==================== lsu_mem_ctrl_flat
lsu_mem_ctrl_flat/m4.png
Supply wires on this layer in grey. Cells faint in the background.
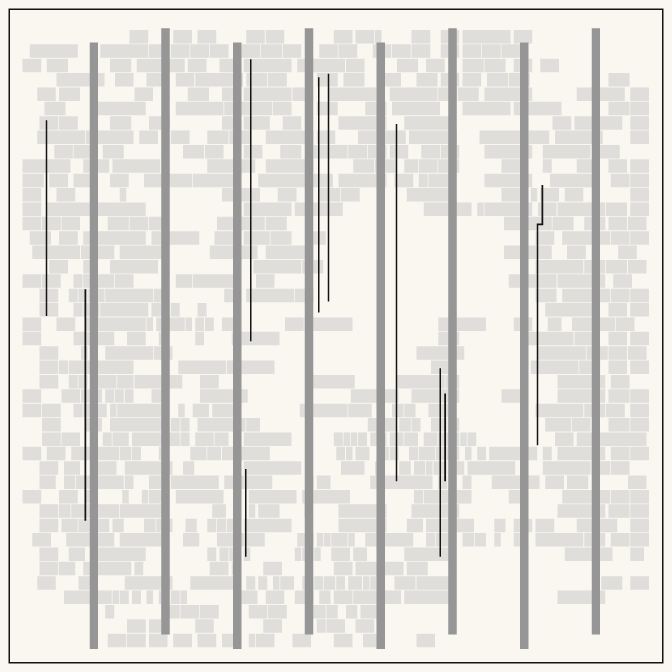

--- src/rtl/lsu_mem_ctrl_if.sv ---
// -----------------------------------------------------------------------------
// lsu_mem_ctrl_if
// Bundles every signal between the load/store sequencer and its surroundings.
//   - MEM-stage request:  req_valid/req_ready, req_we, req_func3, req_addr,
//                         req_wdata
//   - Data-memory port:   mem_req/mem_gnt, mem_we, mem_addr, mem_wstrb,
//                         mem_wdata, mem_rvalid, mem_rdata
//   - Load result:        ld_valid, ld_data, ld_func3, ld_addr01
//   - Status:             lsu_busy, lsu_err
// Modports:
//   slave  - the sequencer (lsu_mem_ctrl)
//   master - the environment: MEM stage, data memory and load-extension stage
// -----------------------------------------------------------------------------
interface lsu_mem_ctrl_if #(
    parameter int ADDR_W = 32
);
    logic              req_valid;
    logic              req_ready;
    logic              req_we;
    logic [2:0]        req_func3;
    logic [ADDR_W-1:0] req_addr;
    logic [31:0]       req_wdata;

    logic              mem_req;
    logic              mem_we;
    logic [ADDR_W-1:0] mem_addr;
    logic [3:0]        mem_wstrb;
    logic [31:0]       mem_wdata;
    logic              mem_gnt;
    logic              mem_rvalid;
    logic [31:0]       mem_rdata;

    logic              ld_valid;
    logic [31:0]       ld_data;
    logic [2:0]        ld_func3;
    logic [1:0]        ld_addr01;

    logic              lsu_busy;
    logic              lsu_err;

    modport slave (
        input  req_valid, req_we, req_func3, req_addr, req_wdata,
        input  mem_gnt, mem_rvalid, mem_rdata,
        output req_ready,
        output mem_req, mem_we, mem_addr, mem_wstrb, mem_wdata,
        output ld_valid, ld_data, ld_func3, ld_addr01,
        output lsu_busy, lsu_err
    );

    modport master (
        output req_valid, req_we, req_func3, req_addr, req_wdata,
        output mem_gnt, mem_rvalid, mem_rdata,
        input  req_ready,
        input  mem_req, mem_we, mem_addr, mem_wstrb, mem_wdata,
        input  ld_valid, ld_data, ld_func3, ld_addr01,
        input  lsu_busy, lsu_err
    );
endinterface

--- src/rtl/lsu_mem_ctrl.sv ---
// -----------------------------------------------------------------------------
// lsu_mem_ctrl
// Load/store sequencer between the MEM-stage request and the data-memory port.
// Accepts one access per req_valid/req_ready handshake, formats store data
// into byte lanes with strobes, runs a request/grant/response exchange with
// memory and registers the raw loaded word (with func3 and addr[1:0]) for the
// load-extension stage. lsu_busy stalls the pipeline while an access is open.
//
// Ports:
//   clk    - clock, rising edge
//   rst_n  - asynchronous active-low reset
//   bus    - lsu_mem_ctrl_if.slave (request, memory port, load result, status)
//
// Parameters:
//   ADDR_W   - byte-address width of req_addr / mem_addr
//   MAX_WAIT - WAIT cycles without a response before aborting with lsu_err
//
// Build option:
//   LSU_MISALIGN_CHK_EN - when defined, misaligned LH/LHU/SH and LW/SW are
//   refused at accept (no memory request, lsu_err pulse the next cycle).
// -----------------------------------------------------------------------------
module lsu_mem_ctrl #(
    parameter int ADDR_W   = 32,
    parameter int MAX_WAIT = 255
) (
    input  logic           clk,
    input  logic           rst_n,
    lsu_mem_ctrl_if.slave  bus
);
    localparam int CNT_W = $clog2(MAX_WAIT + 1);

    typedef enum logic [1:0] {
        S_IDLE = 2'd0,
        S_REQ  = 2'd1,
        S_WAIT = 2'd2
    } state_t;

    state_t            state_reg, state_next;
    logic [CNT_W-1:0]  wait_cnt_reg, wait_cnt_next, wait_cnt_inc;

    // Captured access
    logic [ADDR_W-1:0] addr_reg;
    logic              we_reg;
    logic [3:0]        wstrb_reg;
    logic [31:0]       wdata_reg;
    logic [2:0]        func3_reg;
    logic [1:0]        addr01_reg;

    // Load result and error pulse
    logic              ld_valid_reg;
    logic [31:0]       ld_data_reg;
    logic [2:0]        ld_func3_reg;
    logic [1:0]        ld_addr01_reg;
    logic              err_reg;

    logic              accept, capture, misalign, ld_done, err_set;
    logic [3:0]        sb_wstrb, fmt_wstrb;
    logic [31:0]       sb_wdata, sh_wdata, fmt_wdata;

    // Byte-lane views of the store source: SB replicates byte 0 into every
    // lane, SH replicates the low halfword into both halves.
    for (genvar gi = 0; gi < 4; gi++) begin : g_lane
        assign sb_wstrb[gi]        = (bus.req_addr[1:0] == 2'(gi));
        assign sb_wdata[8*gi +: 8] = bus.req_wdata[7:0];
        assign sh_wdata[8*gi +: 8] = bus.req_wdata[8*(gi%2) +: 8];
    end

    always_comb begin
        fmt_wstrb = 4'b0000;
        fmt_wdata = 32'h0;
        if (bus.req_we) begin
            case (bus.req_func3)
                3'b000: begin
                    fmt_wstrb = sb_wstrb;
                    fmt_wdata = sb_wdata;
                end
                3'b001: begin
                    fmt_wstrb = bus.req_addr[1] ? 4'b1100 : 4'b0011;
                    fmt_wdata = sh_wdata;
                end
                3'b010: begin
                    fmt_wstrb = 4'b1111;
                    fmt_wdata = bus.req_wdata;
                end
                // Unknown store width: request still goes out, no lanes written.
                default: begin
                    fmt_wstrb = 4'b0000;
                    fmt_wdata = 32'h0;
                end
            endcase
        end
    end

`ifdef LSU_MISALIGN_CHK_EN
    logic is_half, is_word;
    // 101 is LHU for loads only; as a store it is an unknown width.
    assign is_half  = (bus.req_func3 == 3'b001) ||
                      (!bus.req_we && (bus.req_func3 == 3'b101));
    assign is_word  = (bus.req_func3 == 3'b010);
    assign misalign = (is_half && bus.req_addr[0]) ||
                      (is_word && (bus.req_addr[1:0] != 2'b00));
`else
    assign misalign = 1'b0;
`endif

    assign accept       = bus.req_valid && (state_reg == S_IDLE);
    assign capture      = accept && !misalign;
    assign wait_cnt_inc = wait_cnt_reg + CNT_W'(1);

    // Next-state logic
    always_comb begin
        state_next    = state_reg;
        wait_cnt_next = wait_cnt_reg;
        ld_done       = 1'b0;
        err_set       = 1'b0;
        case (state_reg)
            S_IDLE: begin
                if (accept) begin
                    if (misalign) err_set    = 1'b1;
                    else          state_next = S_REQ;
                end
            end
            S_REQ: begin
                if (bus.mem_gnt) begin
                    if (we_reg) begin
                        state_next = S_IDLE;
                    end else begin
                        state_next    = S_WAIT;
                        wait_cnt_next = '0;
                    end
                end
            end
            S_WAIT: begin
                if (bus.mem_rvalid) begin
                    ld_done    = 1'b1;
                    state_next = S_IDLE;
                end else begin
                    wait_cnt_next = wait_cnt_inc;
                    if (wait_cnt_inc == CNT_W'(MAX_WAIT)) begin
                        err_set    = 1'b1;
                        state_next = S_IDLE;
                    end
                end
            end
            default: state_next = S_IDLE;
        endcase
    end

    always_ff @(posedge clk or negedge rst_n) begin
        if (!rst_n) begin
            state_reg    <= S_IDLE;
            wait_cnt_reg <= '0;
        end else begin
            state_reg    <= state_next;
            wait_cnt_reg <= wait_cnt_next;
        end
    end

    always_ff @(posedge clk or negedge rst_n) begin
        if (!rst_n) begin
            addr_reg      <= '0;
            we_reg        <= 1'b0;
            wstrb_reg     <= 4'b0000;
            wdata_reg     <= 32'h0;
            func3_reg     <= 3'b000;
            addr01_reg    <= 2'b00;
            ld_valid_reg  <= 1'b0;
            ld_data_reg   <= 32'h0;
            ld_func3_reg  <= 3'b000;
            ld_addr01_reg <= 2'b00;
            err_reg       <= 1'b0;
        end else begin
            if (capture) begin
                addr_reg   <= {bus.req_addr[ADDR_W-1:2], 2'b00};
                we_reg     <= bus.req_we;
                wstrb_reg  <= fmt_wstrb;
                wdata_reg  <= fmt_wdata;
                func3_reg  <= bus.req_func3;
                addr01_reg <= bus.req_addr[1:0];
            end
            ld_valid_reg <= ld_done;
            err_reg      <= err_set;
            if (ld_done) begin
                ld_data_reg   <= bus.mem_rdata;
                ld_func3_reg  <= func3_reg;
                ld_addr01_reg <= addr01_reg;
            end
        end
    end

    // mem_req decodes straight from state so an asynchronous reset drops it
    // without waiting for a clock edge.
    assign bus.req_ready = (state_reg == S_IDLE);
    assign bus.lsu_busy  = (state_reg != S_IDLE);
    assign bus.mem_req   = (state_reg == S_REQ);
    assign bus.mem_we    = (state_reg == S_REQ) && we_reg;
    assign bus.mem_addr  = addr_reg;
    assign bus.mem_wstrb = wstrb_reg;
    assign bus.mem_wdata = wdata_reg;
    assign bus.ld_valid  = ld_valid_reg;
    assign bus.ld_data   = ld_data_reg;
    assign bus.ld_func3  = ld_func3_reg;
    assign bus.ld_addr01 = ld_addr01_reg;
    assign bus.lsu_err   = err_reg;

endmodule

--- src/flat_wrapper.sv ---
// flat-port wrapper written by rule: the top's interface ports become plain ports
module lsu_mem_ctrl_flat 
#(
    parameter int ADDR_W   = 32,
    parameter int MAX_WAIT = 255
)
  (clk, rst_n, bus_req_valid, bus_req_we, bus_req_func3, bus_req_addr, bus_req_wdata, bus_mem_gnt, bus_mem_rvalid, bus_mem_rdata, bus_req_ready, bus_mem_req, bus_mem_we, bus_mem_addr, bus_mem_wstrb, bus_mem_wdata, bus_ld_valid, bus_ld_data, bus_ld_func3, bus_ld_addr01, bus_lsu_busy, bus_lsu_err);
  lsu_mem_ctrl_if #(.ADDR_W(ADDR_W)) bus_i ();
  input  logic clk;
  input  logic rst_n;
  input wire logic [$bits(bus_i.req_valid)-1:0] bus_req_valid;
  input wire logic [$bits(bus_i.req_we)-1:0] bus_req_we;
  input wire logic [$bits(bus_i.req_func3)-1:0] bus_req_func3;
  input wire logic [$bits(bus_i.req_addr)-1:0] bus_req_addr;
  input wire logic [$bits(bus_i.req_wdata)-1:0] bus_req_wdata;
  input wire logic [$bits(bus_i.mem_gnt)-1:0] bus_mem_gnt;
  input wire logic [$bits(bus_i.mem_rvalid)-1:0] bus_mem_rvalid;
  input wire logic [$bits(bus_i.mem_rdata)-1:0] bus_mem_rdata;
  output wire logic [$bits(bus_i.req_ready)-1:0] bus_req_ready;
  output wire logic [$bits(bus_i.mem_req)-1:0] bus_mem_req;
  output wire logic [$bits(bus_i.mem_we)-1:0] bus_mem_we;
  output wire logic [$bits(bus_i.mem_addr)-1:0] bus_mem_addr;
  output wire logic [$bits(bus_i.mem_wstrb)-1:0] bus_mem_wstrb;
  output wire logic [$bits(bus_i.mem_wdata)-1:0] bus_mem_wdata;
  output wire logic [$bits(bus_i.ld_valid)-1:0] bus_ld_valid;
  output wire logic [$bits(bus_i.ld_data)-1:0] bus_ld_data;
  output wire logic [$bits(bus_i.ld_func3)-1:0] bus_ld_func3;
  output wire logic [$bits(bus_i.ld_addr01)-1:0] bus_ld_addr01;
  output wire logic [$bits(bus_i.lsu_busy)-1:0] bus_lsu_busy;
  output wire logic [$bits(bus_i.lsu_err)-1:0] bus_lsu_err;
  assign bus_i.req_valid = bus_req_valid;
  assign bus_i.req_we = bus_req_we;
  assign bus_i.req_func3 = bus_req_func3;
  assign bus_i.req_addr = bus_req_addr;
  assign bus_i.req_wdata = bus_req_wdata;
  assign bus_i.mem_gnt = bus_mem_gnt;
  assign bus_i.mem_rvalid = bus_mem_rvalid;
  assign bus_i.mem_rdata = bus_mem_rdata;
  assign bus_req_ready = bus_i.req_ready;
  assign bus_mem_req = bus_i.mem_req;
  assign bus_mem_we = bus_i.mem_we;
  assign bus_mem_addr = bus_i.mem_addr;
  assign bus_mem_wstrb = bus_i.mem_wstrb;
  assign bus_mem_wdata = bus_i.mem_wdata;
  assign bus_ld_valid = bus_i.ld_valid;
  assign bus_ld_data = bus_i.ld_data;
  assign bus_ld_func3 = bus_i.ld_func3;
  assign bus_ld_addr01 = bus_i.ld_addr01;
  assign bus_lsu_busy = bus_i.lsu_busy;
  assign bus_lsu_err = bus_i.lsu_err;
  lsu_mem_ctrl #(.ADDR_W(ADDR_W), .MAX_WAIT(MAX_WAIT)) u_core (.clk(clk), .rst_n(rst_n), .bus(bus_i));
endmodule
--- config.mk ---
export PLATFORM = sky130hd
export DESIGN_NAME = lsu_mem_ctrl_flat
export DESIGN_NICKNAME = d
export VERILOG_FILES = /design/src/rtl/lsu_mem_ctrl_if.sv /design/src/rtl/lsu_mem_ctrl.sv /design/src/flat_wrapper.sv
export SDC_FILE = /design/constraint.sdc
export NUM_CORES = 1
export LEC_CHECK = 0
export CAP_MARGIN = 15
export CORE_MARGIN = 2
export CORE_UTILIZATION = 35
export DETAILED_ROUTE_END_ITERATION = 16
export GPL_ROUTABILITY_DRIVEN = 0
export PLACE_DENSITY = 0.68
export SLEW_MARGIN = 20
export SYNTH_ARGS = -nofsm -noshare
export SYNTH_HDL_FRONTEND = slang
export SYNTH_SLANG_ARGS = --single-unit
export TNS_END_PERCENT = 5
--- constraint.sdc ---
create_clock -name clk -period 2.64 [get_ports clk]
set_clock_uncertainty 0.05 [all_clocks]
set_input_delay 0.264 -clock clk [delete_from_list [all_inputs] [get_ports clk]]
set_output_delay 0.264 -clock clk [all_outputs]
set_load 0.02 [all_outputs]
==================== alarm_ringer_flat
### config.mk
export PLATFORM = sky130hd
export DESIGN_NAME = alarm_ringer_flat
export DESIGN_NICKNAME = d
export VERILOG_FILES = /design/src/rtl/alarm_ringer_if.sv /design/src/rtl/alarm_ringer.sv /design/src/flat_wrapper.sv
export SDC_FILE = /design/constraint.sdc
export NUM_CORES = 1
export LEC_CHECK = 0
export CAP_MARGIN = 25
export CORE_UTILIZATION = 54
export CTS_CLUSTER_DIAMETER = 80
export DETAILED_ROUTE_END_ITERATION = 16
export HOLD_SLACK_MARGIN = 0.06
export PLACE_DENSITY = 0.79
export SKIP_CTS_REPAIR_TIMING = 1
export SKIP_LAST_GASP = 1
export SLEW_MARGIN = 20
export SYNTH_ARGS = -nofsm -noshare
export SYNTH_HDL_FRONTEND = slang
export SYNTH_SLANG_ARGS = --single-unit
### constraint.sdc
create_clock -name clk -period 2.2 [get_ports clk]
set_input_delay 0.44 -clock clk [delete_from_list [all_inputs] [get_ports clk]]
set_output_delay 0.44 -clock clk [all_outputs]
set_load 0.01 [all_outputs]
### src/rtl/alarm_ringer_if.sv
// Signal bundle between the alarm settings/timekeeping side and the alarm ringer.
// The master side supplies time, settings and buttons; the slave side
// (the ringer) returns the ringing/status outputs.
interface alarm_ringer_if #(
  parameter int MAX_MINUTES = 60,
  parameter int MAX_HOURS   = 24
);
  localparam int MW = $clog2(MAX_MINUTES);
  localparam int HW = $clog2(MAX_HOURS);

  logic          tick_sec;
  logic [MW-1:0] current_minutes;
  logic [HW-1:0] current_hours;
  logic          set_alarm;
  logic [MW-1:0] alarm_minutes;
  logic [HW-1:0] alarm_hours;
  logic          alarm_enable;
  logic          stop_btn;
  logic          snooze_btn;
  logic          buzzer;
  logic          ringing;
  logic          armed;
  logic          missed;
  logic [1:0]    snooze_count;

  modport master (
    output tick_sec, current_minutes, current_hours, set_alarm,
           alarm_minutes, alarm_hours, alarm_enable, stop_btn, snooze_btn,
    input  buzzer, ringing, armed, missed, snooze_count
  );

  modport slave (
    input  tick_sec, current_minutes, current_hours, set_alarm,
           alarm_minutes, alarm_hours, alarm_enable, stop_btn, snooze_btn,
    output buzzer, ringing, armed, missed, snooze_count
  );
endinterface

### src/rtl/alarm_ringer.sv
// Alarm clock ringer: arms on a new alarm time, rings on a minute-change
// match, supports stop, limited snoozes and a ring timeout that flags a
// missed alarm. All outputs are registered.
module alarm_ringer #(
  parameter int MAX_MINUTES    = 60,
  parameter int MAX_HOURS      = 24,
  parameter int RING_SECONDS   = 60,
  parameter int SNOOZE_MINUTES = 5,
  parameter int MAX_SNOOZES    = 3
) (
  input logic           clk,
  input logic           rst,
  alarm_ringer_if.slave bus
);
  localparam int MW = $clog2(MAX_MINUTES);
  localparam int HW = $clog2(MAX_HOURS);
  localparam int RW = $clog2(RING_SECONDS + 1);

  typedef enum logic [1:0] {IDLE, ARMED, RINGING, SNOOZE} state_t;

  state_t        state;
  logic [MW-1:0] target_m;
  logic [HW-1:0] target_h;
  logic [MW-1:0] base_m;
  logic [HW-1:0] base_h;
  logic [RW-1:0] ring_cnt;
  logic          set_q;
  logic [MW-1:0] min_q;

  logic          set_edge;
  logic          min_chg;
  logic          match;
  logic [MW:0]   snz_m_raw;
  logic          m_carry;
  logic [MW-1:0] snz_m;
  logic [HW:0]   snz_h_raw;
  logic          h_carry;
  logic [HW-1:0] snz_h;
  logic [RW:0]   ring_next;
  logic          ring_done;
  logic          can_snooze;

  // Edge/minute-change detection and the snooze target with explicit modulo wrap.
  always_comb begin
    set_edge   = bus.set_alarm & ~set_q;
    min_chg    = bus.current_minutes != min_q;
    match      = min_chg && (bus.current_hours == target_h) &&
                 (bus.current_minutes == target_m);
    snz_m_raw  = {1'b0, bus.current_minutes} + (MW+1)'(SNOOZE_MINUTES);
    m_carry    = snz_m_raw >= (MW+1)'(MAX_MINUTES);
    snz_m      = m_carry ? MW'(snz_m_raw - (MW+1)'(MAX_MINUTES)) : MW'(snz_m_raw);
    snz_h_raw  = {1'b0, bus.current_hours} + (HW+1)'(m_carry);
    h_carry    = snz_h_raw >= (HW+1)'(MAX_HOURS);
    snz_h      = h_carry ? HW'(snz_h_raw - (HW+1)'(MAX_HOURS)) : HW'(snz_h_raw);
    ring_next  = {1'b0, ring_cnt} + (RW+1)'(1);
    ring_done  = ring_next >= (RW+1)'(RING_SECONDS);
    can_snooze = int'(bus.snooze_count) < MAX_SNOOZES;
  end

  // Ringer FSM with registered outputs; enable-off overrides everything.
  always_ff @(posedge clk or negedge rst) begin
    if (!rst) begin
      state            <= IDLE;
      target_m         <= '0;
      target_h         <= '0;
      base_m           <= '0;
      base_h           <= '0;
      ring_cnt         <= '0;
      set_q            <= 1'b0;
      min_q            <= '0;
      bus.buzzer       <= 1'b0;
      bus.ringing      <= 1'b0;
      bus.armed        <= 1'b0;
      bus.missed       <= 1'b0;
      bus.snooze_count <= '0;
    end else begin
      set_q <= bus.set_alarm;
      min_q <= bus.current_minutes;
      if (!bus.alarm_enable) begin
        state            <= IDLE;
        bus.buzzer       <= 1'b0;
        bus.ringing      <= 1'b0;
        bus.armed        <= 1'b0;
        bus.snooze_count <= '0;
      end else begin
        case (state)
          IDLE, ARMED, SNOOZE: begin
            if (set_edge) begin
              target_m         <= bus.alarm_minutes;
              target_h         <= bus.alarm_hours;
              base_m           <= bus.alarm_minutes;
              base_h           <= bus.alarm_hours;
              state            <= ARMED;
              bus.armed        <= 1'b1;
              bus.ringing      <= 1'b0;
              bus.buzzer       <= 1'b0;
              bus.snooze_count <= '0;
              bus.missed       <= 1'b0;
            end else if (state != IDLE && match) begin
              state       <= RINGING;
              ring_cnt    <= '0;
              bus.buzzer  <= 1'b1;
              bus.ringing <= 1'b1;
              bus.armed   <= 1'b0;
            end
          end
          RINGING: begin
            if (bus.stop_btn) begin
              state            <= ARMED;
              target_m         <= base_m;
              target_h         <= base_h;
              bus.snooze_count <= '0;
              bus.buzzer       <= 1'b0;
              bus.ringing      <= 1'b0;
              bus.armed        <= 1'b1;
            end else if (bus.snooze_btn && can_snooze) begin
              state            <= SNOOZE;
              target_m         <= snz_m;
              target_h         <= snz_h;
              bus.snooze_count <= bus.snooze_count + 2'd1;
              bus.buzzer       <= 1'b0;
              bus.ringing      <= 1'b0;
              bus.armed        <= 1'b1;
            end else if (bus.tick_sec) begin
              ring_cnt <= RW'(ring_next);
              if (ring_done) begin
                state            <= ARMED;
                target_m         <= base_m;
                target_h         <= base_h;
                bus.snooze_count <= '0;
                bus.missed       <= 1'b1;
                bus.buzzer       <= 1'b0;
                bus.ringing      <= 1'b0;
                bus.armed        <= 1'b1;
              end else begin
                bus.buzzer <= ~bus.buzzer;
              end
            end
          end
          default: state <= IDLE;
        endcase
      end
    end
  end
endmodule

### src/flat_wrapper.sv
// flat-port wrapper written by rule: the top's interface ports become plain ports
module alarm_ringer_flat 
#(
  parameter int MAX_MINUTES    = 60,
  parameter int MAX_HOURS      = 24,
  parameter int RING_SECONDS   = 60,
  parameter int SNOOZE_MINUTES = 5,
  parameter int MAX_SNOOZES    = 3
)
  (clk, rst, bus_tick_sec, bus_current_minutes, bus_current_hours, bus_set_alarm, bus_alarm_minutes, bus_alarm_hours, bus_alarm_enable, bus_stop_btn, bus_snooze_btn, bus_buzzer, bus_ringing, bus_armed, bus_missed, bus_snooze_count);
  alarm_ringer_if #(.MAX_MINUTES(MAX_MINUTES), .MAX_HOURS(MAX_HOURS)) bus_i ();
  input logic clk;
  input logic rst;
  input wire logic [$bits(bus_i.tick_sec)-1:0] bus_tick_sec;
  input wire logic [$bits(bus_i.current_minutes)-1:0] bus_current_minutes;
  input wire logic [$bits(bus_i.current_hours)-1:0] bus_current_hours;
  input wire logic [$bits(bus_i.set_alarm)-1:0] bus_set_alarm;
  input wire logic [$bits(bus_i.alarm_minutes)-1:0] bus_alarm_minutes;
  input wire logic [$bits(bus_i.alarm_hours)-1:0] bus_alarm_hours;
  input wire logic [$bits(bus_i.alarm_enable)-1:0] bus_alarm_enable;
  input wire logic [$bits(bus_i.stop_btn)-1:0] bus_stop_btn;
  input wire logic [$bits(bus_i.snooze_btn)-1:0] bus_snooze_btn;
  output wire logic [$bits(bus_i.buzzer)-1:0] bus_buzzer;
  output wire logic [$bits(bus_i.ringing)-1:0] bus_ringing;
  output wire logic [$bits(bus_i.armed)-1:0] bus_armed;
  output wire logic [$bits(bus_i.missed)-1:0] bus_missed;
  output wire logic [$bits(bus_i.snooze_count)-1:0] bus_snooze_count;
  assign bus_i.tick_sec = bus_tick_sec;
  assign bus_i.current_minutes = bus_current_minutes;
  assign bus_i.current_hours = bus_current_hours;
  assign bus_i.set_alarm = bus_set_alarm;
  assign bus_i.alarm_minutes = bus_alarm_minutes;
  assign bus_i.alarm_hours = bus_alarm_hours;
  assign bus_i.alarm_enable = bus_alarm_enable;
  assign bus_i.stop_btn = bus_stop_btn;
  assign bus_i.snooze_btn = bus_snooze_btn;
  assign bus_buzzer = bus_i.buzzer;
  assign bus_ringing = bus_i.ringing;
  assign bus_armed = bus_i.armed;
  assign bus_missed = bus_i.missed;
  assign bus_snooze_count = bus_i.snooze_count;
  alarm_ringer #(.MAX_MINUTES(MAX_MINUTES), .MAX_HOURS(MAX_HOURS), .RING_SECONDS(RING_SECONDS), .SNOOZE_MINUTES(SNOOZE_MINUTES), .MAX_SNOOZES(MAX_SNOOZES)) u_core (.clk(clk), .rst(rst), .bus(bus_i));
endmodule
lsu_mem_ctrl_flat/sizing.png
Bar = 20 um.
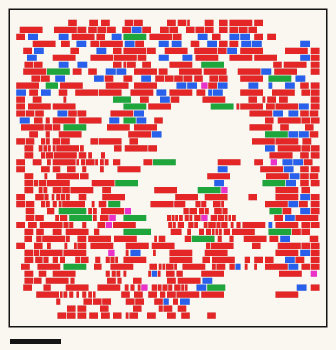
magenta -> x3 and x4  # cells 10, most used buf_4
red -> x1 and smaller  # cells 512, most used clkdlybuf4s50_1
blue -> x2  # cells 79, most used mux2_2
green -> x6 and larger  # cells 25, most used clkbuf_16
final instance area: 7920 um2
setup ws final: 0.481 ns
Plain + repair buffers: 223

lsu_mem_ctrl_flat/m3.png
Bar = 20 um.
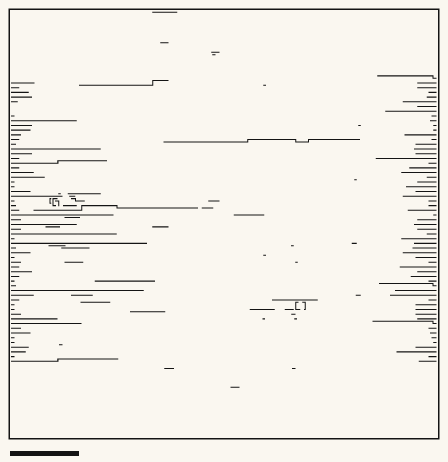
main direction = horizontal
wire length on this layer = 1110 um
longest straight run = 38.9 um
nets with wire on the layer = 145

## Picture notes: lsu_mem_ctrl_flat/m4.png
nets with wire on the layer = 8
wire length on this layer = 406 um
longest straight run = 67.3 um
share of all routed wire = 3.0%
routed wire length: 13500 um
vias post-DR: 4015

==> results.ini, lsu_mem_ctrl_flat <==
[drt]
drc=0
routedWlPerCell_um=16.8
via_per_inst=4.98
drt_first_iter_violations=165

[synth]
xor_share=0.00351
synthCells=394
synthArstFlopShare=1.00
mux_share=0.165
synthTopLogicFamily=multiplexers
synth.cellmix.simpleShare=0.0707
ys_cells=394
synth.top_cell.area_share=0.607

[sta]
fin_crit_ns=2.16
worstMarginPinSlew_ns=0.794
final_max_slew_viol_count=0
fin_crit_sh=0.818
final_hold_viol_count=0
max-slew-margin-rel=0.470

[status]
outcome=completed

[worst_setup_path]
endpoint_kind=output pin
rr_worst_depth=4
crit_chain=nand2b_1 > inv_1 > and2_1 > clkdlybuf4s50_1
endpoint=bus_mem_we
timing.rr.start=u_core.state_reg[0]$_DFFE_PN0P_
r2r_end=u_core.bus.mem_wdata[28]$_DFFE_PN0P_
crit_arrival_ns=1.85

[power_and_ir_drop]
p_switching_w=0.00288
power_density_nw_per_um2=1120
combPwrFrac=0.410
pg_clk_w=0.00227

[finish]
area_growth_pct=58.8
final_cell_count_no_fill=806
fill_cells=1154

[die]
fp-row-count=43
ioPinCount=216
fp_util=0.359

[placement]
port_buffers=213

[global_routing]
first_global_vias=4151
grt_use_total=0.182

[clocking]
ctsHoldBuffers=1
htreeDepth=4
cts_tree=built
cts_buffer_depth=2

## lsu_mem_ctrl_flat: metal layers
layer  wire, um  vias to the layer above  global-route usage
li1           -                     1848                   -
met1       5560                     1948               0.223
met2       6450                      190               0.279
met3       1110                       29              0.0613
met4        405                        0               0.104
met5          0                        -                   0
## lsu_mem_ctrl_flat: area by class of cell
cell class | instances | area (um2) | area share
multi-input combinational | 246 | 1840 | 0.232
timing repair buffer | 223 | 2230 | 0.282
inverter | 4 | 15.0 | 0.00190
tap | 180 | 225 | 0.0284
clock inverter | 7 | 90.1 | 0.0114
clock buffer | 25 | 495 | 0.0625
sequential | 121 | 3030 | 0.382
alarm_ringer_flat/pinout.png
Bar = 20 um. Pins as bars across the die edge, other pins in grey.
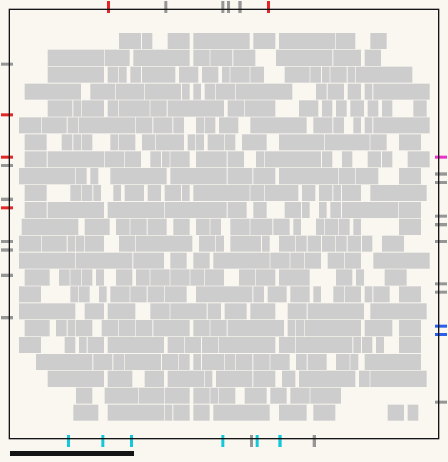
blue -> `bus_snooze_count`  # pins 2, direction output, edge east
magenta -> `bus_missed`  # pins 1, direction output, edge east
red -> `bus_alarm_hours`  # pins 5, direction input, edge 3 west, 2 north
cyan -> `bus_current_minutes`  # pins 6, direction input, edge south
die width: 68.9 um
number of port buffers: 34
die height: 68.9 um

==> results.ini, alarm_ringer_flat <==
[worst_setup_path]
crit_buf_inv=4
crit_start=bus_current_minutes[2]
crit_arrival_ns=2.66
crit_required_ns=2.38
cp.depth=16
timing.rr.start=u_core.ring_cnt[0]$_DFFE_PN0P_
r2r_end=u_core.target_m[4]$_DFFE_PN0P_
endpoint_kind=flip-flop
start_kind=input port
crit_type=in2reg

[drt]
wl_met3_um=254
drt-met1-wl_um=2600

[synth]
aoi_share=0.173
mux_share=0.0683
yosysMostFrequentCell=dfrtp_1
avgSynthCellArea_um2=9.59
ys_seq_frac=0.435
synth-warning-count=0
synth_area_um2=2420
synth_top_cell_by_area=dfrtp_1

[die]
n_tap_cell=50
ioPinCount=35
fp_util=0.583

[placement]
place_ws_ns=-1.15

[power_and_ir_drop]
combPwrFrac=0.348
internal_power_w=0.00169
maxPowerGroup=sequential cells
p_sw_frac=0.323
pg_clk_w=0.000521
p_leak_nw=1.47
seqPwrFrac=0.443
total_power_w=0.00249
p_clk_frac=0.209

[sta]
final_hold_viol_count=0
final_max_slew_viol_count=0
worst_slack_ns=-0.276
tns_ns=-0.488
fin_crit_sh=1.13
setup_viol=3
worst_clock_skew_ns=0.0117
fin_crit_ns=2.48

[finish]
bufAreaShareNonClock=0.206
num-nonclk-inverters=5
sh_seq_area=0.310
buffers_excl_clock=79
clk_share=0.0281
comb_area_um2=1460

[clocking]
cts_buffer_depth=2
clk_pin_slew_ns=0.08

[status]
violations=negative setup slack
outcome=finished with violations

[job]
maxCapViolCount=0

[global_routing]
grt-busiest-layer=met2
use_met1=0.297
grt_pass1_wl_um=8540

alarm_ringer_flat: registers in the layout (all words and copies together), names as in the netlist:
register                 flops
u_core.bus.ringing           1
u_core.bus.buzzer            1
u_core.bus.snooze_count      2
u_core.target_m              6
u_core.bus.missed            1
u_core.set_q                 1
u_core.base_h                5
u_core.base_m                6
u_core.bus.armed             1
u_core.min_q                 6
u_core.ring_cnt              6
u_core.target_h              5
u_core.state                 1

==> screenshots <==
Placement view.
picture 1
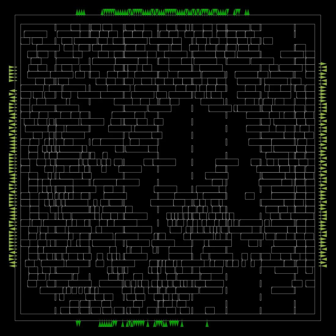
picture 2
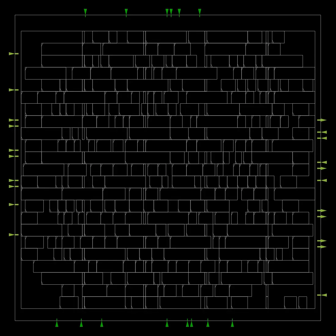
The one with the most sequential cells is picture 1.
Picture 2 is alarm_ringer_flat.
Picture 1 is lsu_mem_ctrl_flat.


==================== seg7_scan_decoder
seg7_scan_decoder/m3.png
Bar = 20 um.
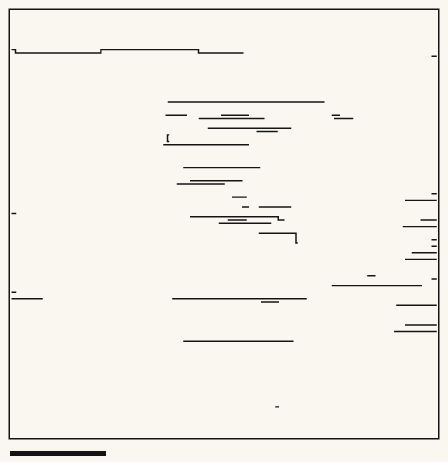

$ cat src/rtl/seg7_pkg.sv
// Shared 7-segment definitions used by both the encoder and the scan decoder,
// so both ends of a display loopback agree on one pattern table.
package seg7_pkg;

    // Bit positions of each segment within a 7-bit pattern (a is the MSB).
    localparam int unsigned SEG_A = 6;
    localparam int unsigned SEG_B = 5;
    localparam int unsigned SEG_C = 4;
    localparam int unsigned SEG_D = 3;
    localparam int unsigned SEG_E = 2;
    localparam int unsigned SEG_F = 1;
    localparam int unsigned SEG_G = 0;

    localparam logic [6:0] SEG_0     = 7'b1111110;
    localparam logic [6:0] SEG_1     = 7'b0110000;
    localparam logic [6:0] SEG_2     = 7'b1101101;
    localparam logic [6:0] SEG_3     = 7'b1111001;
    localparam logic [6:0] SEG_4     = 7'b0110011;
    localparam logic [6:0] SEG_5     = 7'b1011011;
    localparam logic [6:0] SEG_6     = 7'b1011111;
    localparam logic [6:0] SEG_7     = 7'b1110000;
    localparam logic [6:0] SEG_8     = 7'b1111111;
    localparam logic [6:0] SEG_9     = 7'b1111011;
    localparam logic [6:0] SEG_BLANK = 7'b0000000;

    typedef enum logic {
        StWait,
        StCaptured
    } scan_state_e;

endpackage

$ cat src/rtl/seg7_to_bcd.sv
// Combinational 7-segment pattern to BCD decoder; anything outside the
// ten digit patterns (blank included) is reported as illegal and decodes to 0.
module seg7_to_bcd
    import seg7_pkg::*;
(
    input  logic [6:0] seg,
    output logic [3:0] bcd,
    output logic       legal
);

    always_comb begin
        bcd   = 4'd0;
        legal = 1'b1;
        unique case (seg)
            SEG_0:   bcd = 4'd0;
            SEG_1:   bcd = 4'd1;
            SEG_2:   bcd = 4'd2;
            SEG_3:   bcd = 4'd3;
            SEG_4:   bcd = 4'd4;
            SEG_5:   bcd = 4'd5;
            SEG_6:   bcd = 4'd6;
            SEG_7:   bcd = 4'd7;
            SEG_8:   bcd = 4'd8;
            SEG_9:   bcd = 4'd9;
            default: legal = 1'b0;
        endcase
    end

endmodule

$ cat src/rtl/seg7_scan_decoder.sv
// Captures stable digits from a multiplexed 7-segment bus, decodes them to BCD
// and publishes a full multi-digit value once every position has been seen.
module seg7_scan_decoder
    import seg7_pkg::*;
#(
    parameter int unsigned NUM_DIGITS    = 4,
    parameter int unsigned STABLE_CYCLES = 4
) (
    input  logic                    clk,
    input  logic                    rst,
    input  logic [6:0]              seg_in,
    input  logic [NUM_DIGITS-1:0]   dig_en,
    output logic [4*NUM_DIGITS-1:0] bcd_out,
    output logic                    frame_valid,
    output logic                    digit_err,
    output logic [2:0]              err_idx
);

    localparam int unsigned SW = NUM_DIGITS + 7;

    logic [SW-1:0]           samp_q, samp_d;
    logic [3:0]              cnt_q, cnt_d;
    scan_state_e             state_q, state_d;
    logic [NUM_DIGITS-1:0]   mask_q, mask_d;
    logic [4*NUM_DIGITS-1:0] shadow_q, shadow_d;
    logic [4*NUM_DIGITS-1:0] bcd_q, bcd_d;
    logic                    frame_valid_q, frame_valid_d;
    logic                    digit_err_q, digit_err_d;
    logic [2:0]              err_idx_q, err_idx_d;

    logic [NUM_DIGITS-1:0] s_dig;
    logic [6:0]            s_seg;
    logic [3:0]            dec_bcd;
    logic                  dec_legal;
    logic                  same;
    logic                  one_hot;
    logic                  cap_evt;
    logic [2:0]            dig_idx;
    logic [NUM_DIGITS-1:0] mask_new;

    assign samp_d = {dig_en, seg_in};
    assign s_dig  = samp_q[SW-1:7];
    assign s_seg  = samp_q[6:0];

    // Only the registered sample is decoded; raw inputs never reach the decoder.
    seg7_to_bcd u_seg7_to_bcd (
        .seg   (s_seg),
        .bcd   (dec_bcd),
        .legal (dec_legal)
    );

    assign same     = (samp_d == samp_q);
    assign one_hot  = (s_dig != '0) && ((s_dig & (s_dig - NUM_DIGITS'(1))) == '0);
    assign cap_evt  = same && (cnt_q == 4'(STABLE_CYCLES - 1)) && one_hot
                      && (state_q == StWait);
    assign mask_new = mask_q | s_dig;

    always_comb begin
        dig_idx = 3'd0;
        for (int unsigned i = 0; i < NUM_DIGITS; i++) begin
            if (s_dig[i]) begin
                dig_idx = 3'(i);
            end
        end
    end

    always_comb begin
        cnt_d         = cnt_q;
        state_d       = state_q;
        mask_d        = mask_q;
        shadow_d      = shadow_q;
        bcd_d         = bcd_q;
        frame_valid_d = 1'b0;
        digit_err_d   = 1'b0;
        err_idx_d     = err_idx_q;

        if (!same) begin
            cnt_d = 4'd0;
        end else if (cnt_q < 4'(STABLE_CYCLES)) begin
            cnt_d = cnt_q + 4'd1;
        end

        unique case (state_q)
            StWait: begin
                if (cap_evt) begin
                    state_d = StCaptured;
                end
            end
            StCaptured: begin
                if (!same) begin
                    state_d = StWait;
                end
            end
            default: state_d = StWait;
        endcase

        if (cap_evt) begin
            if (dec_legal) begin
                for (int unsigned i = 0; i < NUM_DIGITS; i++) begin
                    if (s_dig[i]) begin
                        shadow_d[4*i +: 4] = dec_bcd;
                    end
                end
                // Publish includes the nibble captured on this same edge.
                if (&mask_new) begin
                    bcd_d         = shadow_d;
                    frame_valid_d = 1'b1;
                    mask_d        = '0;
                end else begin
                    mask_d = mask_new;
                end
            end else begin
                digit_err_d = 1'b1;
                err_idx_d   = dig_idx;
            end
        end
    end

    always_ff @(posedge clk) begin
        if (rst) begin
            samp_q        <= '0;
            cnt_q         <= 4'd0;
            state_q       <= StWait;
            mask_q        <= '0;
            shadow_q      <= '0;
            bcd_q         <= '0;
            frame_valid_q <= 1'b0;
            digit_err_q   <= 1'b0;
            err_idx_q     <= 3'd0;
        end else begin
            samp_q        <= samp_d;
            cnt_q         <= cnt_d;
            state_q       <= state_d;
            mask_q        <= mask_d;
            shadow_q      <= shadow_d;
            bcd_q         <= bcd_d;
            frame_valid_q <= frame_valid_d;
            digit_err_q   <= digit_err_d;
            err_idx_q     <= err_idx_d;
        end
    end

    assign bcd_out     = bcd_q;
    assign frame_valid = frame_valid_q;
    assign digit_err   = digit_err_q;
    assign err_idx     = err_idx_q;

endmodule

$ cat config.mk
export PLATFORM = sky130hd
export DESIGN_NAME = seg7_scan_decoder
export DESIGN_NICKNAME = d
export VERILOG_FILES = /design/src/rtl/seg7_pkg.sv /design/src/rtl/seg7_to_bcd.sv /design/src/rtl/seg7_scan_decoder.sv
export SDC_FILE = /design/constraint.sdc
export NUM_CORES = 1
export LEC_CHECK = 0
export CAP_MARGIN = 0
export CORE_MARGIN = 3
export CORE_UTILIZATION = 40
export CTS_BUF_LIST = sky130_fd_sc_hd__clkbuf_16
export CTS_CLUSTER_SIZE = 40
export DETAILED_ROUTE_END_ITERATION = 8
export GPL_TIMING_DRIVEN = 1
export PLACE_DENSITY_LB_ADDON = 0.3
export SLEW_MARGIN = 10
export SYNTH_ARGS = -nofsm -noshare
export SYNTH_HDL_FRONTEND = slang
export SYNTH_SLANG_ARGS = --single-unit
$ cat constraint.sdc
create_clock -name clk -period 2.1 [get_ports clk]
set_input_delay 0.21 -clock clk [delete_from_list [all_inputs] [get_ports clk]]
set_output_delay 0.21 -clock clk [all_outputs]
set_load 0.03 [all_outputs]
==================== or21nand_bist
### src/rtl/or21nand_bist_pkg.sv
// or21nand_bist_pkg: shared FSM states and constants for the or21nand BIST stage.
package or21nand_bist_pkg;
    typedef enum logic [1:0] {IDLE, SETTLE, CHECK, DONE} state_t;
    localparam logic [7:0]  EXP_MASK  = 8'h1F;
    localparam logic [15:0] MISR_POLY = 16'h1021;
    localparam logic [15:0] MISR_SEED = 16'hFFFF;
endpackage

### src/rtl/or21nand_bist_misr.sv
// or21nand_bist_misr: 16-bit MISR (x^16+x^12+x^5+1), LSB-first insertion, synchronous seed load.
module or21nand_bist_misr
    import or21nand_bist_pkg::*;
(
    input  logic        clk,
    input  logic        rst,
    input  logic        load_i,
    input  logic        en_i,
    input  logic        din_i,
    output logic [15:0] sig_o
);
    logic [15:0] sig_q, sig_d;
    assign sig_d = load_i ? MISR_SEED
                 : en_i   ? ({sig_q[14:0], din_i} ^ (sig_q[15] ? MISR_POLY : 16'h0000))
                 : sig_q;
    always_ff @(posedge clk) begin
        if (rst) sig_q <= MISR_SEED;
        else     sig_q <= sig_d;
    end
    assign sig_o = sig_q;
endmodule

### src/rtl/or21nand_bist.sv
// or21nand_bist: exhaustive 8-vector BIST around one or21nand cell.
// Define OR21NAND_BIST_SIGNATURE_EN to add the 16-bit MISR signature output sig.
module or21nand_bist
    import or21nand_bist_pkg::*;
#(
    parameter int SETTLE_CYCLES = 2,
    parameter int PASSES        = 1,
    parameter int CNT_W         = 8
) (
    input  logic             clk,
    input  logic             rst,
    input  logic             start,
    output logic             dut_i0,
    output logic             dut_i1,
    output logic             dut_i2,
    input  logic             dut_nq,
    output logic             busy,
    output logic             done,
    output logic             pass,
    output logic [CNT_W-1:0] err_cnt,
    output logic [7:0]       fail_vec
`ifdef OR21NAND_BIST_SIGNATURE_EN
    ,
    output logic [15:0]      sig
`endif
);
    localparam int SW = SETTLE_CYCLES > 1 ? $clog2(SETTLE_CYCLES) : 1;
    localparam int PW = PASSES > 1 ? $clog2(PASSES) : 1;
    localparam logic [SW-1:0]    S_LAST = SW'(SETTLE_CYCLES - 1);
    localparam logic [PW-1:0]    P_LAST = PW'(PASSES - 1);
    localparam logic [CNT_W-1:0] E_MAX  = '1;

    state_t           state_q, state_d;
    logic [2:0]       vec_q, vec_d;
    logic [SW-1:0]    scnt_q, scnt_d;
    logic [PW-1:0]    pidx_q, pidx_d;
    logic [CNT_W-1:0] err_q, err_d;
    logic [7:0]       fail_q, fail_d;
    logic             accept, check, mism;

    // start is honoured only when not busy; rst takes priority in the register block
    assign accept = start && (state_q == IDLE || state_q == DONE);
    assign check  = state_q == CHECK;
    assign mism   = check && (dut_nq != EXP_MASK[vec_q]);

    always_comb begin
        state_d = state_q;
        vec_d   = vec_q;
        scnt_d  = scnt_q;
        pidx_d  = pidx_q;
        err_d   = err_q;
        fail_d  = fail_q;
        if (accept) begin
            state_d = SETTLE;
            vec_d   = '0;
            scnt_d  = '0;
            pidx_d  = '0;
            err_d   = '0;
            fail_d  = '0;
        end else if (state_q == SETTLE) begin
            state_d = scnt_q == S_LAST ? CHECK : SETTLE;
            scnt_d  = scnt_q == S_LAST ? '0 : scnt_q + 1'b1;
        end else if (check) begin
            vec_d   = vec_q + 3'd1;
            pidx_d  = vec_q == 3'd7 ? pidx_q + 1'b1 : pidx_q;
            state_d = (vec_q == 3'd7 && pidx_q == P_LAST) ? DONE : SETTLE;
            err_d   = (mism && err_q != E_MAX) ? err_q + 1'b1 : err_q;
            if (mism) fail_d[vec_q] = 1'b1;
        end
    end

    always_ff @(posedge clk) begin
        if (rst) begin
            state_q <= IDLE;
            vec_q   <= '0;
            scnt_q  <= '0;
            pidx_q  <= '0;
            err_q   <= '0;
            fail_q  <= '0;
        end else begin
            state_q <= state_d;
            vec_q   <= vec_d;
            scnt_q  <= scnt_d;
            pidx_q  <= pidx_d;
            err_q   <= err_d;
            fail_q  <= fail_d;
        end
    end

    assign {dut_i2, dut_i1, dut_i0} = vec_q;
    assign busy     = state_q == SETTLE || state_q == CHECK;
    assign done     = state_q == DONE;
    assign pass     = done && err_q == '0;
    assign err_cnt  = err_q;
    assign fail_vec = fail_q;

`ifdef OR21NAND_BIST_SIGNATURE_EN
    or21nand_bist_misr u_misr (
        .clk    (clk),
        .rst    (rst),
        .load_i (accept),
        .en_i   (check),
        .din_i  (dut_nq),
        .sig_o  (sig)
    );
`endif
endmodule
### config.mk
export PLATFORM = sky130hd
export DESIGN_NAME = or21nand_bist
export DESIGN_NICKNAME = d
export VERILOG_FILES = /design/src/rtl/or21nand_bist_pkg.sv /design/src/rtl/or21nand_bist_misr.sv /design/src/rtl/or21nand_bist.sv
export SDC_FILE = /design/constraint.sdc
export NUM_CORES = 1
export LEC_CHECK = 0
export CAP_MARGIN = 10
export CORE_ASPECT_RATIO = 0.7
export CORE_MARGIN = 5
export CORE_UTILIZATION = 48
export DETAILED_ROUTE_END_ITERATION = 8
export GPL_ROUTABILITY_DRIVEN = 0
export PLACE_DENSITY_LB_ADDON = 0.08
export SYNTH_ARGS = -nofsm -noshare
export SYNTH_HDL_FRONTEND = slang
export SYNTH_SLANG_ARGS = --single-unit
### constraint.sdc
create_clock -name clk -period 1.8 [get_ports clk]
set_input_delay 0.45 -clock clk [delete_from_list [all_inputs] [get_ports clk]]
set_output_delay 0.45 -clock clk [all_outputs]
set_load 0.02 [all_outputs]
==================== tutorial_sched
## config.mk

```make
export PLATFORM = sky130hd
export DESIGN_NAME = tutorial_sched
export DESIGN_NICKNAME = d
export VERILOG_FILES = /design/src/rtl/tutorial_sched.sv
export SDC_FILE = /design/constraint.sdc
export NUM_CORES = 1
export LEC_CHECK = 0
export ABC_AREA = 1
export CORE_MARGIN = 3
export CORE_UTILIZATION = 45
export CTS_CLUSTER_DIAMETER = 50
export DETAILED_ROUTE_END_ITERATION = 16
export PLACE_DENSITY = 0.86
export SLEW_MARGIN = 20
export SYNTH_ARGS = -nofsm -noshare
export SYNTH_HDL_FRONTEND = slang
export SYNTH_SLANG_ARGS = --single-unit
```

## constraint.sdc

```tcl
create_clock -name clk -period 1.95 [get_ports clk]
set_input_delay 0.585 -clock clk [delete_from_list [all_inputs] [get_ports clk]]
set_output_delay 0.585 -clock clk [all_outputs]
set_load 0.05 [all_outputs]
```

## src/rtl/tutorial_sched.sv

```systemverilog
// tutorial_sched: round-robin scheduler sharing one `tutorial` evaluation unit
// between NREQ requesters.
//
// Ports:
//   clk                  clock, all state on rising edge
//   rst_n                synchronous active-low reset
//   req[NREQ]            per-lane request, held with stable operand until ack
//   op[5*NREQ]           operand lanes, lane i = op[5*i+4:5*i] = {a,b,c,d,r}
//   ack[NREQ]            one-hot one-cycle completion pulse
//   rsp_data[5]          captured unit result, held after ack
//   rsp_id[IDW]          served lane index, held after ack
//   busy                 high from grant through DONE
//   ua/ub/uc/ud/ur       registered drive to the unit inputs
//   uout[5]              unit result
module tutorial_sched #(
    parameter int unsigned NREQ   = 4,
    parameter int unsigned IDW    = 2,
    parameter int unsigned SETTLE = 1
) (
    input  logic              clk,
    input  logic              rst_n,
    input  logic [NREQ-1:0]   req,
    input  logic [5*NREQ-1:0] op,
    output logic [NREQ-1:0]   ack,
    output logic [4:0]        rsp_data,
    output logic [IDW-1:0]    rsp_id,
    output logic              busy,
    output logic              ua,
    output logic              ub,
    output logic              uc,
    output logic              ud,
    output logic              ur,
    input  logic [4:0]        uout
);

    localparam int unsigned CW = (SETTLE > 1) ? $clog2(SETTLE) : 1;

    typedef enum logic [1:0] {StIdle, StSettle, StDone} state_e;

    state_e          state_q;
    logic [IDW-1:0]  ptr_q;
    logic [IDW-1:0]  g_q;
    logic [CW-1:0]   cnt_q;
    logic [NREQ-1:0] ack_q;
    logic [4:0]      rsp_data_q;
    logic [IDW-1:0]  rsp_id_q;
    logic            busy_q;
    logic [4:0]      u_q;

    // Grant selection: first set req bit searching from ptr upwards with wrap.
    logic [IDW-1:0] gnt_d;
    logic [4:0]     gnt_op_d;
    logic           found;
    logic [IDW:0]   sum;
    logic [IDW-1:0] lane;

    always_comb begin
        gnt_d    = '0;
        gnt_op_d = '0;
        found    = 1'b0;
        sum      = '0;
        lane     = '0;
        for (int i = 0; i < int'(NREQ); i++) begin
            sum = {1'b0, ptr_q} + (IDW+1)'(i);
            if (sum >= (IDW+1)'(NREQ)) begin
                sum = sum - (IDW+1)'(NREQ);
            end
            lane = sum[IDW-1:0];
            if (!found && req[lane]) begin
                found = 1'b1;
                gnt_d = lane;
            end
        end
        // Constant-index mux keeps the operand select free of computed part-selects.
        for (int j = 0; j < int'(NREQ); j++) begin
            if (gnt_d == IDW'(j)) begin
                gnt_op_d = op[5*j +: 5];
            end
        end
    end

    always_ff @(posedge clk) begin
        if (!rst_n) begin
            state_q    <= StIdle;
            ptr_q      <= '0;
            g_q        <= '0;
            cnt_q      <= '0;
            ack_q      <= '0;
            rsp_data_q <= '0;
            rsp_id_q   <= '0;
            busy_q     <= 1'b0;
            u_q        <= '0;
        end else begin
            unique case (state_q)
                StIdle: begin
                    if (found) begin
                        g_q     <= gnt_d;
                        u_q     <= gnt_op_d;
                        cnt_q   <= CW'(SETTLE - 1);
                        busy_q  <= 1'b1;
                        state_q <= StSettle;
                    end
                end
                StSettle: begin
                    if (cnt_q == '0) begin
                        rsp_data_q <= uout;
                        rsp_id_q   <= g_q;
                        ack_q      <= NREQ'(1) << g_q;
                        state_q    <= StDone;
                    end else begin
                        cnt_q <= cnt_q - 1'b1;
                    end
                end
                StDone: begin
                    ack_q   <= '0;
                    busy_q  <= 1'b0;
                    ptr_q   <= (g_q == IDW'(NREQ - 1)) ? '0 : g_q + 1'b1;
                    state_q <= StIdle;
                end
                default: state_q <= StIdle;
            endcase
        end
    end

    assign ack      = ack_q;
    assign rsp_data = rsp_data_q;
    assign rsp_id   = rsp_id_q;
    assign busy     = busy_q;
    assign {ua, ub, uc, ud, ur} = u_q;

endmodule

```

tutorial_sched/m3.png
Bar = 20 um.
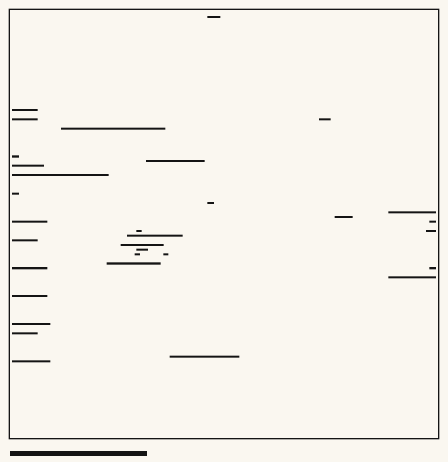
share of all routed wire = 3.8%
nets with wire on the layer = 27
wire length on this layer = 137 um
main direction = horizontal
longest straight run = 14.9 um
routed wire length: 3590 um
grt met3 use: 0.0342

==> results.ini, tutorial_sched <==
[die]
die_width_um=62.5
n_tap_cell=42
ioPinCount=48
fp_util=0.496

[finish]
antenna_cells=0

[drt]
drt_first_iter_violations=90
top_layer_used=met4
vias=1554

[placement]
port_buffers=47
place_area_um2=2000

[synth]
synth_top_cell_by_area=dfxtp_1
synthTopCellsByCount=nand2_1, dfxtp_1, inv_1
ys_seq_frac=0.320
synthCells=215
synthArstFlopShare=0

[sta]
fin_crit_sh=0.928
final_hold_viol_count=0

[worst_setup_path]
crit_chain=dlygate4sd2_1 > inv_1 > nand2_1 > nand2_1 > nand2_1 > nand2_1 > nor2_1 > nor2_1 > nand2_2 > nand2_4 > inv_2 > o21ai_0 > nand3_1 > nand2_1 > a21oi_2

[status]
outcome=completed

[global_routing]
grt_use_total=0.182

-- tutorial_sched: where the power goes --
part,leakage [nW],internal (W),total [W],switching [W]
Sequential,0.191,0.000565,0.000628,0.0000635
Clock,0.0177,0.0000771,0.000218,0.000141
Combinational,0.801,0.000459,0.00121,0.000747
-- tutorial_sched: logic make-up (layout without fill, tap and decap cells) --
logic type               count (synthesis)  after routing  synth area share
AND/OR/NAND/NOR                        115            115             0.372
AND-OR/OR-AND                           38             38             0.146
buffers and inverters                   30             95            0.0835
flip-flops                              23             23             0.320
adder cells (fa/ha/maj)                  9              9            0.0783
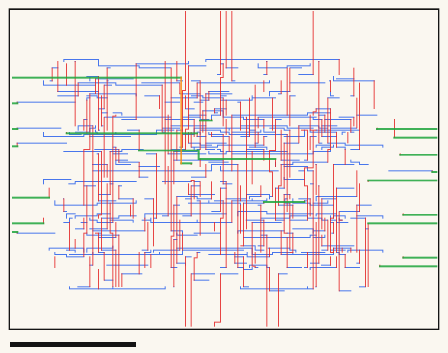
or21nand_bist/layers.png
Bar = 20 um.
orange -> M4  # wire length 13.6 um
blue -> M1  # wire length 1200 um
green -> M3  # wire length 157 um
red -> M2  # wire length 1170 um
vias post-DR: 1049
total global-route track usage: 0.160
routed wire length: 2530 um
post-DR wirelength/cell: 12.5 um

==> results.ini, or21nand_bist <==
[sta]
final_hold_viol_count=0
worst_slack_ns=-0.186
setup_viol=1

[clocking]
cts-resized-gates=21
clock_sinks=24

[worst_setup_path]
start_kind=flip-flop
cp_top_family=simple AND/OR/NAND/NOR gates
r2r_end=fail_vec[0]$_SDFFE_PP0P_
cpPeakStageDelay_ns=0.55

[drt]
wl_met2_um=1170
drt_first_iter_violations=62

[finish]
lay_top_cells=dfxtp_1, buf_4, nand2_1
layout.nets=184
bufAreaShareNonClock=0.241
largest_class=logic gates

[placement]
place_area_um2=1570

[synth]
ys_cells=126
yosysUniqueCellTypes=34
edf_count=0

[global_routing]
first_global_vias=963
grt-busiest-layer=met2
use_met3=0.0536

[min_path]
hold_class=reg2reg

[die]
fp-row-count=14

[status]
outcome=finished with violations
violations=negative setup slack

[job]
maxCapViolCount=0

[power_and_ir_drop]
combPwrFrac=0.347
internal_power_w=0.00103

[or21nand_bist: logic make-up (layout without fill, tap and decap cells)]
logic type / count (synthesis) / count (layout) / share of synthesized area
muxes: 2 / 2 / 0.0178
xor gates and xnor gates: 7 / 7 / 0.0612
AOI/OAI and AO/OA: 26 / 26 / 0.146
DFF: 24 / 24 / 0.427
buffers and inverters: 8 / 53 / 0.0300
adders and majority gates: 8 / 8 / 0.0890
and+or+nand+nor: 51 / 51 / 0.229
seg7_scan_decoder/sizing.png
Bar = 20 um.
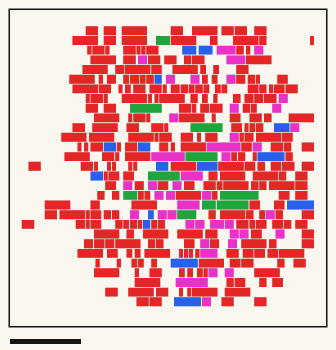
red -> x1 and smaller  # cells 285, most used dfxtp_1
green -> x6 and larger  # cells 10, most used clkbuf_16
blue -> x2  # cells 15, most used dfxtp_2
magenta -> x3 and x4  # cells 43, most used buf_4

About seg7_scan_decoder/m3.png:
main direction = horizontal
nets with wire on the layer = 38
share of all routed wire = 5.3%
grt met3 use: 0.0382
routed wire length: 7080 um

==> results.ini, seg7_scan_decoder <==
[worst_setup_path]
rr_worst_depth=6
endpoint=bcd_out[15]$_SDFFE_PP0P_
crit_required_ns=2.29
critPathMaxFanout=9
cp.depth=6
crit_buf_inv=0
worst-r2r-setup-slack_ns=0.004
crit_type=reg2reg

[power_and_ir_drop]
p_clk_frac=0.431
p_leak_nw=1.40
ir_drop_uv=422
maxPowerGroup=sequential cells
p_switching_w=0.000511
powerSeq_w=0.00109
seqPwrFrac=0.490

[global_routing]
grt_use_total=0.187
met2_usage=0.299
use_met1=0.252
antenna_found_initial=0

[clocking]
postCtsSetupBuffers=2
htreeDepth=2
cts-resized-gates=12
clk_pin_slew_ns=0.08
clk_latency_ns=0.29
ctsHoldBuffers=0
cts_buffer_depth=2
cts_buffers=5

[die]
dieArea_um2=7890
die_width_um=88.8
ioPinCount=34
fp-row-count=29
n_tap_cell=77

[placement]
port_buffers=32
dp_hpwl_um=4920

[sta]
setup_viol=0
final_hold_viol_count=0
worstMarginPinSlew_ns=0.634
max-slew-margin-rel=0.574
fin_crit_sh=0.998

[finish]
area_growth_pct=31.0
ff_count=56
seqCellArea_um2=1130
sh_comb_area=0.432
layout-drive-gt1-share=0.193
lay_top_count=dfxtp_1
largest_class=logic gates
sh_seq_area=0.313
utilization=0.553
final_cell_count_no_fill=430
num-nonclk-inverters=9
bufAreaShareNonClock=0.172

[synth]
ys_seq_frac=0.409
mux_share=0.107
xor_share=0.0447
avgSynthCellArea_um2=9.05
yosysUniqueCellTypes=52
yosys-stat-area_um2=2740
synth.top_cell.area_share=0.409
aoi_share=0.134
synthTopCellsByCount=dfxtp_1, nand2_1, mux2i_1
synthCells=303
adder_share=0.00456

[drt]
dr.pass1.iters=4
drt_first_iter_violations=237
wl_met2_um=3360

[status]
outcome=completed

## seg7_scan_decoder: worst min-delay path by stage
stage	to	cells past startpoint	slack (ns)
CTS	shadow_q[1]$_SDFFE_PP0P_	2	0.47
global placement	bcd_out[12]$_SDFFE_PP0P_	2	0.45
detailed placement	shadow_q[1]$_SDFFE_PP0P_	2	0.45
finish	shadow_q[1]$_SDFFE_PP0P_	2	0.46
floorplan	samp_q[0]$_SDFF_PP0_	1	0.34
global route	shadow_q[10]$_SDFFE_PP0P_	2	0.48

==================== cpu_hex_uart_tx
cpu_hex_uart_tx/layers.png
Bar = 20 um.
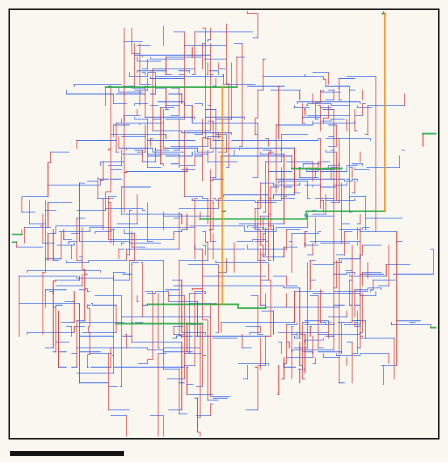

File: config.mk
export PLATFORM = sky130hd
export DESIGN_NAME = cpu_hex_uart_tx
export DESIGN_NICKNAME = d
export VERILOG_FILES = /design/src/rtl/cpu_uart_pkg.sv /design/src/rtl/sync_nibble_fifo.sv /design/src/rtl/cpu_hex_uart_tx.sv
export SDC_FILE = /design/constraint.sdc
export NUM_CORES = 1
export LEC_CHECK = 0
export CAP_MARGIN = 10
export CORE_UTILIZATION = 45
export CTS_CLUSTER_DIAMETER = 30
export CTS_CLUSTER_SIZE = 24
export DETAILED_ROUTE_END_ITERATION = 8
export MAX_ROUTING_LAYER = met4
export PLACE_DENSITY_LB_ADDON = 0.3
export SYNTH_ARGS = -nofsm -noshare
export SYNTH_HDL_FRONTEND = slang
export SYNTH_SLANG_ARGS = --single-unit
export TNS_END_PERCENT = 1
File: constraint.sdc
create_clock -name clk_i -period 5.98 [get_ports clk_i]
set_input_delay 0.897 -clock clk_i [delete_from_list [all_inputs] [get_ports clk_i]]
set_output_delay 0.897 -clock clk_i [all_outputs]
set_load 0.02 [all_outputs]
File: src/rtl/cpu_uart_pkg.sv
// Shared types and constants for the CPU hex UART transmitter.
// Holds the frame FSM states, UART line levels and the nibble-to-ASCII helper.
package cpu_uart_pkg;

    typedef enum logic [1:0] {
        IDLE,
        START,
        DATA,
        STOP
    } uart_state_e;

    localparam logic [7:0] ASCII_DIGIT_BASE = 8'h30;
    localparam logic [7:0] ASCII_ALPHA_BASE = 8'h41 - 8'd10;

    localparam logic UART_IDLE_LEVEL = 1'b1;
    localparam logic UART_START_BIT  = 1'b0;
    localparam logic UART_STOP_BIT   = 1'b1;

    // Upper-case hex digit for a 4-bit value.
    function automatic logic [7:0] hex_to_ascii(input logic [3:0] nibble);
        logic [7:0] wide;
        wide = {4'h0, nibble};
        if (nibble < 4'd10) begin
            return ASCII_DIGIT_BASE + wide;
        end
        return ASCII_ALPHA_BASE + wide;
    endfunction

endpackage

File: src/rtl/sync_nibble_fifo.sv
// Small synchronous FIFO buffering CPU output nibbles.
// A full FIFO still accepts a push when a pop happens on the same edge.
module sync_nibble_fifo #(
    parameter int unsigned DATA_WIDTH      = 4,
    parameter int unsigned FIFO_DEPTH      = 4,
    parameter int unsigned FIFO_ADDR_WIDTH = 2
) (
    input  logic                       clk_i,
    input  logic                       reset_ni,
    input  logic                       push,
    input  logic                       pop,
    input  logic [DATA_WIDTH-1:0]      wdata,
    output logic [DATA_WIDTH-1:0]      rdata,
    output logic                       full,
    output logic                       empty,
    output logic [FIFO_ADDR_WIDTH:0]   level
);

    localparam logic [FIFO_ADDR_WIDTH-1:0] PTR_ONE = 1;
    localparam logic [FIFO_ADDR_WIDTH:0]   LVL_ONE = 1;
    localparam logic [FIFO_ADDR_WIDTH:0]   LVL_FULL =
        (FIFO_ADDR_WIDTH+1)'(FIFO_DEPTH);

    logic [DATA_WIDTH-1:0]      mem [FIFO_DEPTH];
    logic [FIFO_ADDR_WIDTH-1:0] wr_ptr_q;
    logic [FIFO_ADDR_WIDTH-1:0] rd_ptr_q;
    logic [FIFO_ADDR_WIDTH:0]   level_q;
    logic                       do_push;
    logic                       do_pop;

    assign full    = (level_q == LVL_FULL);
    assign empty   = (level_q == '0);
    assign level   = level_q;
    assign rdata   = mem[rd_ptr_q];
    assign do_pop  = pop && !empty;
    assign do_push = push && (!full || pop);

    always_ff @(posedge clk_i) begin
        if (do_push) begin
            mem[wr_ptr_q] <= wdata;
        end
    end

    always_ff @(posedge clk_i or negedge reset_ni) begin
        if (!reset_ni) begin
            wr_ptr_q <= '0;
            rd_ptr_q <= '0;
            level_q  <= '0;
        end else begin
            if (do_push) begin
                wr_ptr_q <= wr_ptr_q + PTR_ONE;
            end
            if (do_pop) begin
                rd_ptr_q <= rd_ptr_q + PTR_ONE;
            end
            if (do_push && !do_pop) begin
                level_q <= level_q + LVL_ONE;
            end else if (do_pop && !do_push) begin
                level_q <= level_q - LVL_ONE;
            end
        end
    end

endmodule

File: src/rtl/cpu_hex_uart_tx.sv
// Logs CPU output nibbles as ASCII hex characters on a UART 8N1 TX line.
// Frames are sent back-to-back while the nibble FIFO holds data.
module cpu_hex_uart_tx
    import cpu_uart_pkg::*;
#(
    parameter int unsigned UART_DATA_LENGTH           = 8,
    parameter int unsigned BAUD_COUNTS_PER_BIT        = 521,
    parameter int unsigned BAUD_RATE_COUNTER_BITWIDTH = 10,
    parameter int unsigned DATA_WIDTH                 = 4,
    parameter int unsigned FIFO_DEPTH                 = 4,
    parameter int unsigned FIFO_ADDR_WIDTH            = 2
) (
    input  logic                  clk_i,
    input  logic                  reset_ni,
    input  logic [DATA_WIDTH-1:0] data_i,
    input  logic                  data_valid_strb_i,
    output logic                  tx_o,
    output logic                  busy_o,
    output logic                  overflow_o
);

    localparam int unsigned BW = BAUD_RATE_COUNTER_BITWIDTH;
    localparam int unsigned NW = $clog2(UART_DATA_LENGTH);

    localparam logic [BW-1:0] BAUD_LAST = BW'(BAUD_COUNTS_PER_BIT - 1);
    localparam logic [BW-1:0] BAUD_ONE  = 1;
    localparam logic [NW-1:0] BIT_LAST  = NW'(UART_DATA_LENGTH - 1);
    localparam logic [NW-1:0] BIT_ONE   = 1;

    uart_state_e state_q, state_d;

    logic [BW-1:0]               baud_q, baud_d;
    logic [NW-1:0]               bit_q, bit_d;
    logic [UART_DATA_LENGTH-1:0] shift_q, shift_d;
    logic                        tx_q, tx_d;
    logic                        strb_q;
    logic                        overflow_q;

    logic                        push;
    logic                        fifo_pop;
    logic                        fifo_full;
    logic                        fifo_empty;
    logic [FIFO_ADDR_WIDTH:0]    fifo_level;
    logic [DATA_WIDTH-1:0]       fifo_rdata;
    logic [UART_DATA_LENGTH-1:0] ascii_byte;
    logic                        baud_done;

    assign push       = data_valid_strb_i && !strb_q;
    assign ascii_byte = UART_DATA_LENGTH'(hex_to_ascii(4'(fifo_rdata)));
    assign baud_done  = (baud_q == BAUD_LAST);

    sync_nibble_fifo #(
        .DATA_WIDTH      (DATA_WIDTH),
        .FIFO_DEPTH      (FIFO_DEPTH),
        .FIFO_ADDR_WIDTH (FIFO_ADDR_WIDTH)
    ) u_fifo (
        .clk_i    (clk_i),
        .reset_ni (reset_ni),
        .push     (push),
        .pop      (fifo_pop),
        .wdata    (data_i),
        .rdata    (fifo_rdata),
        .full     (fifo_full),
        .empty    (fifo_empty),
        .level    (fifo_level)
    );

    always_comb begin
        state_d  = state_q;
        baud_d   = baud_q;
        bit_d    = bit_q;
        shift_d  = shift_q;
        tx_d     = tx_q;
        fifo_pop = 1'b0;
        unique case (state_q)
            IDLE: begin
                tx_d   = UART_IDLE_LEVEL;
                baud_d = '0;
                if (!fifo_empty) begin
                    fifo_pop = 1'b1;
                    shift_d  = ascii_byte;
                    tx_d     = UART_START_BIT;
                    state_d  = START;
                end
            end
            START: begin
                if (baud_done) begin
                    baud_d  = '0;
                    bit_d   = '0;
                    tx_d    = shift_q[0];
                    state_d = DATA;
                end else begin
                    baud_d = baud_q + BAUD_ONE;
                end
            end
            DATA: begin
                if (baud_done) begin
                    baud_d = '0;
                    if (bit_q == BIT_LAST) begin
                        tx_d    = UART_STOP_BIT;
                        state_d = STOP;
                    end else begin
                        bit_d   = bit_q + BIT_ONE;
                        shift_d = shift_q >> 1;
                        tx_d    = shift_q[1];
                    end
                end else begin
                    baud_d = baud_q + BAUD_ONE;
                end
            end
            STOP: begin
                if (baud_done) begin
                    baud_d = '0;
                    // Chain straight into the next start bit when data waits.
                    if (!fifo_empty) begin
                        fifo_pop = 1'b1;
                        shift_d  = ascii_byte;
                        tx_d     = UART_START_BIT;
                        state_d  = START;
                    end else begin
                        tx_d    = UART_IDLE_LEVEL;
                        state_d = IDLE;
                    end
                end else begin
                    baud_d = baud_q + BAUD_ONE;
                end
            end
            default: begin
                state_d = IDLE;
            end
        endcase
    end

    always_ff @(posedge clk_i or negedge reset_ni) begin
        if (!reset_ni) begin
            state_q    <= IDLE;
            baud_q     <= '0;
            bit_q      <= '0;
            shift_q    <= '0;
            tx_q       <= UART_IDLE_LEVEL;
            strb_q     <= 1'b0;
            overflow_q <= 1'b0;
        end else begin
            state_q <= state_d;
            baud_q  <= baud_d;
            bit_q   <= bit_d;
            shift_q <= shift_d;
            tx_q    <= tx_d;
            strb_q  <= data_valid_strb_i;
            if (push && fifo_full && !fifo_pop) begin
                overflow_q <= 1'b1;
            end
        end
    end

    assign tx_o       = tx_q;
    assign overflow_o = overflow_q;
    assign busy_o     = (state_q != IDLE) || (fifo_level != '0);

endmodule

==================== usr_serial_rx_flat
===== config.mk =====
export PLATFORM = sky130hd
export DESIGN_NAME = usr_serial_rx_flat
export DESIGN_NICKNAME = d
export VERILOG_FILES = /design/src/rtl/usr_pkg.sv /design/src/rtl/usr_serial_rx_if.sv /design/src/rtl/usr_rx_shreg.sv /design/src/rtl/usr_serial_rx.sv /design/src/flat_wrapper.sv
export SDC_FILE = /design/constraint.sdc
export NUM_CORES = 1
export LEC_CHECK = 0
export CAP_MARGIN = 20
export CORE_MARGIN = 2
export CORE_UTILIZATION = 27
export DETAILED_ROUTE_END_ITERATION = 8
export PLACE_DENSITY = 0.55
export SYNTH_ARGS = -nofsm -noshare
export SYNTH_HDL_FRONTEND = slang
export SYNTH_SLANG_ARGS = --single-unit

===== constraint.sdc =====
create_clock -name clk -period 1.69 [get_ports clk]
set_input_delay 0.169 -clock clk [delete_from_list [all_inputs] [get_ports clk]]
set_output_delay 0.169 -clock clk [all_outputs]
set_load 0.01 [all_outputs]

===== src/rtl/usr_pkg.sv =====
// Shared definitions for the universal-shift-register serial link (transmit and receive sides).
package usr_pkg;

  localparam logic [0:0] ST_IDLE = 1'b0;
  localparam logic [0:0] ST_RECV = 1'b1;

  localparam logic DIR_LSB_FIRST = 1'b0;
  localparam logic DIR_MSB_FIRST = 1'b1;

endpackage


===== src/rtl/usr_serial_rx_if.sv =====
// Serial input and parallel output bundle of the serial receiver.
// Handshake: a word transfers on any clock edge where par_valid && par_ready;
// par_valid never drops without a transfer, and par_out is stable while par_valid is high.
interface usr_serial_rx_if #(parameter int SIZE = 4);

  logic            ser_in;
  logic            ser_valid;
  logic            ser_sof;
  logic            dir;
  logic [SIZE-1:0] par_out;
  logic            par_valid;
  logic            par_ready;
  logic            busy;
  logic            overflow;
  logic            frame_err;
  logic            err_clr;

  modport master (
    output ser_in, ser_valid, ser_sof, dir, par_ready, err_clr,
    input  par_out, par_valid, busy, overflow, frame_err
  );

  modport slave (
    input  ser_in, ser_valid, ser_sof, dir, par_ready, err_clr,
    output par_out, par_valid, busy, overflow, frame_err
  );

endinterface


===== src/rtl/usr_rx_shreg.sv =====
// Receive shift register: shifts toward LSB (LSB-first) or toward MSB (MSB-first).
module usr_rx_shreg #(
  parameter int SIZE = 4
) (
  input  logic            clk,
  input  logic            rst_n,
  input  logic            en_i,
  input  logic            clr_i,
  input  logic            bit_i,
  input  logic            dir_i,
  output logic [SIZE-1:0] word_o
);
  import usr_pkg::*;

  logic [SIZE-1:0] q_q;
  logic [SIZE-1:0] first_w;

  // word_o is the register contents with bit_i already shifted in, so the
  // completing bit can reach the output register on the same edge.
  assign word_o  = (dir_i == DIR_MSB_FIRST) ? {q_q[SIZE-2:0], bit_i}
                                            : {bit_i, q_q[SIZE-1:1]};
  assign first_w = (dir_i == DIR_MSB_FIRST) ? {{(SIZE-1){1'b0}}, bit_i}
                                            : {bit_i, {(SIZE-1){1'b0}}};

  always_ff @(posedge clk or negedge rst_n) begin
    if (!rst_n) begin
      q_q <= '0;
    end else if (en_i && clr_i) begin
      q_q <= first_w;
    end else if (en_i) begin
      q_q <= word_o;
    end else if (clr_i) begin
      q_q <= '0;
    end
  end

endmodule


===== src/rtl/usr_serial_rx.sv =====
// Serial-to-parallel receiver: frame FSM, bit counter, one-deep output register, sticky errors.
module usr_serial_rx #(
  parameter int SIZE = 4
) (
  input  logic              clk,
  input  logic              rst,
  usr_serial_rx_if.slave    bus
);
  import usr_pkg::*;

  localparam int CW = $clog2(SIZE + 1);

  logic [0:0]      state_q, state_d;
  logic [CW-1:0]   cnt_q, cnt_d;
  logic            dir_q, dir_d;
  logic [SIZE-1:0] par_out_q, par_out_d;
  logic            par_valid_q, par_valid_d;
  logic            ovf_q, ovf_d;
  logic            ferr_q, ferr_d;

  logic            start, complete, slot_free, ovf_set, ferr_set;
  logic            sh_en, sh_clr, sh_dir;
  logic [SIZE-1:0] sh_word;

  usr_rx_shreg #(.SIZE(SIZE)) u_shreg (
    .clk    (clk),
    .rst_n  (rst),
    .en_i   (sh_en),
    .clr_i  (sh_clr),
    .bit_i  (bus.ser_in),
    .dir_i  (sh_dir),
    .word_o (sh_word)
  );

  assign start     = bus.ser_valid && bus.ser_sof;
  assign slot_free = !par_valid_q || bus.par_ready;

  always_comb begin
    state_d  = state_q;
    cnt_d    = cnt_q;
    dir_d    = dir_q;
    sh_en    = 1'b0;
    sh_clr   = 1'b0;
    sh_dir   = dir_q;
    complete = 1'b0;
    ferr_set = 1'b0;
    // A start bit always begins a fresh frame; mid-frame it discards the partial word.
    if (start) begin
      ferr_set = (state_q == ST_RECV);
      state_d  = ST_RECV;
      cnt_d    = CW'(1);
      dir_d    = bus.dir;
      sh_dir   = bus.dir;
      sh_en    = 1'b1;
      sh_clr   = 1'b1;
    end else if (bus.ser_valid && (state_q == ST_RECV)) begin
      if (cnt_q == CW'(SIZE - 1)) begin
        complete = 1'b1;
        state_d  = ST_IDLE;
        cnt_d    = '0;
        sh_clr   = 1'b1;
      end else begin
        cnt_d    = cnt_q + 1'b1;
        sh_en    = 1'b1;
      end
    end
  end

  always_comb begin
    par_out_d   = par_out_q;
    par_valid_d = par_valid_q;
    ovf_set     = 1'b0;
    if (complete) begin
      if (slot_free) begin
        par_out_d   = sh_word;
        par_valid_d = 1'b1;
      end else begin
        ovf_set     = 1'b1;
      end
    end else if (par_valid_q && bus.par_ready) begin
      par_valid_d = 1'b0;
    end
    ovf_d  = (ovf_q && !bus.err_clr) || ovf_set;
    ferr_d = (ferr_q && !bus.err_clr) || ferr_set;
  end

  always_ff @(posedge clk or negedge rst) begin
    if (!rst) begin
      state_q     <= ST_IDLE;
      cnt_q       <= '0;
      dir_q       <= DIR_LSB_FIRST;
      par_out_q   <= '0;
      par_valid_q <= 1'b0;
      ovf_q       <= 1'b0;
      ferr_q      <= 1'b0;
    end else begin
      state_q     <= state_d;
      cnt_q       <= cnt_d;
      dir_q       <= dir_d;
      par_out_q   <= par_out_d;
      par_valid_q <= par_valid_d;
      ovf_q       <= ovf_d;
      ferr_q      <= ferr_d;
    end
  end

  assign bus.par_out   = par_out_q;
  assign bus.par_valid = par_valid_q;
  assign bus.busy      = (state_q == ST_RECV);
  assign bus.overflow  = ovf_q;
  assign bus.frame_err = ferr_q;

endmodule

===== src/flat_wrapper.sv =====
// flat-port wrapper written by rule: the top's interface ports become plain ports
module usr_serial_rx_flat import usr_pkg::*;
#(
  parameter int SIZE = 4
)
  (clk, rst, bus_ser_in, bus_ser_valid, bus_ser_sof, bus_dir, bus_par_ready, bus_err_clr, bus_par_out, bus_par_valid, bus_busy, bus_overflow, bus_frame_err);
  usr_serial_rx_if #(.SIZE(SIZE)) bus_i ();
  input  logic clk;
  input  logic rst;
  input wire logic [$bits(bus_i.ser_in)-1:0] bus_ser_in;
  input wire logic [$bits(bus_i.ser_valid)-1:0] bus_ser_valid;
  input wire logic [$bits(bus_i.ser_sof)-1:0] bus_ser_sof;
  input wire logic [$bits(bus_i.dir)-1:0] bus_dir;
  input wire logic [$bits(bus_i.par_ready)-1:0] bus_par_ready;
  input wire logic [$bits(bus_i.err_clr)-1:0] bus_err_clr;
  output wire logic [$bits(bus_i.par_out)-1:0] bus_par_out;
  output wire logic [$bits(bus_i.par_valid)-1:0] bus_par_valid;
  output wire logic [$bits(bus_i.busy)-1:0] bus_busy;
  output wire logic [$bits(bus_i.overflow)-1:0] bus_overflow;
  output wire logic [$bits(bus_i.frame_err)-1:0] bus_frame_err;
  assign bus_i.ser_in = bus_ser_in;
  assign bus_i.ser_valid = bus_ser_valid;
  assign bus_i.ser_sof = bus_ser_sof;
  assign bus_i.dir = bus_dir;
  assign bus_i.par_ready = bus_par_ready;
  assign bus_i.err_clr = bus_err_clr;
  assign bus_par_out = bus_i.par_out;
  assign bus_par_valid = bus_i.par_valid;
  assign bus_busy = bus_i.busy;
  assign bus_overflow = bus_i.overflow;
  assign bus_frame_err = bus_i.frame_err;
  usr_serial_rx #(.SIZE(SIZE)) u_core (.clk(clk), .rst(rst), .bus(bus_i));
endmodule


==> notes/layouts.md <==
Pictures saved along the way, in no particular order.

Ports around the boundary.
Bar = 20 um. Pins as bars across the die edge, other pins in grey.
(a)
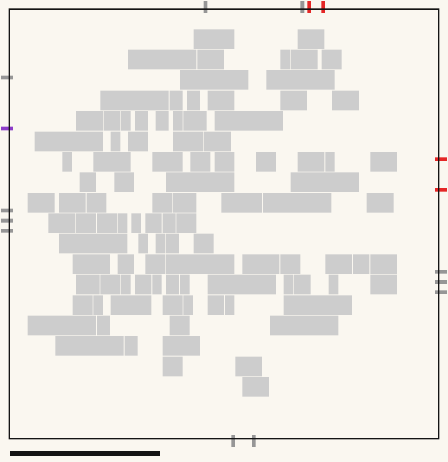
(b)
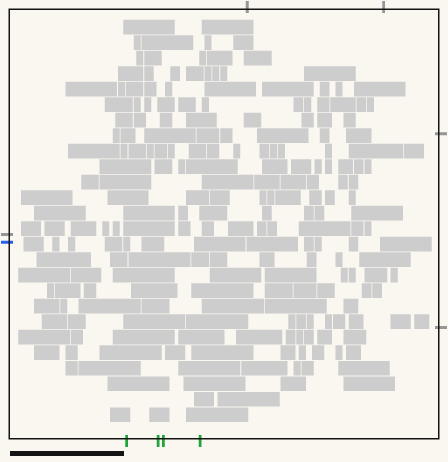
Of these, largest die: (b)
Of these, most pins: (a)
- usr_serial_rx_flat = (a)
- cpu_hex_uart_tx = (b)

usr_serial_rx_flat/layers.png
Bar = 20 um.
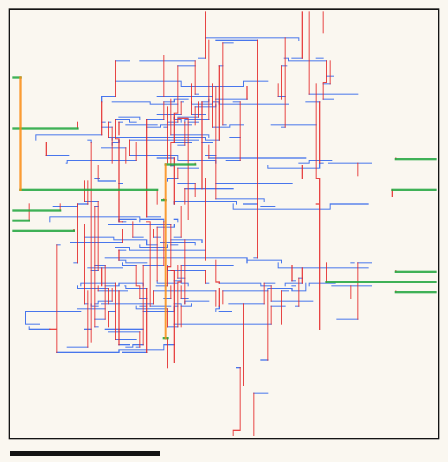
orange -> M4  # wire length 38.1 um
red -> M2  # wire length 676 um
blue -> M1  # wire length 713 um
green -> M3  # wire length 84.4 um

usr_serial_rx_flat/m3.png
Bar = 20 um.
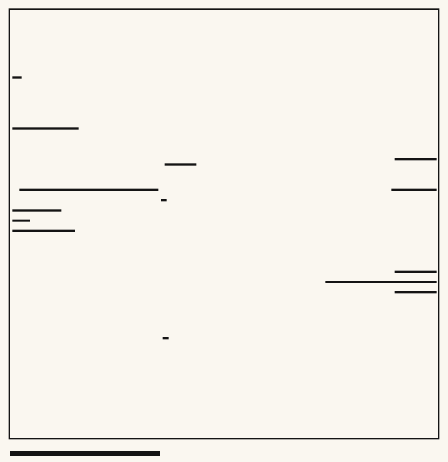
share of all routed wire = 5.6%
main direction = horizontal

==> results.ini, usr_serial_rx_flat <==
[worst_setup_path]
worst-r2r-setup-slack_ns=-0.04
crit_required_ns=1.87
start_kind=flip-flop
crit_arrival_ns=1.91
crit_start=u_core.cnt_q[0]$_DFFE_PN0P_
timing.rr.start=u_core.cnt_q[0]$_DFFE_PN0P_
rr_worst_depth=5
crit_type=reg2reg

[power_and_ir_drop]
total_power_w=0.00136
power_density_nw_per_um2=1260
p_clk_frac=0.189
powerSeq_w=0.000550

[job]
maxCapViolCount=0

[sta]
setup_viol=2
worst_slack_ns=-0.0372
worstMarginPinSlew_ns=0.280
fin_crit_ns=1.73

[drt]
via_per_inst=4.45
drt-met1-wl_um=713
wl_met3_um=84

[clocking]
clk_root_buffer_cell=clkbuf_4

[synth]
synth.top_cell.area_share=0.530
yosysMostFrequentCell=dfrtp_1
mux_share=0.141
ys_ff=16
yosys-stat-area_um2=756
synth-warning-count=0
synth_top_cell_by_area=dfrtp_1
yosysUniqueCellTypes=25
syn_nets=78

[die]
die_width_um=56.9
dieArea_um2=3240
die-height_um=56.9

[status]
violations=negative setup slack
outcome=finished with violations

[placement]
dp_hpwl_um=1190
port_buffers=15

[finish]
finalInstanceArea_um2=1080
utilization=0.400
fill_cells=288

[global_routing]
use_met3=0.0276
grt_pass1_wl_um=2620
grt_use_total=0.105
use_met1=0.131

[min_path]
hold_class=in2async

-- usr_serial_rx_flat: metrics by stage --
stage | setup TNS, ns | cells
6_report | -0.0673 | 132
5_1_grt | -0.334 | 132
4_1_cts | -0.131 | 131
3_5_place_dp | -0.727 | 127
3_3_place_gp | -0.536 | 127
2_1_floorplan | -0.00777 | 69
-- usr_serial_rx_flat: cell type report --
class	instances	area, um2	area share
Tap cell	31	38.8	0.0358
Inverter	7	26.3	0.0242
Timing Repair Buffer	29	255	0.236
Multi-Input combinational cell	45	327	0.301
Sequential cell	16	400	0.370
Clock buffer	4	36.3	0.0335
cpu_hex_uart_tx/m3.png
Bar = 20 um.
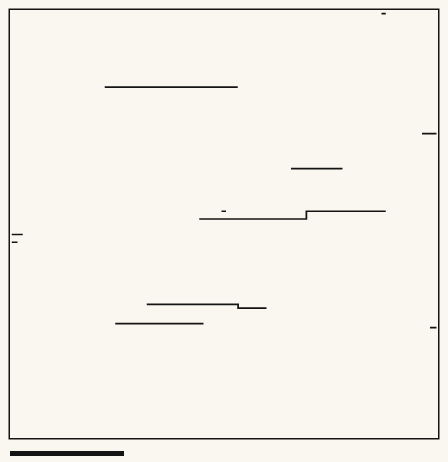
nets with wire on the layer = 8
wire length on this layer = 108 um
routed wire length: 3700 um
vias post-DR: 1477
grt met3 use: 0.0442

Notes on cpu_hex_uart_tx/layers.png above:
orange -> M4  # wire length 72.8 um
red -> M2  # wire length 1790 um
green -> M3  # wire length 108 um
blue -> M1  # wire length 1730 um

==> results.ini, cpu_hex_uart_tx <==
[status]
outcome=completed

[worst_setup_path]
crit_start=state_q[0]$_DFFE_PN0P_
endpoint_kind=flip-flop
endpoint=u_fifo.level[2]$_DFFE_PN0P_
crit_required_ns=6.21
r2r_end=u_fifo.level[2]$_DFFE_PN0P_
crit_chain=inv_1 > ha_1 > nor3_2 > nand2_4 > a311oi_4 > ha_1 > inv_1 > fa_1 > xor2_1 > nor2_1 > xor2_1
start_kind=flip-flop
crit_buf_inv=2

[power_and_ir_drop]
ir_drop_uv=196
p_switching_w=0.000483
seqPwrFrac=0.394
p_comb_w=0.000544
pg_clk_w=0.000240
power_density_nw_per_um2=483
internal_power_w=0.000811
p_clk_frac=0.185

[sta]
rsz0062_at_grt=no
setup_viol=0
fin_crit_ns=3.02
tns_ns=0
max-slew-margin-rel=0.481

[drt]
ant_nets=0
drt-met1-wl_um=1730
routedWlPerCell_um=12.9
dr.pass1.iters=4
wl_met2_um=1790

[die]
ioPinCount=10
core_um2=5140
fp-row-count=26
fp_util=0.468

[finish]
sh_seq_area=0.479
lay_top_count=dfrtp_1
n_clock_buffer=5
comb_cells=132
sh_comb_area=0.381
bufAreaShareNonClock=0.0364
clk_share=0.0430
antenna_cells=0
final_cell_count_no_fill=288

[min_path]
hold_start=tx_o$_DFFE_PN1P_

[synth]
syn_nets=229
synthTopCellsByCount=dfrtp_1, inv_1, nor2_1
area_leaders=dfrtp_1, edfxtp_1, ha_1, mux4_2, xnor2_1

[global_routing]
antenna_found_initial=0
grt_overflow=0
grt_use_total=0.161
met2_usage=0.252

[clocking]
htreeDepth=2
clk_latency_ns=0.31

[job]
log.warning_count=34

[placement]
place_ws_ns=2.91

## cpu_hex_uart_tx: sequential cells by signal, indices dropped and copies added (netlist names)
register / cells
u_fifo.mem: 16
baud_q: 10
shift_q: 7
bit_q: 3
u_fifo.level: 3
state_q: 2
u_fifo.rd_ptr_q: 2
u_fifo.wr_ptr_q: 2
overflow_o: 1
strb_q: 1
tx_o: 1
## cpu_hex_uart_tx: cell families after synthesis
logic type | share of synthesized area
flops | 0.534
xor+xnor | 0.0547
buf+inv | 0.0416
fa+ha+maj | 0.0864
simple gates | 0.126
mux | 0.0625
compound gates | 0.0947

==================== guess_round_ctrl
guess_round_ctrl/sizing.png
Bar = 20 um.
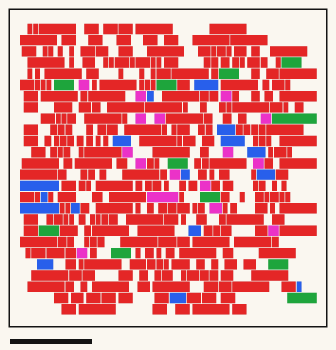

## config.mk

```make
export PLATFORM = sky130hd
export DESIGN_NAME = guess_round_ctrl
export DESIGN_NICKNAME = d
export VERILOG_FILES = /design/src/rtl/guess_round_ctrl.sv
export SDC_FILE = /design/constraint.sdc
export NUM_CORES = 1
export LEC_CHECK = 0
export CORE_MARGIN = 2
export CORE_UTILIZATION = 57
export CTS_BUF_LIST = sky130_fd_sc_hd__clkbuf_2 sky130_fd_sc_hd__clkbuf_4 sky130_fd_sc_hd__clkbuf_8
export CTS_CLUSTER_DIAMETER = 120
export DETAILED_ROUTE_END_ITERATION = 7
export PLACE_DENSITY = 0.79
export SLEW_MARGIN = 40
export SYNTH_ARGS = -nofsm -noshare
export SYNTH_HDL_FRONTEND = slang
export SYNTH_SLANG_ARGS = --single-unit
```

## constraint.sdc

```tcl
create_clock -name clk -period 2.4 [get_ports clk]
set_clock_uncertainty 0.2 [all_clocks]
set_input_delay 0.36 -clock clk [delete_from_list [all_inputs] [get_ports clk]]
set_output_delay 0.36 -clock clk [all_outputs]
set_load 0.05 [all_outputs]
```

## src/rtl/guess_round_ctrl.sv

```systemverilog
// guess_round_ctrl: sequences one round of the number-guessing game.
// Fetches the secret from the puzzle BRAM, accepts guesses, strobes the
// feedback stage, tracks remaining attempts and keeps a saturating win score.
// Optional: define GUESS_HINT_EN to add the hint_high/hint_low outputs.
module guess_round_ctrl #(
  parameter int DATA_W      = 4,
  parameter int ADDR_W      = 4,
  parameter int BRAM_LAT    = 1,
  parameter int MAX_TRIES   = 3,
  parameter int SHOW_CYCLES = 50000000,
  parameter int SCORE_W     = 8
) (
  input  logic               clk,
  input  logic               rst,
  input  logic               start,
  input  logic               guess_valid,
  input  logic [DATA_W-1:0]  player_guess,
  output logic               bram_en,
  output logic [ADDR_W-1:0]  bram_addr,
  input  logic [DATA_W-1:0]  bram_data,
  output logic [DATA_W-1:0]  guess_q,
  output logic [DATA_W-1:0]  secret_q,
  output logic               guess_submitted,
  output logic [3:0]         attempts_left,
  output logic               round_win,
  output logic               round_lose,
  output logic [SCORE_W-1:0] score,
  output logic               busy
`ifdef GUESS_HINT_EN
  ,
  output logic               hint_high,
  output logic               hint_low
`endif
);

  localparam int SHOW_W = (SHOW_CYCLES > 2) ? $clog2(SHOW_CYCLES) : 1;

  typedef enum logic [2:0] {
    IDLE,
    FETCH,
    WAIT_GUESS,
    SHOW,
    WIN,
    LOSE
  } state_t;

  state_t              state_q, state_d;
  logic [1:0]          fetch_cnt_q, fetch_cnt_d;
  logic [SHOW_W-1:0]   show_cnt_q, show_cnt_d;
  logic                match_q, match_d;
  logic                bram_en_q, bram_en_d;
  logic [ADDR_W-1:0]   bram_addr_q, bram_addr_d;
  logic [DATA_W-1:0]   guess_d, secret_d;
  logic                guess_submitted_q, guess_submitted_d;
  logic [3:0]          attempts_left_q, attempts_left_d;
  logic                round_win_q, round_win_d;
  logic                round_lose_q, round_lose_d;
  logic [SCORE_W-1:0]  score_q, score_d;
  logic                busy_q, busy_d;
`ifdef GUESS_HINT_EN
  logic                hint_high_q, hint_high_d;
  logic                hint_low_q, hint_low_d;
`endif

  // Next-state and next-output computation for the round sequencer
  always_comb begin
    state_d           = state_q;
    fetch_cnt_d       = fetch_cnt_q;
    show_cnt_d        = show_cnt_q;
    match_d           = match_q;
    bram_en_d         = 1'b0;
    bram_addr_d       = bram_addr_q;
    guess_d           = guess_q;
    secret_d          = secret_q;
    guess_submitted_d = guess_submitted_q;
    attempts_left_d   = attempts_left_q;
    round_win_d       = 1'b0;
    round_lose_d      = 1'b0;
    score_d           = score_q;
`ifdef GUESS_HINT_EN
    hint_high_d       = hint_high_q;
    hint_low_d        = hint_low_q;
`endif

    unique case (state_q)
      IDLE: begin
        if (start) begin
          state_d     = FETCH;
          bram_en_d   = 1'b1;
          fetch_cnt_d = '0;
        end
      end

      FETCH: begin
        // Data is valid BRAM_LAT cycles after the enable cycle
        if (fetch_cnt_q == 2'(BRAM_LAT)) begin
          secret_d        = bram_data;
          attempts_left_d = 4'(MAX_TRIES);
          state_d         = WAIT_GUESS;
        end else begin
          fetch_cnt_d = fetch_cnt_q + 2'd1;
        end
      end

      WAIT_GUESS: begin
        if (guess_valid) begin
          guess_d           = player_guess;
          match_d           = (player_guess == secret_q);
          show_cnt_d        = '0;
          guess_submitted_d = 1'b1;
          state_d           = SHOW;
`ifdef GUESS_HINT_EN
          hint_high_d       = (player_guess > secret_q);
          hint_low_d        = (player_guess < secret_q);
`endif
        end
      end

      SHOW: begin
        if (show_cnt_q == SHOW_W'(SHOW_CYCLES - 1)) begin
          guess_submitted_d = 1'b0;
`ifdef GUESS_HINT_EN
          hint_high_d       = 1'b0;
          hint_low_d        = 1'b0;
`endif
          if (match_q) begin
            state_d     = WIN;
            round_win_d = 1'b1;
            score_d     = (score_q == '1) ? score_q : score_q + SCORE_W'(1);
            bram_addr_d = bram_addr_q + ADDR_W'(1);
          end else if (attempts_left_q > 4'd1) begin
            attempts_left_d = attempts_left_q - 4'd1;
            state_d         = WAIT_GUESS;
          end else begin
            attempts_left_d = '0;
            state_d         = LOSE;
            round_lose_d    = 1'b1;
            bram_addr_d     = bram_addr_q + ADDR_W'(1);
          end
        end else begin
          show_cnt_d = show_cnt_q + SHOW_W'(1);
        end
      end

      WIN, LOSE: begin
        state_d = IDLE;
      end

      default: begin
        state_d = IDLE;
      end
    endcase

    busy_d = (state_d != IDLE);
  end

  // State and registered outputs, asynchronously cleared
  always_ff @(posedge clk or posedge rst) begin
    if (rst) begin
      state_q           <= IDLE;
      fetch_cnt_q       <= '0;
      show_cnt_q        <= '0;
      match_q           <= 1'b0;
      bram_en_q         <= 1'b0;
      bram_addr_q       <= '0;
      guess_q           <= '0;
      secret_q          <= '0;
      guess_submitted_q <= 1'b0;
      attempts_left_q   <= 4'(MAX_TRIES);
      round_win_q       <= 1'b0;
      round_lose_q      <= 1'b0;
      score_q           <= '0;
      busy_q            <= 1'b0;
`ifdef GUESS_HINT_EN
      hint_high_q       <= 1'b0;
      hint_low_q        <= 1'b0;
`endif
    end else begin
      state_q           <= state_d;
      fetch_cnt_q       <= fetch_cnt_d;
      show_cnt_q        <= show_cnt_d;
      match_q           <= match_d;
      bram_en_q         <= bram_en_d;
      bram_addr_q       <= bram_addr_d;
      guess_q           <= guess_d;
      secret_q          <= secret_d;
      guess_submitted_q <= guess_submitted_d;
      attempts_left_q   <= attempts_left_d;
      round_win_q       <= round_win_d;
      round_lose_q      <= round_lose_d;
      score_q           <= score_d;
      busy_q            <= busy_d;
`ifdef GUESS_HINT_EN
      hint_high_q       <= hint_high_d;
      hint_low_q        <= hint_low_d;
`endif
    end
  end

  assign bram_en         = bram_en_q;
  assign bram_addr       = bram_addr_q;
  assign guess_submitted = guess_submitted_q;
  assign attempts_left   = attempts_left_q;
  assign round_win       = round_win_q;
  assign round_lose      = round_lose_q;
  assign score           = score_q;
  assign busy            = busy_q;
`ifdef GUESS_HINT_EN
  assign hint_high       = hint_high_q;
  assign hint_low        = hint_low_q;
`endif

endmodule

```

==================== inst_mem_loader
**src/rtl/inst_mem_loader.sv**
```systemverilog
// Streams a program from an AXI-Stream slave into instruction memory, holding the CPU in halt until
// the program is committed. Define INST_MEM_LOADER_OVF_CHECK_EN to flag and discard over-length programs.
module inst_mem_loader #(
  parameter int ADDR_WIDTH = 10,
  parameter int DATA_WIDTH = 64
) (
  input  logic                  clk,
  input  logic                  rst_n,
  input  logic [DATA_WIDTH-1:0] s_tdata,
  input  logic                  s_tvalid,
  output logic                  s_tready,
  input  logic                  s_tlast,
  input  logic                  load_req,
  output logic                  cpu_halt,
  input  logic                  cpu_rd_en,
  input  logic [ADDR_WIDTH-1:0] cpu_rd_addr,
  output logic                  mem_wr_en,
  output logic [ADDR_WIDTH-1:0] mem_wr_addr,
  output logic [DATA_WIDTH-1:0] mem_wr_data,
  output logic                  mem_rd_en,
  output logic [ADDR_WIDTH-1:0] mem_rd_addr,
  output logic [ADDR_WIDTH:0]   prog_len,
  output logic                  err
);

  typedef enum logic [1:0] {S_IDLE, S_LOAD, S_COMMIT, S_RUN} state_e;

  localparam logic [ADDR_WIDTH:0] CNT_ONE = (ADDR_WIDTH+1)'(1);

  state_e                  state_q, state_d;
  logic [ADDR_WIDTH:0]     wr_cnt_q, wr_cnt_d;     // words accepted in the current program
  logic [ADDR_WIDTH:0]     prog_len_q, prog_len_d;
  logic                    mem_wr_en_q, mem_wr_en_d;
  logic [ADDR_WIDTH-1:0]   mem_wr_addr_q, mem_wr_addr_d;
  logic [DATA_WIDTH-1:0]   mem_wr_data_q, mem_wr_data_d;
  logic                    accept;
  logic                    ovf_hit;

`ifdef INST_MEM_LOADER_OVF_CHECK_EN
  localparam logic [ADDR_WIDTH:0] DEPTH_CNT = (ADDR_WIDTH+1)'(2**ADDR_WIDTH);

  logic err_q, err_d;

  // The counter parks at DEPTH once full, so every later word of the same program also hits this.
  assign ovf_hit = (wr_cnt_q == DEPTH_CNT);
  assign err     = err_q;
`else
  // Without checking, the low address bits wrap and later words overwrite from address 0.
  assign ovf_hit = 1'b0;
  assign err     = 1'b0;
`endif

  assign s_tready    = (state_q == S_IDLE) || (state_q == S_LOAD);
  assign accept      = s_tvalid && s_tready;
  assign cpu_halt    = (state_q != S_RUN);
  assign mem_rd_en   = (state_q == S_RUN) && cpu_rd_en;
  assign mem_rd_addr = cpu_rd_addr;
  assign mem_wr_en   = mem_wr_en_q;
  assign mem_wr_addr = mem_wr_addr_q;
  assign mem_wr_data = mem_wr_data_q;
  assign prog_len    = prog_len_q;

  always_comb begin
    // NOTE: every signal written here gets a default first, so no path can leave it unassigned
    // and infer a latch.
    state_d       = state_q;
    wr_cnt_d      = wr_cnt_q;
    prog_len_d    = prog_len_q;
    mem_wr_en_d   = 1'b0;
    mem_wr_addr_d = mem_wr_addr_q;
    mem_wr_data_d = mem_wr_data_q;
`ifdef INST_MEM_LOADER_OVF_CHECK_EN
    err_d         = err_q;
`endif

    case (state_q)
      S_IDLE, S_LOAD: begin
        if (accept) begin
`ifdef INST_MEM_LOADER_OVF_CHECK_EN
          if (state_q == S_IDLE) err_d = 1'b0;
          if (ovf_hit)           err_d = 1'b1;
`endif
          if (!ovf_hit) begin
            mem_wr_en_d   = 1'b1;
            mem_wr_addr_d = wr_cnt_q[ADDR_WIDTH-1:0];
            mem_wr_data_d = s_tdata;
            wr_cnt_d      = wr_cnt_q + CNT_ONE;
          end
          if (s_tlast) begin
            wr_cnt_d = '0;
            if (ovf_hit) begin
              state_d = S_IDLE;
            end else begin
              state_d    = S_COMMIT;
              prog_len_d = wr_cnt_q + CNT_ONE;
            end
          end else begin
            state_d = S_LOAD;
          end
        end
      end
      S_COMMIT: state_d = S_RUN;
      S_RUN: begin
        if (load_req) begin
          state_d  = S_IDLE;
          wr_cnt_d = '0;
        end
      end
      default: state_d = S_IDLE;
    endcase
  end

  always_ff @(posedge clk or negedge rst_n) begin
    if (!rst_n) begin
      state_q       <= S_IDLE;
      wr_cnt_q      <= '0;
      prog_len_q    <= '0;
      mem_wr_en_q   <= 1'b0;
      mem_wr_addr_q <= '0;
      mem_wr_data_q <= '0;
`ifdef INST_MEM_LOADER_OVF_CHECK_EN
      err_q         <= 1'b0;
`endif
    end else begin
      // NOTE: non-blocking assignments so every flop samples the pre-edge values of the others.
      state_q       <= state_d;
      wr_cnt_q      <= wr_cnt_d;
      prog_len_q    <= prog_len_d;
      mem_wr_en_q   <= mem_wr_en_d;
      mem_wr_addr_q <= mem_wr_addr_d;
      mem_wr_data_q <= mem_wr_data_d;
`ifdef INST_MEM_LOADER_OVF_CHECK_EN
      err_q         <= err_d;
`endif
    end
  end

endmodule

```
**config.mk**
```make
export PLATFORM = sky130hd
export DESIGN_NAME = inst_mem_loader
export DESIGN_NICKNAME = d
export VERILOG_FILES = /design/src/rtl/inst_mem_loader.sv
export SDC_FILE = /design/constraint.sdc
export NUM_CORES = 1
export LEC_CHECK = 0
export ABC_AREA = 1
export CORE_UTILIZATION = 38
export CTS_CLUSTER_SIZE = 20
export DETAILED_ROUTE_END_ITERATION = 7
export PLACE_DENSITY = 0.76
export RECOVER_POWER = 25
export SKIP_CTS_REPAIR_TIMING = 1
export SKIP_LAST_GASP = 1
export SLEW_MARGIN = 20
export SYNTH_ARGS = -nofsm -noshare
export SYNTH_HDL_FRONTEND = slang
export SYNTH_SLANG_ARGS = --single-unit
export TNS_END_PERCENT = 100
```
**constraint.sdc**
```tcl
create_clock -name clk -period 1.24 [get_ports clk]
set_input_delay 0.248 -clock clk [delete_from_list [all_inputs] [get_ports clk]]
set_output_delay 0.248 -clock clk [all_outputs]
set_load 0.02 [all_outputs]
```
inst_mem_loader/sizing.png
Bar = 20 um.
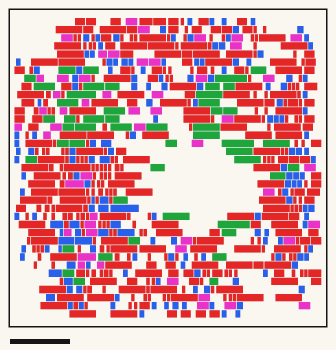
red -> x1 and smaller  # cells 388, most used nand2_1
blue -> x2  # cells 163, most used clkbuf_2
magenta -> x3 and x4  # cells 50, most used nand2_4
green -> x6 and larger  # cells 49, most used buf_6

==> results.ini, inst_mem_loader <==
[status]
outcome=finished with violations
violations=negative setup slack

[drt]
wl_met3_um=757
drt-total-wl_um=13100
drt-met1-wl_um=5210

[power_and_ir_drop]
ir_drop_uv=1060
seqPwrFrac=0.361
power_density_nw_per_um2=2230
total_power_w=0.0148
p_sw_frac=0.419
p_switching_w=0.00618

[sta]
setup_viol=79
worst_slack_ns=-0.200
fin_crit_ns=1.44

[clocking]
cts_tree=built
htreeDepth=3
cts_buffer_depth=2

[worst_setup_path]
start_kind=flip-flop
cp_top_family=flip-flops
crit_start=state_q[0]$_DFFE_PN0P_
endpoint_kind=output pin
critPathMaxFanout=3
crit_arrival_ns=1.19
crit_type=reg2out

[synth]
yosys-stat-area_um2=4100
synth_area_um2=4100
mux_share=0
synth.cellmix.simpleShare=0.282
adder_share=0.00305
aoi_share=0.0305

[finish]
num-nonclk-inverters=20
layout-drive-gt1-share=0.403
largest_reg_flops=64
buffers_excl_clock=197
final_cell_count_no_fill=786
comb_cells=318
lay_top_cells=nand2_1, dfrtp_1, clkbuf_2

[placement]
port_buffers=158

[die]
die_width_um=106
core_um2=10400
n_tap_cell=136
ioPinCount=180

[job]
log.warning_count=27

[global_routing]
grt_max_degree=51
grt_pass1_wl_um=16900

[inst_mem_loader: Yosys cell counts (all sizes together)]
cell type / n / area, um2
conb: 1 / 3.75
o21ai: 17 / 92.6
nor2: 11 / 65.1
nand3: 15 / 75.1
o22ai: 2 / 12.5
nor3: 1 / 5.00
buf: 28 / 229
dfrtp: 99 / 2480
inv: 19 / 71.3
nand2: 264 / 1010
xor2: 3 / 26.3
a21oi: 2 / 10.0
ha: 1 / 12.5
o211a: 1 / 10.0
guess_round_ctrl/m3.png
Bar = 20 um.
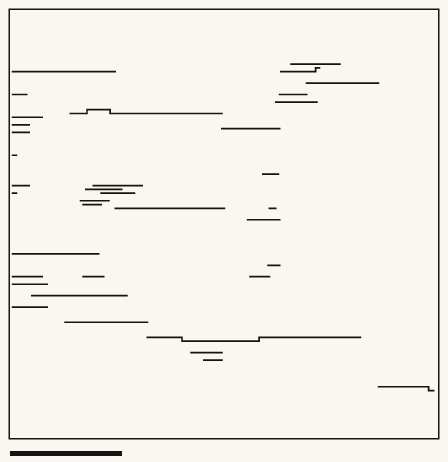
main direction = horizontal
nets with wire on the layer = 27
share of all routed wire = 4.6%
wire length on this layer = 308 um

guess_round_ctrl/pinout.png
Bar = 20 um. Pins as bars across the die edge, other pins in grey.
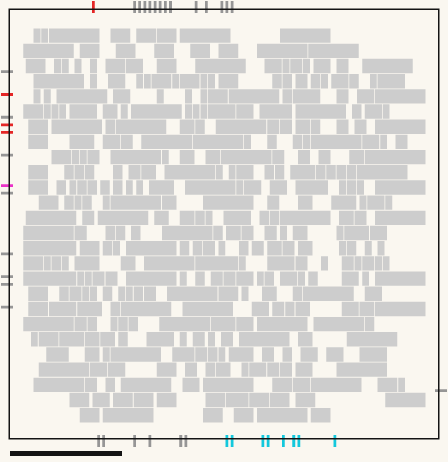
cyan -> `score`  # pins 8, direction output, edge south
red -> `bram_data`  # pins 4, direction input, edge 3 west, 1 north
magenta -> `guess_valid`  # pins 1, direction input, edge west
all pins by edge = 14 south, 14 north, 12 west, 1 east

## Picture notes: guess_round_ctrl/sizing.png
red -> x1 and smaller  # cells 329, most used dfrtp_1
blue -> x2  # cells 16
green -> x6 and larger  # cells 11, most used clkbuf_8
magenta -> x3 and x4  # cells 16, most used buf_4

==> results.ini, guess_round_ctrl <==
[finish]
ff_count=61
comb_area_um2=1430
largest_class=sequential cells
final_cell_count_no_fill=442
finalInstanceArea_um2=3770
antenna_cells=0
area_growth_pct=25.4
lay_top_cells=dfrtp_1, nand2_1, clkdlybuf4s50_1
num-nonclk-inverters=8

[worst_setup_path]
crit_chain=clkdlybuf4s50_1
cp.depth=1
worst-r2r-setup-slack_ns=0.13
critPathMaxFanout=6
endpoint_kind=output pin
cpPeakStageDelay_ns=0.82
start_kind=flip-flop

[clocking]
cts_buffer_depth=2

[sta]
final_max_slew_viol_count=0
tns_ns=0
rsz0062_at_grt=no
timing.fmax_mhz=436
holdWs_ns=0.182

[power_and_ir_drop]
internal_power_w=0.00179
p_leak_nw=1.72
seqPwrFrac=0.482
ir_drop_uv=540

[synth]
synth.cellmix.simpleShare=0.283
synthTopLogicFamily=simple AND/OR/NAND/NOR gates
synth_top_cell_by_area=dfrtp_1
synthCells=312
edf_count=0
synthTopCellsByCount=dfrtp_1, nand2_1, nor2_1
mux_share=0.0212
yosysUniqueCellTypes=41
aoi_share=0.0611
synth-warning-count=0

[placement]
place_ws_ns=0.130

[die]
core_um2=5110
fp-row-count=26
n_tap_cell=70
ioPinCount=41

[global_routing]
met2_usage=0.401

[min_path]
hold_class=in2async

[job]
log.warning_count=27

[drt]
routedWlPerCell_um=15.1

[status]
outcome=completed

## guess_round_ctrl: logic make-up after synthesis
group | after synthesis
flops | 61
xor+xnor | 27
mux | 6
fa+ha+maj | 6
simple gates | 163
compound gates | 33
buf+inv | 16
## guess_round_ctrl: flip-flops by register name (all words and copies together), names as in the netlist, 2 cells and up
name,count
guess_q,4
attempts_left,4
bram_addr,4
show_cnt_q,26
state_q,3
fetch_cnt_q,2
score,8
secret_q,4
## guess_round_ctrl: timing repair
item / 4_1_cts / 5_1_grt
setup endpoints to repair: 0 / 6
resized: 0 / 3
buffers inserted: 0 / 1
hold endpoints to repair: 0 / 0

==================== button_event
button_event/class_map.png
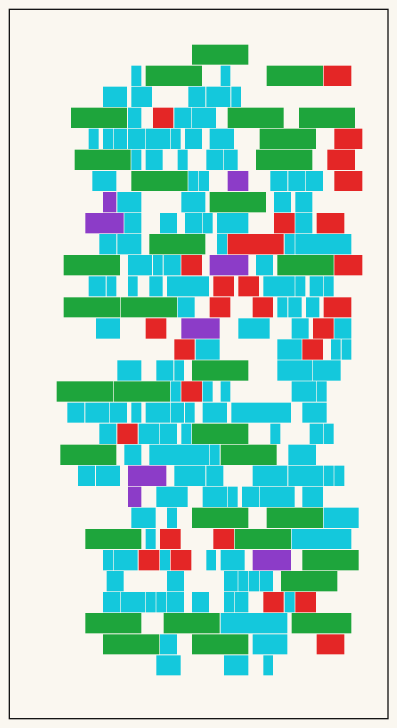

===== config.mk =====
export PLATFORM = sky130hd
export DESIGN_NAME = button_event
export DESIGN_NICKNAME = d
export VERILOG_FILES = /design/src/rtl/button_event.sv
export SDC_FILE = /design/constraint.sdc
export NUM_CORES = 1
export LEC_CHECK = 0
export ABC_CLOCK_PERIOD_IN_PS = 1900
export CORE_ASPECT_RATIO = 2
export CORE_MARGIN = 3
export CORE_UTILIZATION = 45
export CTS_BUF_LIST = sky130_fd_sc_hd__clkbuf_4 sky130_fd_sc_hd__clkbuf_8 sky130_fd_sc_hd__clkbuf_16
export CTS_CLUSTER_SIZE = 8
export DETAILED_ROUTE_END_ITERATION = 10
export MAX_ROUTING_LAYER = met4
export PLACE_DENSITY = 0.65
export SLEW_MARGIN = 20
export SYNTH_ARGS = -nofsm -noshare
export SYNTH_HDL_FRONTEND = slang
export SYNTH_SLANG_ARGS = --single-unit

===== constraint.sdc =====
create_clock -name clk_i -period 1.9 [get_ports clk_i]
set_input_delay 0.38 -clock clk_i [delete_from_list [all_inputs] [get_ports clk_i]]
set_output_delay 0.38 -clock clk_i [all_outputs]
set_load 0.005 [all_outputs]

===== src/rtl/button_event.sv =====
// Turns a clean debounced button level into single-cycle press / release /
// long-press / auto-repeat pulses plus a registered "held" level.
module button_event #(
    parameter int CLK_FREQ  = 25_000_000,
    parameter int LONG_MS   = 1000,
    parameter int REPEAT_MS = 200
) (
    input  logic clk_i,
    input  logic rst_ni,
    input  logic level_i,
    input  logic repeat_en_i,
    output logic held_o,
    output logic press_o,
    output logic release_o,
    output logic long_o,
    output logic repeat_o
);

    // 64-bit math so the default 25 MHz * 1000 ms product cannot overflow.
    localparam longint LONG_CYC = longint'(CLK_FREQ) * longint'(LONG_MS) / 1000;
    localparam longint REP_CYC  = longint'(CLK_FREQ) * longint'(REPEAT_MS) / 1000;
    localparam longint MAX_CYC  = (LONG_CYC > REP_CYC) ? LONG_CYC : REP_CYC;
    localparam int     CW       = $clog2(MAX_CYC + 1);

    localparam logic [CW-1:0] LONG_TC = CW'(LONG_CYC);
    localparam logic [CW-1:0] REP_TC  = CW'(REP_CYC);
    localparam logic [CW-1:0] ONE     = CW'(1);

    if (LONG_CYC < 2 || REP_CYC < 2) begin : g_bad_cfg
        $error("button_event: LONG_CYC and REP_CYC must both be >= 2");
    end

    typedef enum logic [1:0] {
        IDLE    = 2'd0,
        PRESSED = 2'd1,
        HELD    = 2'd2
    } state_t;

    state_t        state, state_d;
    logic [CW-1:0] cnt, cnt_d;
    logic          level_q;
    logic          rise, fall;
    logic          held_d, press_d, release_d, long_d, repeat_d;

    assign rise = level_i & ~level_q;
    assign fall = ~level_i & level_q;

    // State, counter, edge history and all outputs are registered together.
    always_ff @(posedge clk_i) begin
        if (!rst_ni) begin
            state     <= IDLE;
            cnt       <= '0;
            level_q   <= 1'b0;
            held_o    <= 1'b0;
            press_o   <= 1'b0;
            release_o <= 1'b0;
            long_o    <= 1'b0;
            repeat_o  <= 1'b0;
        end else begin
            state     <= state_d;
            cnt       <= cnt_d;
            level_q   <= level_i;
            held_o    <= held_d;
            press_o   <= press_d;
            release_o <= release_d;
            long_o    <= long_d;
            repeat_o  <= repeat_d;
        end
    end

    // A fall always takes priority over a terminal count in the same cycle.
    always_comb begin
        state_d = state;
        cnt_d   = cnt;
        unique case (state)
            IDLE: begin
                if (rise) begin
                    state_d = PRESSED;
                    cnt_d   = ONE;
                end else begin
                    cnt_d   = '0;
                end
            end
            PRESSED: begin
                if (fall) begin
                    state_d = IDLE;
                    cnt_d   = '0;
                end else if (cnt == LONG_TC) begin
                    state_d = HELD;
                    cnt_d   = ONE;
                end else begin
                    cnt_d   = cnt + ONE;
                end
            end
            HELD: begin
                if (fall) begin
                    state_d = IDLE;
                    cnt_d   = '0;
                end else if (cnt == REP_TC) begin
                    cnt_d   = ONE;
                end else begin
                    cnt_d   = cnt + ONE;
                end
            end
            default: begin
                state_d = IDLE;
                cnt_d   = '0;
            end
        endcase
    end

    // repeat_en_i only gates the pulse; the repeat counter keeps running.
    always_comb begin
        held_d    = (state_d != IDLE);
        press_d   = (state == IDLE) & rise;
        release_d = ((state == PRESSED) | (state == HELD)) & fall;
        long_d    = (state == PRESSED) & ~fall & (cnt == LONG_TC);
        repeat_d  = (state == HELD) & ~fall & (cnt == REP_TC) & repeat_en_i;
    end

endmodule


==================== nibbler_sequencer
### src/rtl/nibbler_pkg.sv
// Nibbler 4-bit CPU: shared opcodes, ALU select codes and sequencer states.
package nibbler_pkg;

    localparam logic [3:0] OP_NOP   = 4'h0;
    localparam logic [3:0] OP_ADDI  = 4'h1;
    localparam logic [3:0] OP_ADDM  = 4'h2;
    localparam logic [3:0] OP_SUBI  = 4'h3;
    localparam logic [3:0] OP_SUBM  = 4'h4;
    localparam logic [3:0] OP_NANDI = 4'h5;
    localparam logic [3:0] OP_NANDM = 4'h6;
    localparam logic [3:0] OP_LIT   = 4'h7;
    localparam logic [3:0] OP_LD    = 4'h8;
    localparam logic [3:0] OP_ST    = 4'h9;
    localparam logic [3:0] OP_OUT   = 4'hA;
    localparam logic [3:0] OP_JMP   = 4'hB;
    localparam logic [3:0] OP_JC    = 4'hC;
    localparam logic [3:0] OP_JNC   = 4'hD;
    localparam logic [3:0] OP_JZ    = 4'hE;
    localparam logic [3:0] OP_JNZ   = 4'hF;

    localparam logic [1:0] ALU_ADD  = 2'b00;
    localparam logic [1:0] ALU_SUB  = 2'b01;
    localparam logic [1:0] ALU_NAND = 2'b10;
    localparam logic [1:0] ALU_PASS = 2'b11;

    typedef enum logic [1:0] {
        FETCH = 2'd0,
        EXEC  = 2'd1,
        JADDR = 2'd2
    } state_t;

    function automatic logic is_jump(input logic [3:0] op);
        return op >= OP_JMP;
    endfunction

endpackage

### src/rtl/nibbler_ctrl_decode.sv
// Nibbler control decode: per-instruction strobes and jump condition.
// Purely combinational; everything is gated by en and the current state.
module nibbler_ctrl_decode
    import nibbler_pkg::*;
(
    input  state_t     state,
    input  logic [3:0] instr,
    input  logic       C_flag,
    input  logic       Z_flag,
    input  logic       en,
    output logic [1:0] alu_sel,
    output logic       src_mem,
    output logic       acc_en,
    output logic       flags_en,
    output logic       mem_we,
    output logic       out_en,
    output logic       jump_cond
);

    always_comb begin
        alu_sel   = ALU_ADD;
        src_mem   = 1'b0;
        acc_en    = 1'b0;
        flags_en  = 1'b0;
        mem_we    = 1'b0;
        out_en    = 1'b0;
        jump_cond = 1'b0;
        if (en && state == EXEC) begin
            case (instr)
                OP_ADDI: begin
                    acc_en   = 1'b1;
                    flags_en = 1'b1;
                end
                OP_ADDM: begin
                    acc_en   = 1'b1;
                    flags_en = 1'b1;
                    src_mem  = 1'b1;
                end
                OP_SUBI: begin
                    acc_en   = 1'b1;
                    flags_en = 1'b1;
                    alu_sel  = ALU_SUB;
                end
                OP_SUBM: begin
                    acc_en   = 1'b1;
                    flags_en = 1'b1;
                    alu_sel  = ALU_SUB;
                    src_mem  = 1'b1;
                end
                OP_NANDI: begin
                    acc_en   = 1'b1;
                    flags_en = 1'b1;
                    alu_sel  = ALU_NAND;
                end
                OP_NANDM: begin
                    acc_en   = 1'b1;
                    flags_en = 1'b1;
                    alu_sel  = ALU_NAND;
                    src_mem  = 1'b1;
                end
                OP_LIT: begin
                    acc_en  = 1'b1;
                    alu_sel = ALU_PASS;
                end
                OP_LD: begin
                    acc_en  = 1'b1;
                    alu_sel = ALU_PASS;
                    src_mem = 1'b1;
                end
                OP_ST:   mem_we = 1'b1;
                OP_OUT:  out_en = 1'b1;
                default: ;
            endcase
        end else if (en && state == JADDR) begin
            case (instr)
                OP_JMP:  jump_cond = 1'b1;
                OP_JC:   jump_cond = C_flag;
                OP_JNC:  jump_cond = ~C_flag;
                OP_JZ:   jump_cond = Z_flag;
                OP_JNZ:  jump_cond = ~Z_flag;
                default: jump_cond = 1'b0;
            endcase
        end
    end

endmodule

### src/rtl/nibbler_sequencer.sv
// Nibbler fetch/execute sequencer: owns pc, the fetch latch and the phase FSM.
// Jumps are two-byte; the address byte is consumed in JADDR.
module nibbler_sequencer
    import nibbler_pkg::*;
#(
    parameter int              PC_W     = 12,
    parameter logic [PC_W-1:0] RESET_PC = '0
) (
    input  logic            clk,
    input  logic            reset,
    input  logic            en,
    input  logic [7:0]      prog_byte,
    input  logic            rom_valid,
    input  logic            C_flag,
    input  logic            Z_flag,
    output logic [PC_W-1:0] pc,
    output logic [3:0]      instr,
    output logic [3:0]      oprnd,
    output logic [1:0]      alu_sel,
    output logic            src_mem,
    output logic            acc_en,
    output logic            flags_en,
    output logic            mem_we,
    output logic            out_en,
    output logic            jump_taken
);

    state_t          r_state;
    logic [PC_W-1:0] r_pc;
    logic [3:0]      r_instr;
    logic [3:0]      r_oprnd;

    state_t          w_state_nxt;
    logic [PC_W-1:0] w_pc_nxt;
    logic [3:0]      w_instr_nxt;
    logic [3:0]      w_oprnd_nxt;
    logic [PC_W-1:0] w_pc_inc;
    logic [PC_W-1:0] w_target;
    logic            w_fire;
    logic            w_jump_cond;

    assign w_pc_inc = r_pc + PC_W'(1);
    assign w_target = PC_W'({r_oprnd, prog_byte});
    assign w_fire   = en & rom_valid;

    nibbler_ctrl_decode u_dec (
        .state     (r_state),
        .instr     (r_instr),
        .C_flag    (C_flag),
        .Z_flag    (Z_flag),
        .en        (en),
        .alu_sel   (alu_sel),
        .src_mem   (src_mem),
        .acc_en    (acc_en),
        .flags_en  (flags_en),
        .mem_we    (mem_we),
        .out_en    (out_en),
        .jump_cond (w_jump_cond)
    );

    always_comb begin
        w_state_nxt = r_state;
        w_pc_nxt    = r_pc;
        w_instr_nxt = r_instr;
        w_oprnd_nxt = r_oprnd;
        unique case (r_state)
            FETCH: begin
                if (w_fire) begin
                    w_instr_nxt = prog_byte[7:4];
                    w_oprnd_nxt = prog_byte[3:0];
                    w_pc_nxt    = w_pc_inc;
                    w_state_nxt = is_jump(prog_byte[7:4]) ? JADDR : EXEC;
                end
            end
            EXEC: begin
                if (en) w_state_nxt = FETCH;
            end
            JADDR: begin
                if (w_fire) begin
                    w_pc_nxt    = w_jump_cond ? w_target : w_pc_inc;
                    w_state_nxt = FETCH;
                end
            end
            default: w_state_nxt = FETCH;
        endcase
    end

    always_ff @(posedge clk or negedge reset) begin
        if (!reset) begin
            r_state <= FETCH;
            r_pc    <= RESET_PC;
            r_instr <= '0;
            r_oprnd <= '0;
        end else begin
            r_state <= w_state_nxt;
            r_pc    <= w_pc_nxt;
            r_instr <= w_instr_nxt;
            r_oprnd <= w_oprnd_nxt;
        end
    end

    // w_jump_cond is already qualified by en and JADDR
    assign jump_taken = w_jump_cond & rom_valid;
    assign pc         = r_pc;
    assign instr      = r_instr;
    assign oprnd      = r_oprnd;

endmodule

### config.mk
export PLATFORM = sky130hd
export DESIGN_NAME = nibbler_sequencer
export DESIGN_NICKNAME = d
export VERILOG_FILES = /design/src/rtl/nibbler_pkg.sv /design/src/rtl/nibbler_ctrl_decode.sv /design/src/rtl/nibbler_sequencer.sv
export SDC_FILE = /design/constraint.sdc
export NUM_CORES = 1
export LEC_CHECK = 0
export ABC_AREA = 1
export CAP_MARGIN = 15
export CORE_MARGIN = 2
export CORE_UTILIZATION = 35
export CTS_BUF_LIST = sky130_fd_sc_hd__clkbuf_8
export CTS_CLUSTER_DIAMETER = 50
export CTS_CLUSTER_SIZE = 14
export DETAILED_ROUTE_END_ITERATION = 10
export GPL_ROUTABILITY_DRIVEN = 0
export PLACE_DENSITY = 0.64
export SYNTH_ARGS = -nofsm -noshare
export SYNTH_HDL_FRONTEND = slang
export SYNTH_SLANG_ARGS = --single-unit
### constraint.sdc
create_clock -name clk -period 2.7 [get_ports clk]
set_clock_uncertainty 0.1 [all_clocks]
set_input_delay 0.54 -clock clk [delete_from_list [all_inputs] [get_ports clk]]
set_output_delay 0.54 -clock clk [all_outputs]
set_load 0.03 [all_outputs]
button_event/m3.png
Bar = 10 um.
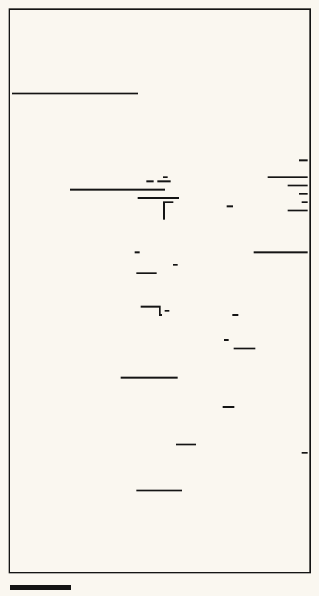
wire length on this layer = 107 um
longest straight run = 20.2 um
share of all routed wire = 2.7%
vias post-DR: 1385
routed wire length: 3910 um

Notes on button_event/class_map.png above:
purple -> clock drivers and dummy loads  # cells 8
green -> registers  # cells 33
red -> remaining buffers and delay cells  # cells 28
cyan -> remaining logic cells  # cells 145

==> results.ini, button_event <==
[worst_setup_path]
timing.rr.start=cnt[1]$_SDFF_PN0_
cp.depth=8
rr_worst_depth=8
endpoint=cnt[15]$_SDFF_PN0_
slowest_stage=or3_4

[sta]
setup_viol=27
final_hold_viol_count=0
worstMarginPinSlew_ns=0.528
fin_crit_ns=1.99
max-slew-margin-rel=0.644
worst_slack_ns=-0.0924

[finish]
largest_class=logic gates
layout-drive-gt1-share=0.257
utilization=0.594
n_clock_buffer=6
bufAreaShareNonClock=0.118

[power_and_ir_drop]
p_switching_w=0.000307
internal_power_w=0.00102
p_leak_nw=0.740

[synth]
ff_type=dfxtp_1
synthArstFlopShare=0

[global_routing]
grt_max_degree=25
met2_usage=0.367

[status]
outcome=finished with violations
violations=negative setup slack

[min_path]
holdPathEnd=cnt[24]$_SDFF_PN0_

-- button_event: registers in the layout, summed over array words and instances (netlist names) --
signal     count
cnt           25
state          2
held_o         1
level_q        1
long_o         1
press_o        1
release_o      1
repeat_o       1
-- button_event: cell families (layout without fill, tap and decap cells) --
family,Yosys count,after routing,synth area share
compound gates,9,9,0.0487
xor+xnor,23,23,0.123
fa+ha+maj,6,6,0.0457
buf+inv,14,47,0.0434
flops,33,33,0.402
simple gates,96,96,0.337
nibbler_sequencer/pinout.png
Bar = 20 um. Pins as bars across the die edge, other pins in grey.
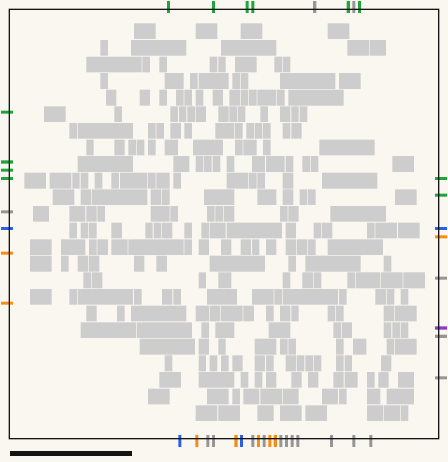
blue -> `oprnd`  # pins 4, direction output, edge 2 south, 1 west, 1 east
purple -> `Z_flag`  # pins 1, direction input, edge east
green -> `pc`  # pins 12, direction output, edge 6 north, 4 west, 2 east
orange -> `prog_byte`  # pins 8, direction input, edge 5 south, 2 west, 1 east
all pins by edge = 18 south, 8 east, 8 north, 8 west
die width: 70.1 um
die height: 70.1 um
number of port buffers: 41

nibbler_sequencer/layers.png
Bar = 20 um.
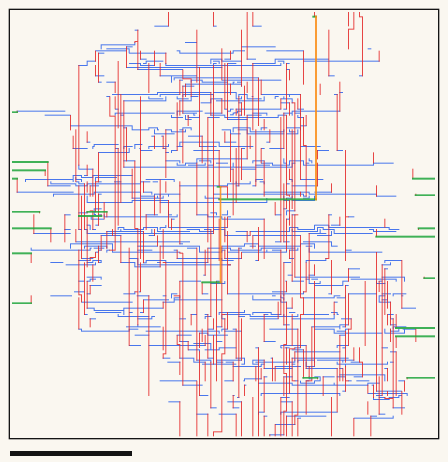
red -> M2  # wire length 1730 um
green -> M3  # wire length 94.3 um
blue -> M1  # wire length 1780 um
orange -> M4  # wire length 45.6 um
post-DR wirelength/cell: 11.3 um
vias post-DR: 1501
routed wire length: 3650 um
total global-route track usage: 0.162

==> results.ini, nibbler_sequencer <==
[clocking]
clock_sinks=22
cts_buffer_depth=2
ctsHoldBuffers=0
postCtsSetupBuffers=0
clk_latency_ns=0.26
clk_root_buffer_cell=clkbuf_8

[placement]
place_ws_ns=0.218
dp_hpwl_um=2830
dpl.cell_count=319

[synth]
synth_area_um2=1530
synthArstFlopShare=1.00
edf_count=0
synthTopCellsByCount=nand2_1, nand3_1, inv_1
avgSynthCellArea_um2=6.68
yosysMostFrequentCell=nand2_1
ys_cells=229
yosysUniqueCellTypes=28
synth_top_cell_by_area=dfrtp_1
ff_type=dfrtp_1
mux_share=0
aoi_share=0.0613
ys_ff=22
area_leaders=dfrtp_1, nand2_1, nand3_1, inv_1, o21ai_1
synthCells=229
adder_share=0.00818
ys_seq_frac=0.360

[global_routing]
grt_overflow=0
use_met3=0.0188
met2_usage=0.270
grt_pass1_wl_um=6520
grt_max_degree=23

[worst_setup_path]
crit_arrival_ns=1.84
slowest_stage=clkdlybuf4s50_1
rr_worst_depth=10
cpPeakStageDelay_ns=0.50
crit_chain=clkdlybuf4s50_1 > inv_1 > nor3_1 > inv_2 > nor4_1 > buf_4
r2r_end=pc[7]$_DFFE_PN0P_
endpoint_kind=output pin
critPathMaxFanout=6
crit_start=en
crit_required_ns=2.06
start_kind=input port
cp_top_family=buffers and inverters

[finish]
fill_cells=455
lay_top_count=nand2_1
antenna_cells=0
layout-drive-gt1-share=0.137
utilization=0.472
lay_top_cells=nand2_1, nand3_1, clkdlybuf4s50_1
area_growth_pct=32.4

[status]
outcome=completed

[job]
log.warning_count=26

[drt]
ant_nets=0
wl_met3_um=94
via_per_inst=4.65
top_layer_used=met4

[sta]
max-slew-margin-rel=0.732
setup_viol=0
final_hold_viol_count=0
timing.fmax_mhz=403
worst_slack_ns=0.219
rsz0062_at_grt=no
fin_crit_ns=2.48

[min_path]
hold_class=reg2reg
hold_start=oprnd[0]$_DFFE_PN0P_

[power_and_ir_drop]
p_leak_nw=1.01
total_power_w=0.00167

[die]
dieArea_um2=4920

nibbler_sequencer: where the power goes:
group	total [W]	leakage, nW	switching, W	internal, W
Clock	0.000237	0.0288	0.000107	0.000130
Combinational	0.000840	0.692	0.000495	0.000344
Sequential	0.000591	0.285	0.000158	0.000433
nibbler_sequencer: area by class of cell:
class                           instances  area [um2]  share of cell area
Inverter                               40         150              0.0741
Timing Repair Buffer                   45         420               0.208
Tap cell                               52        65.1              0.0321
Multi-Input combinational cell        160         785               0.387
Sequential cell                        22         551               0.272
Clock buffer                            4        55.1              0.0272


==> notes/layouts.md <==
Pictures saved along the way, in no particular order.

Placement view.
Plate I
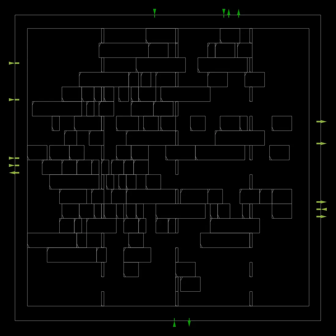
Plate II
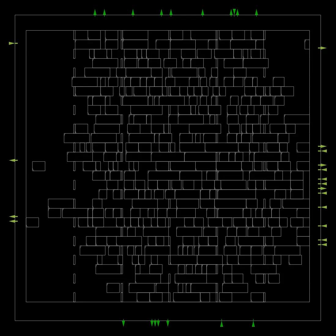
Plate III
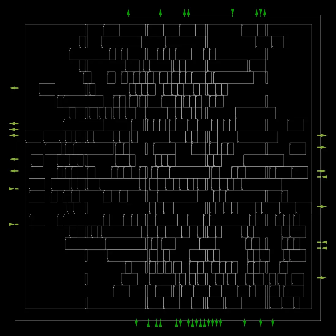
Plate IV
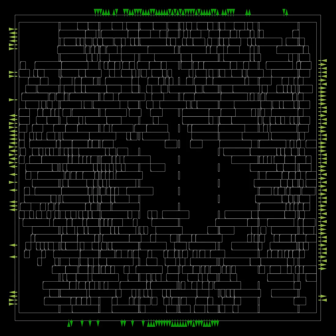
Plate V
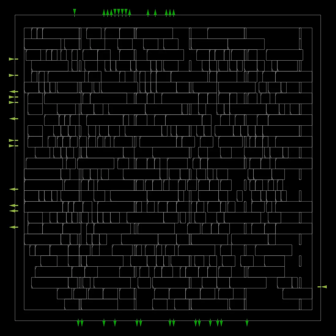
Plate VI
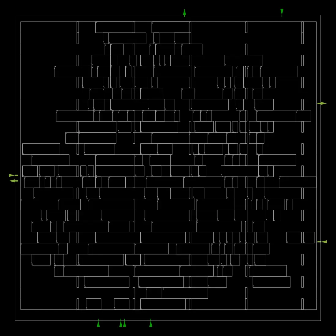
guess_round_ctrl is Plate V.
nibbler_sequencer is Plate III.
cpu_hex_uart_tx is Plate VI.
seg7_scan_decoder is Plate II.
inst_mem_loader is Plate IV.
usr_serial_rx_flat is Plate I.
- fewest sequential cells: Plate I


==> screenshots <==
Cell sizes after repair.
Bar = 20 um.
panel A
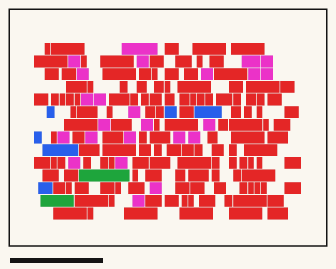
panel B
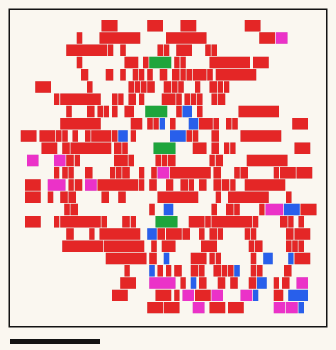
panel C
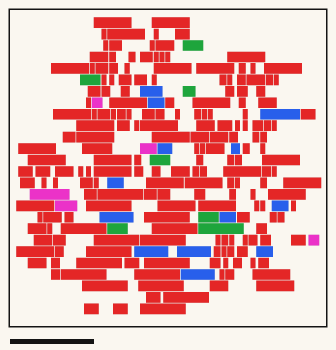
panel D
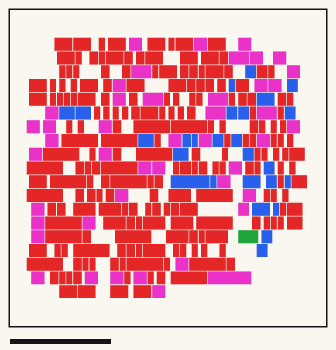
panel E
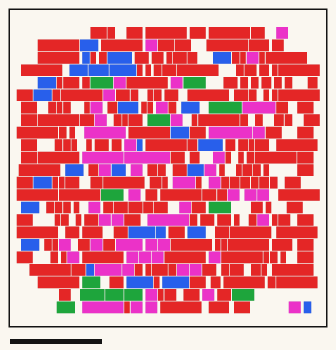
panel F
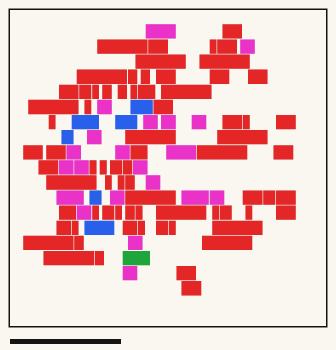
Panel A is or21nand_bist.
Panel D is tutorial_sched.
Panel E is alarm_ringer_flat.
Panel F is usr_serial_rx_flat.
Panel B is nibbler_sequencer.
Panel C is cpu_hex_uart_tx.

No activity file was given, so power comes from the tool's default toggle rates.
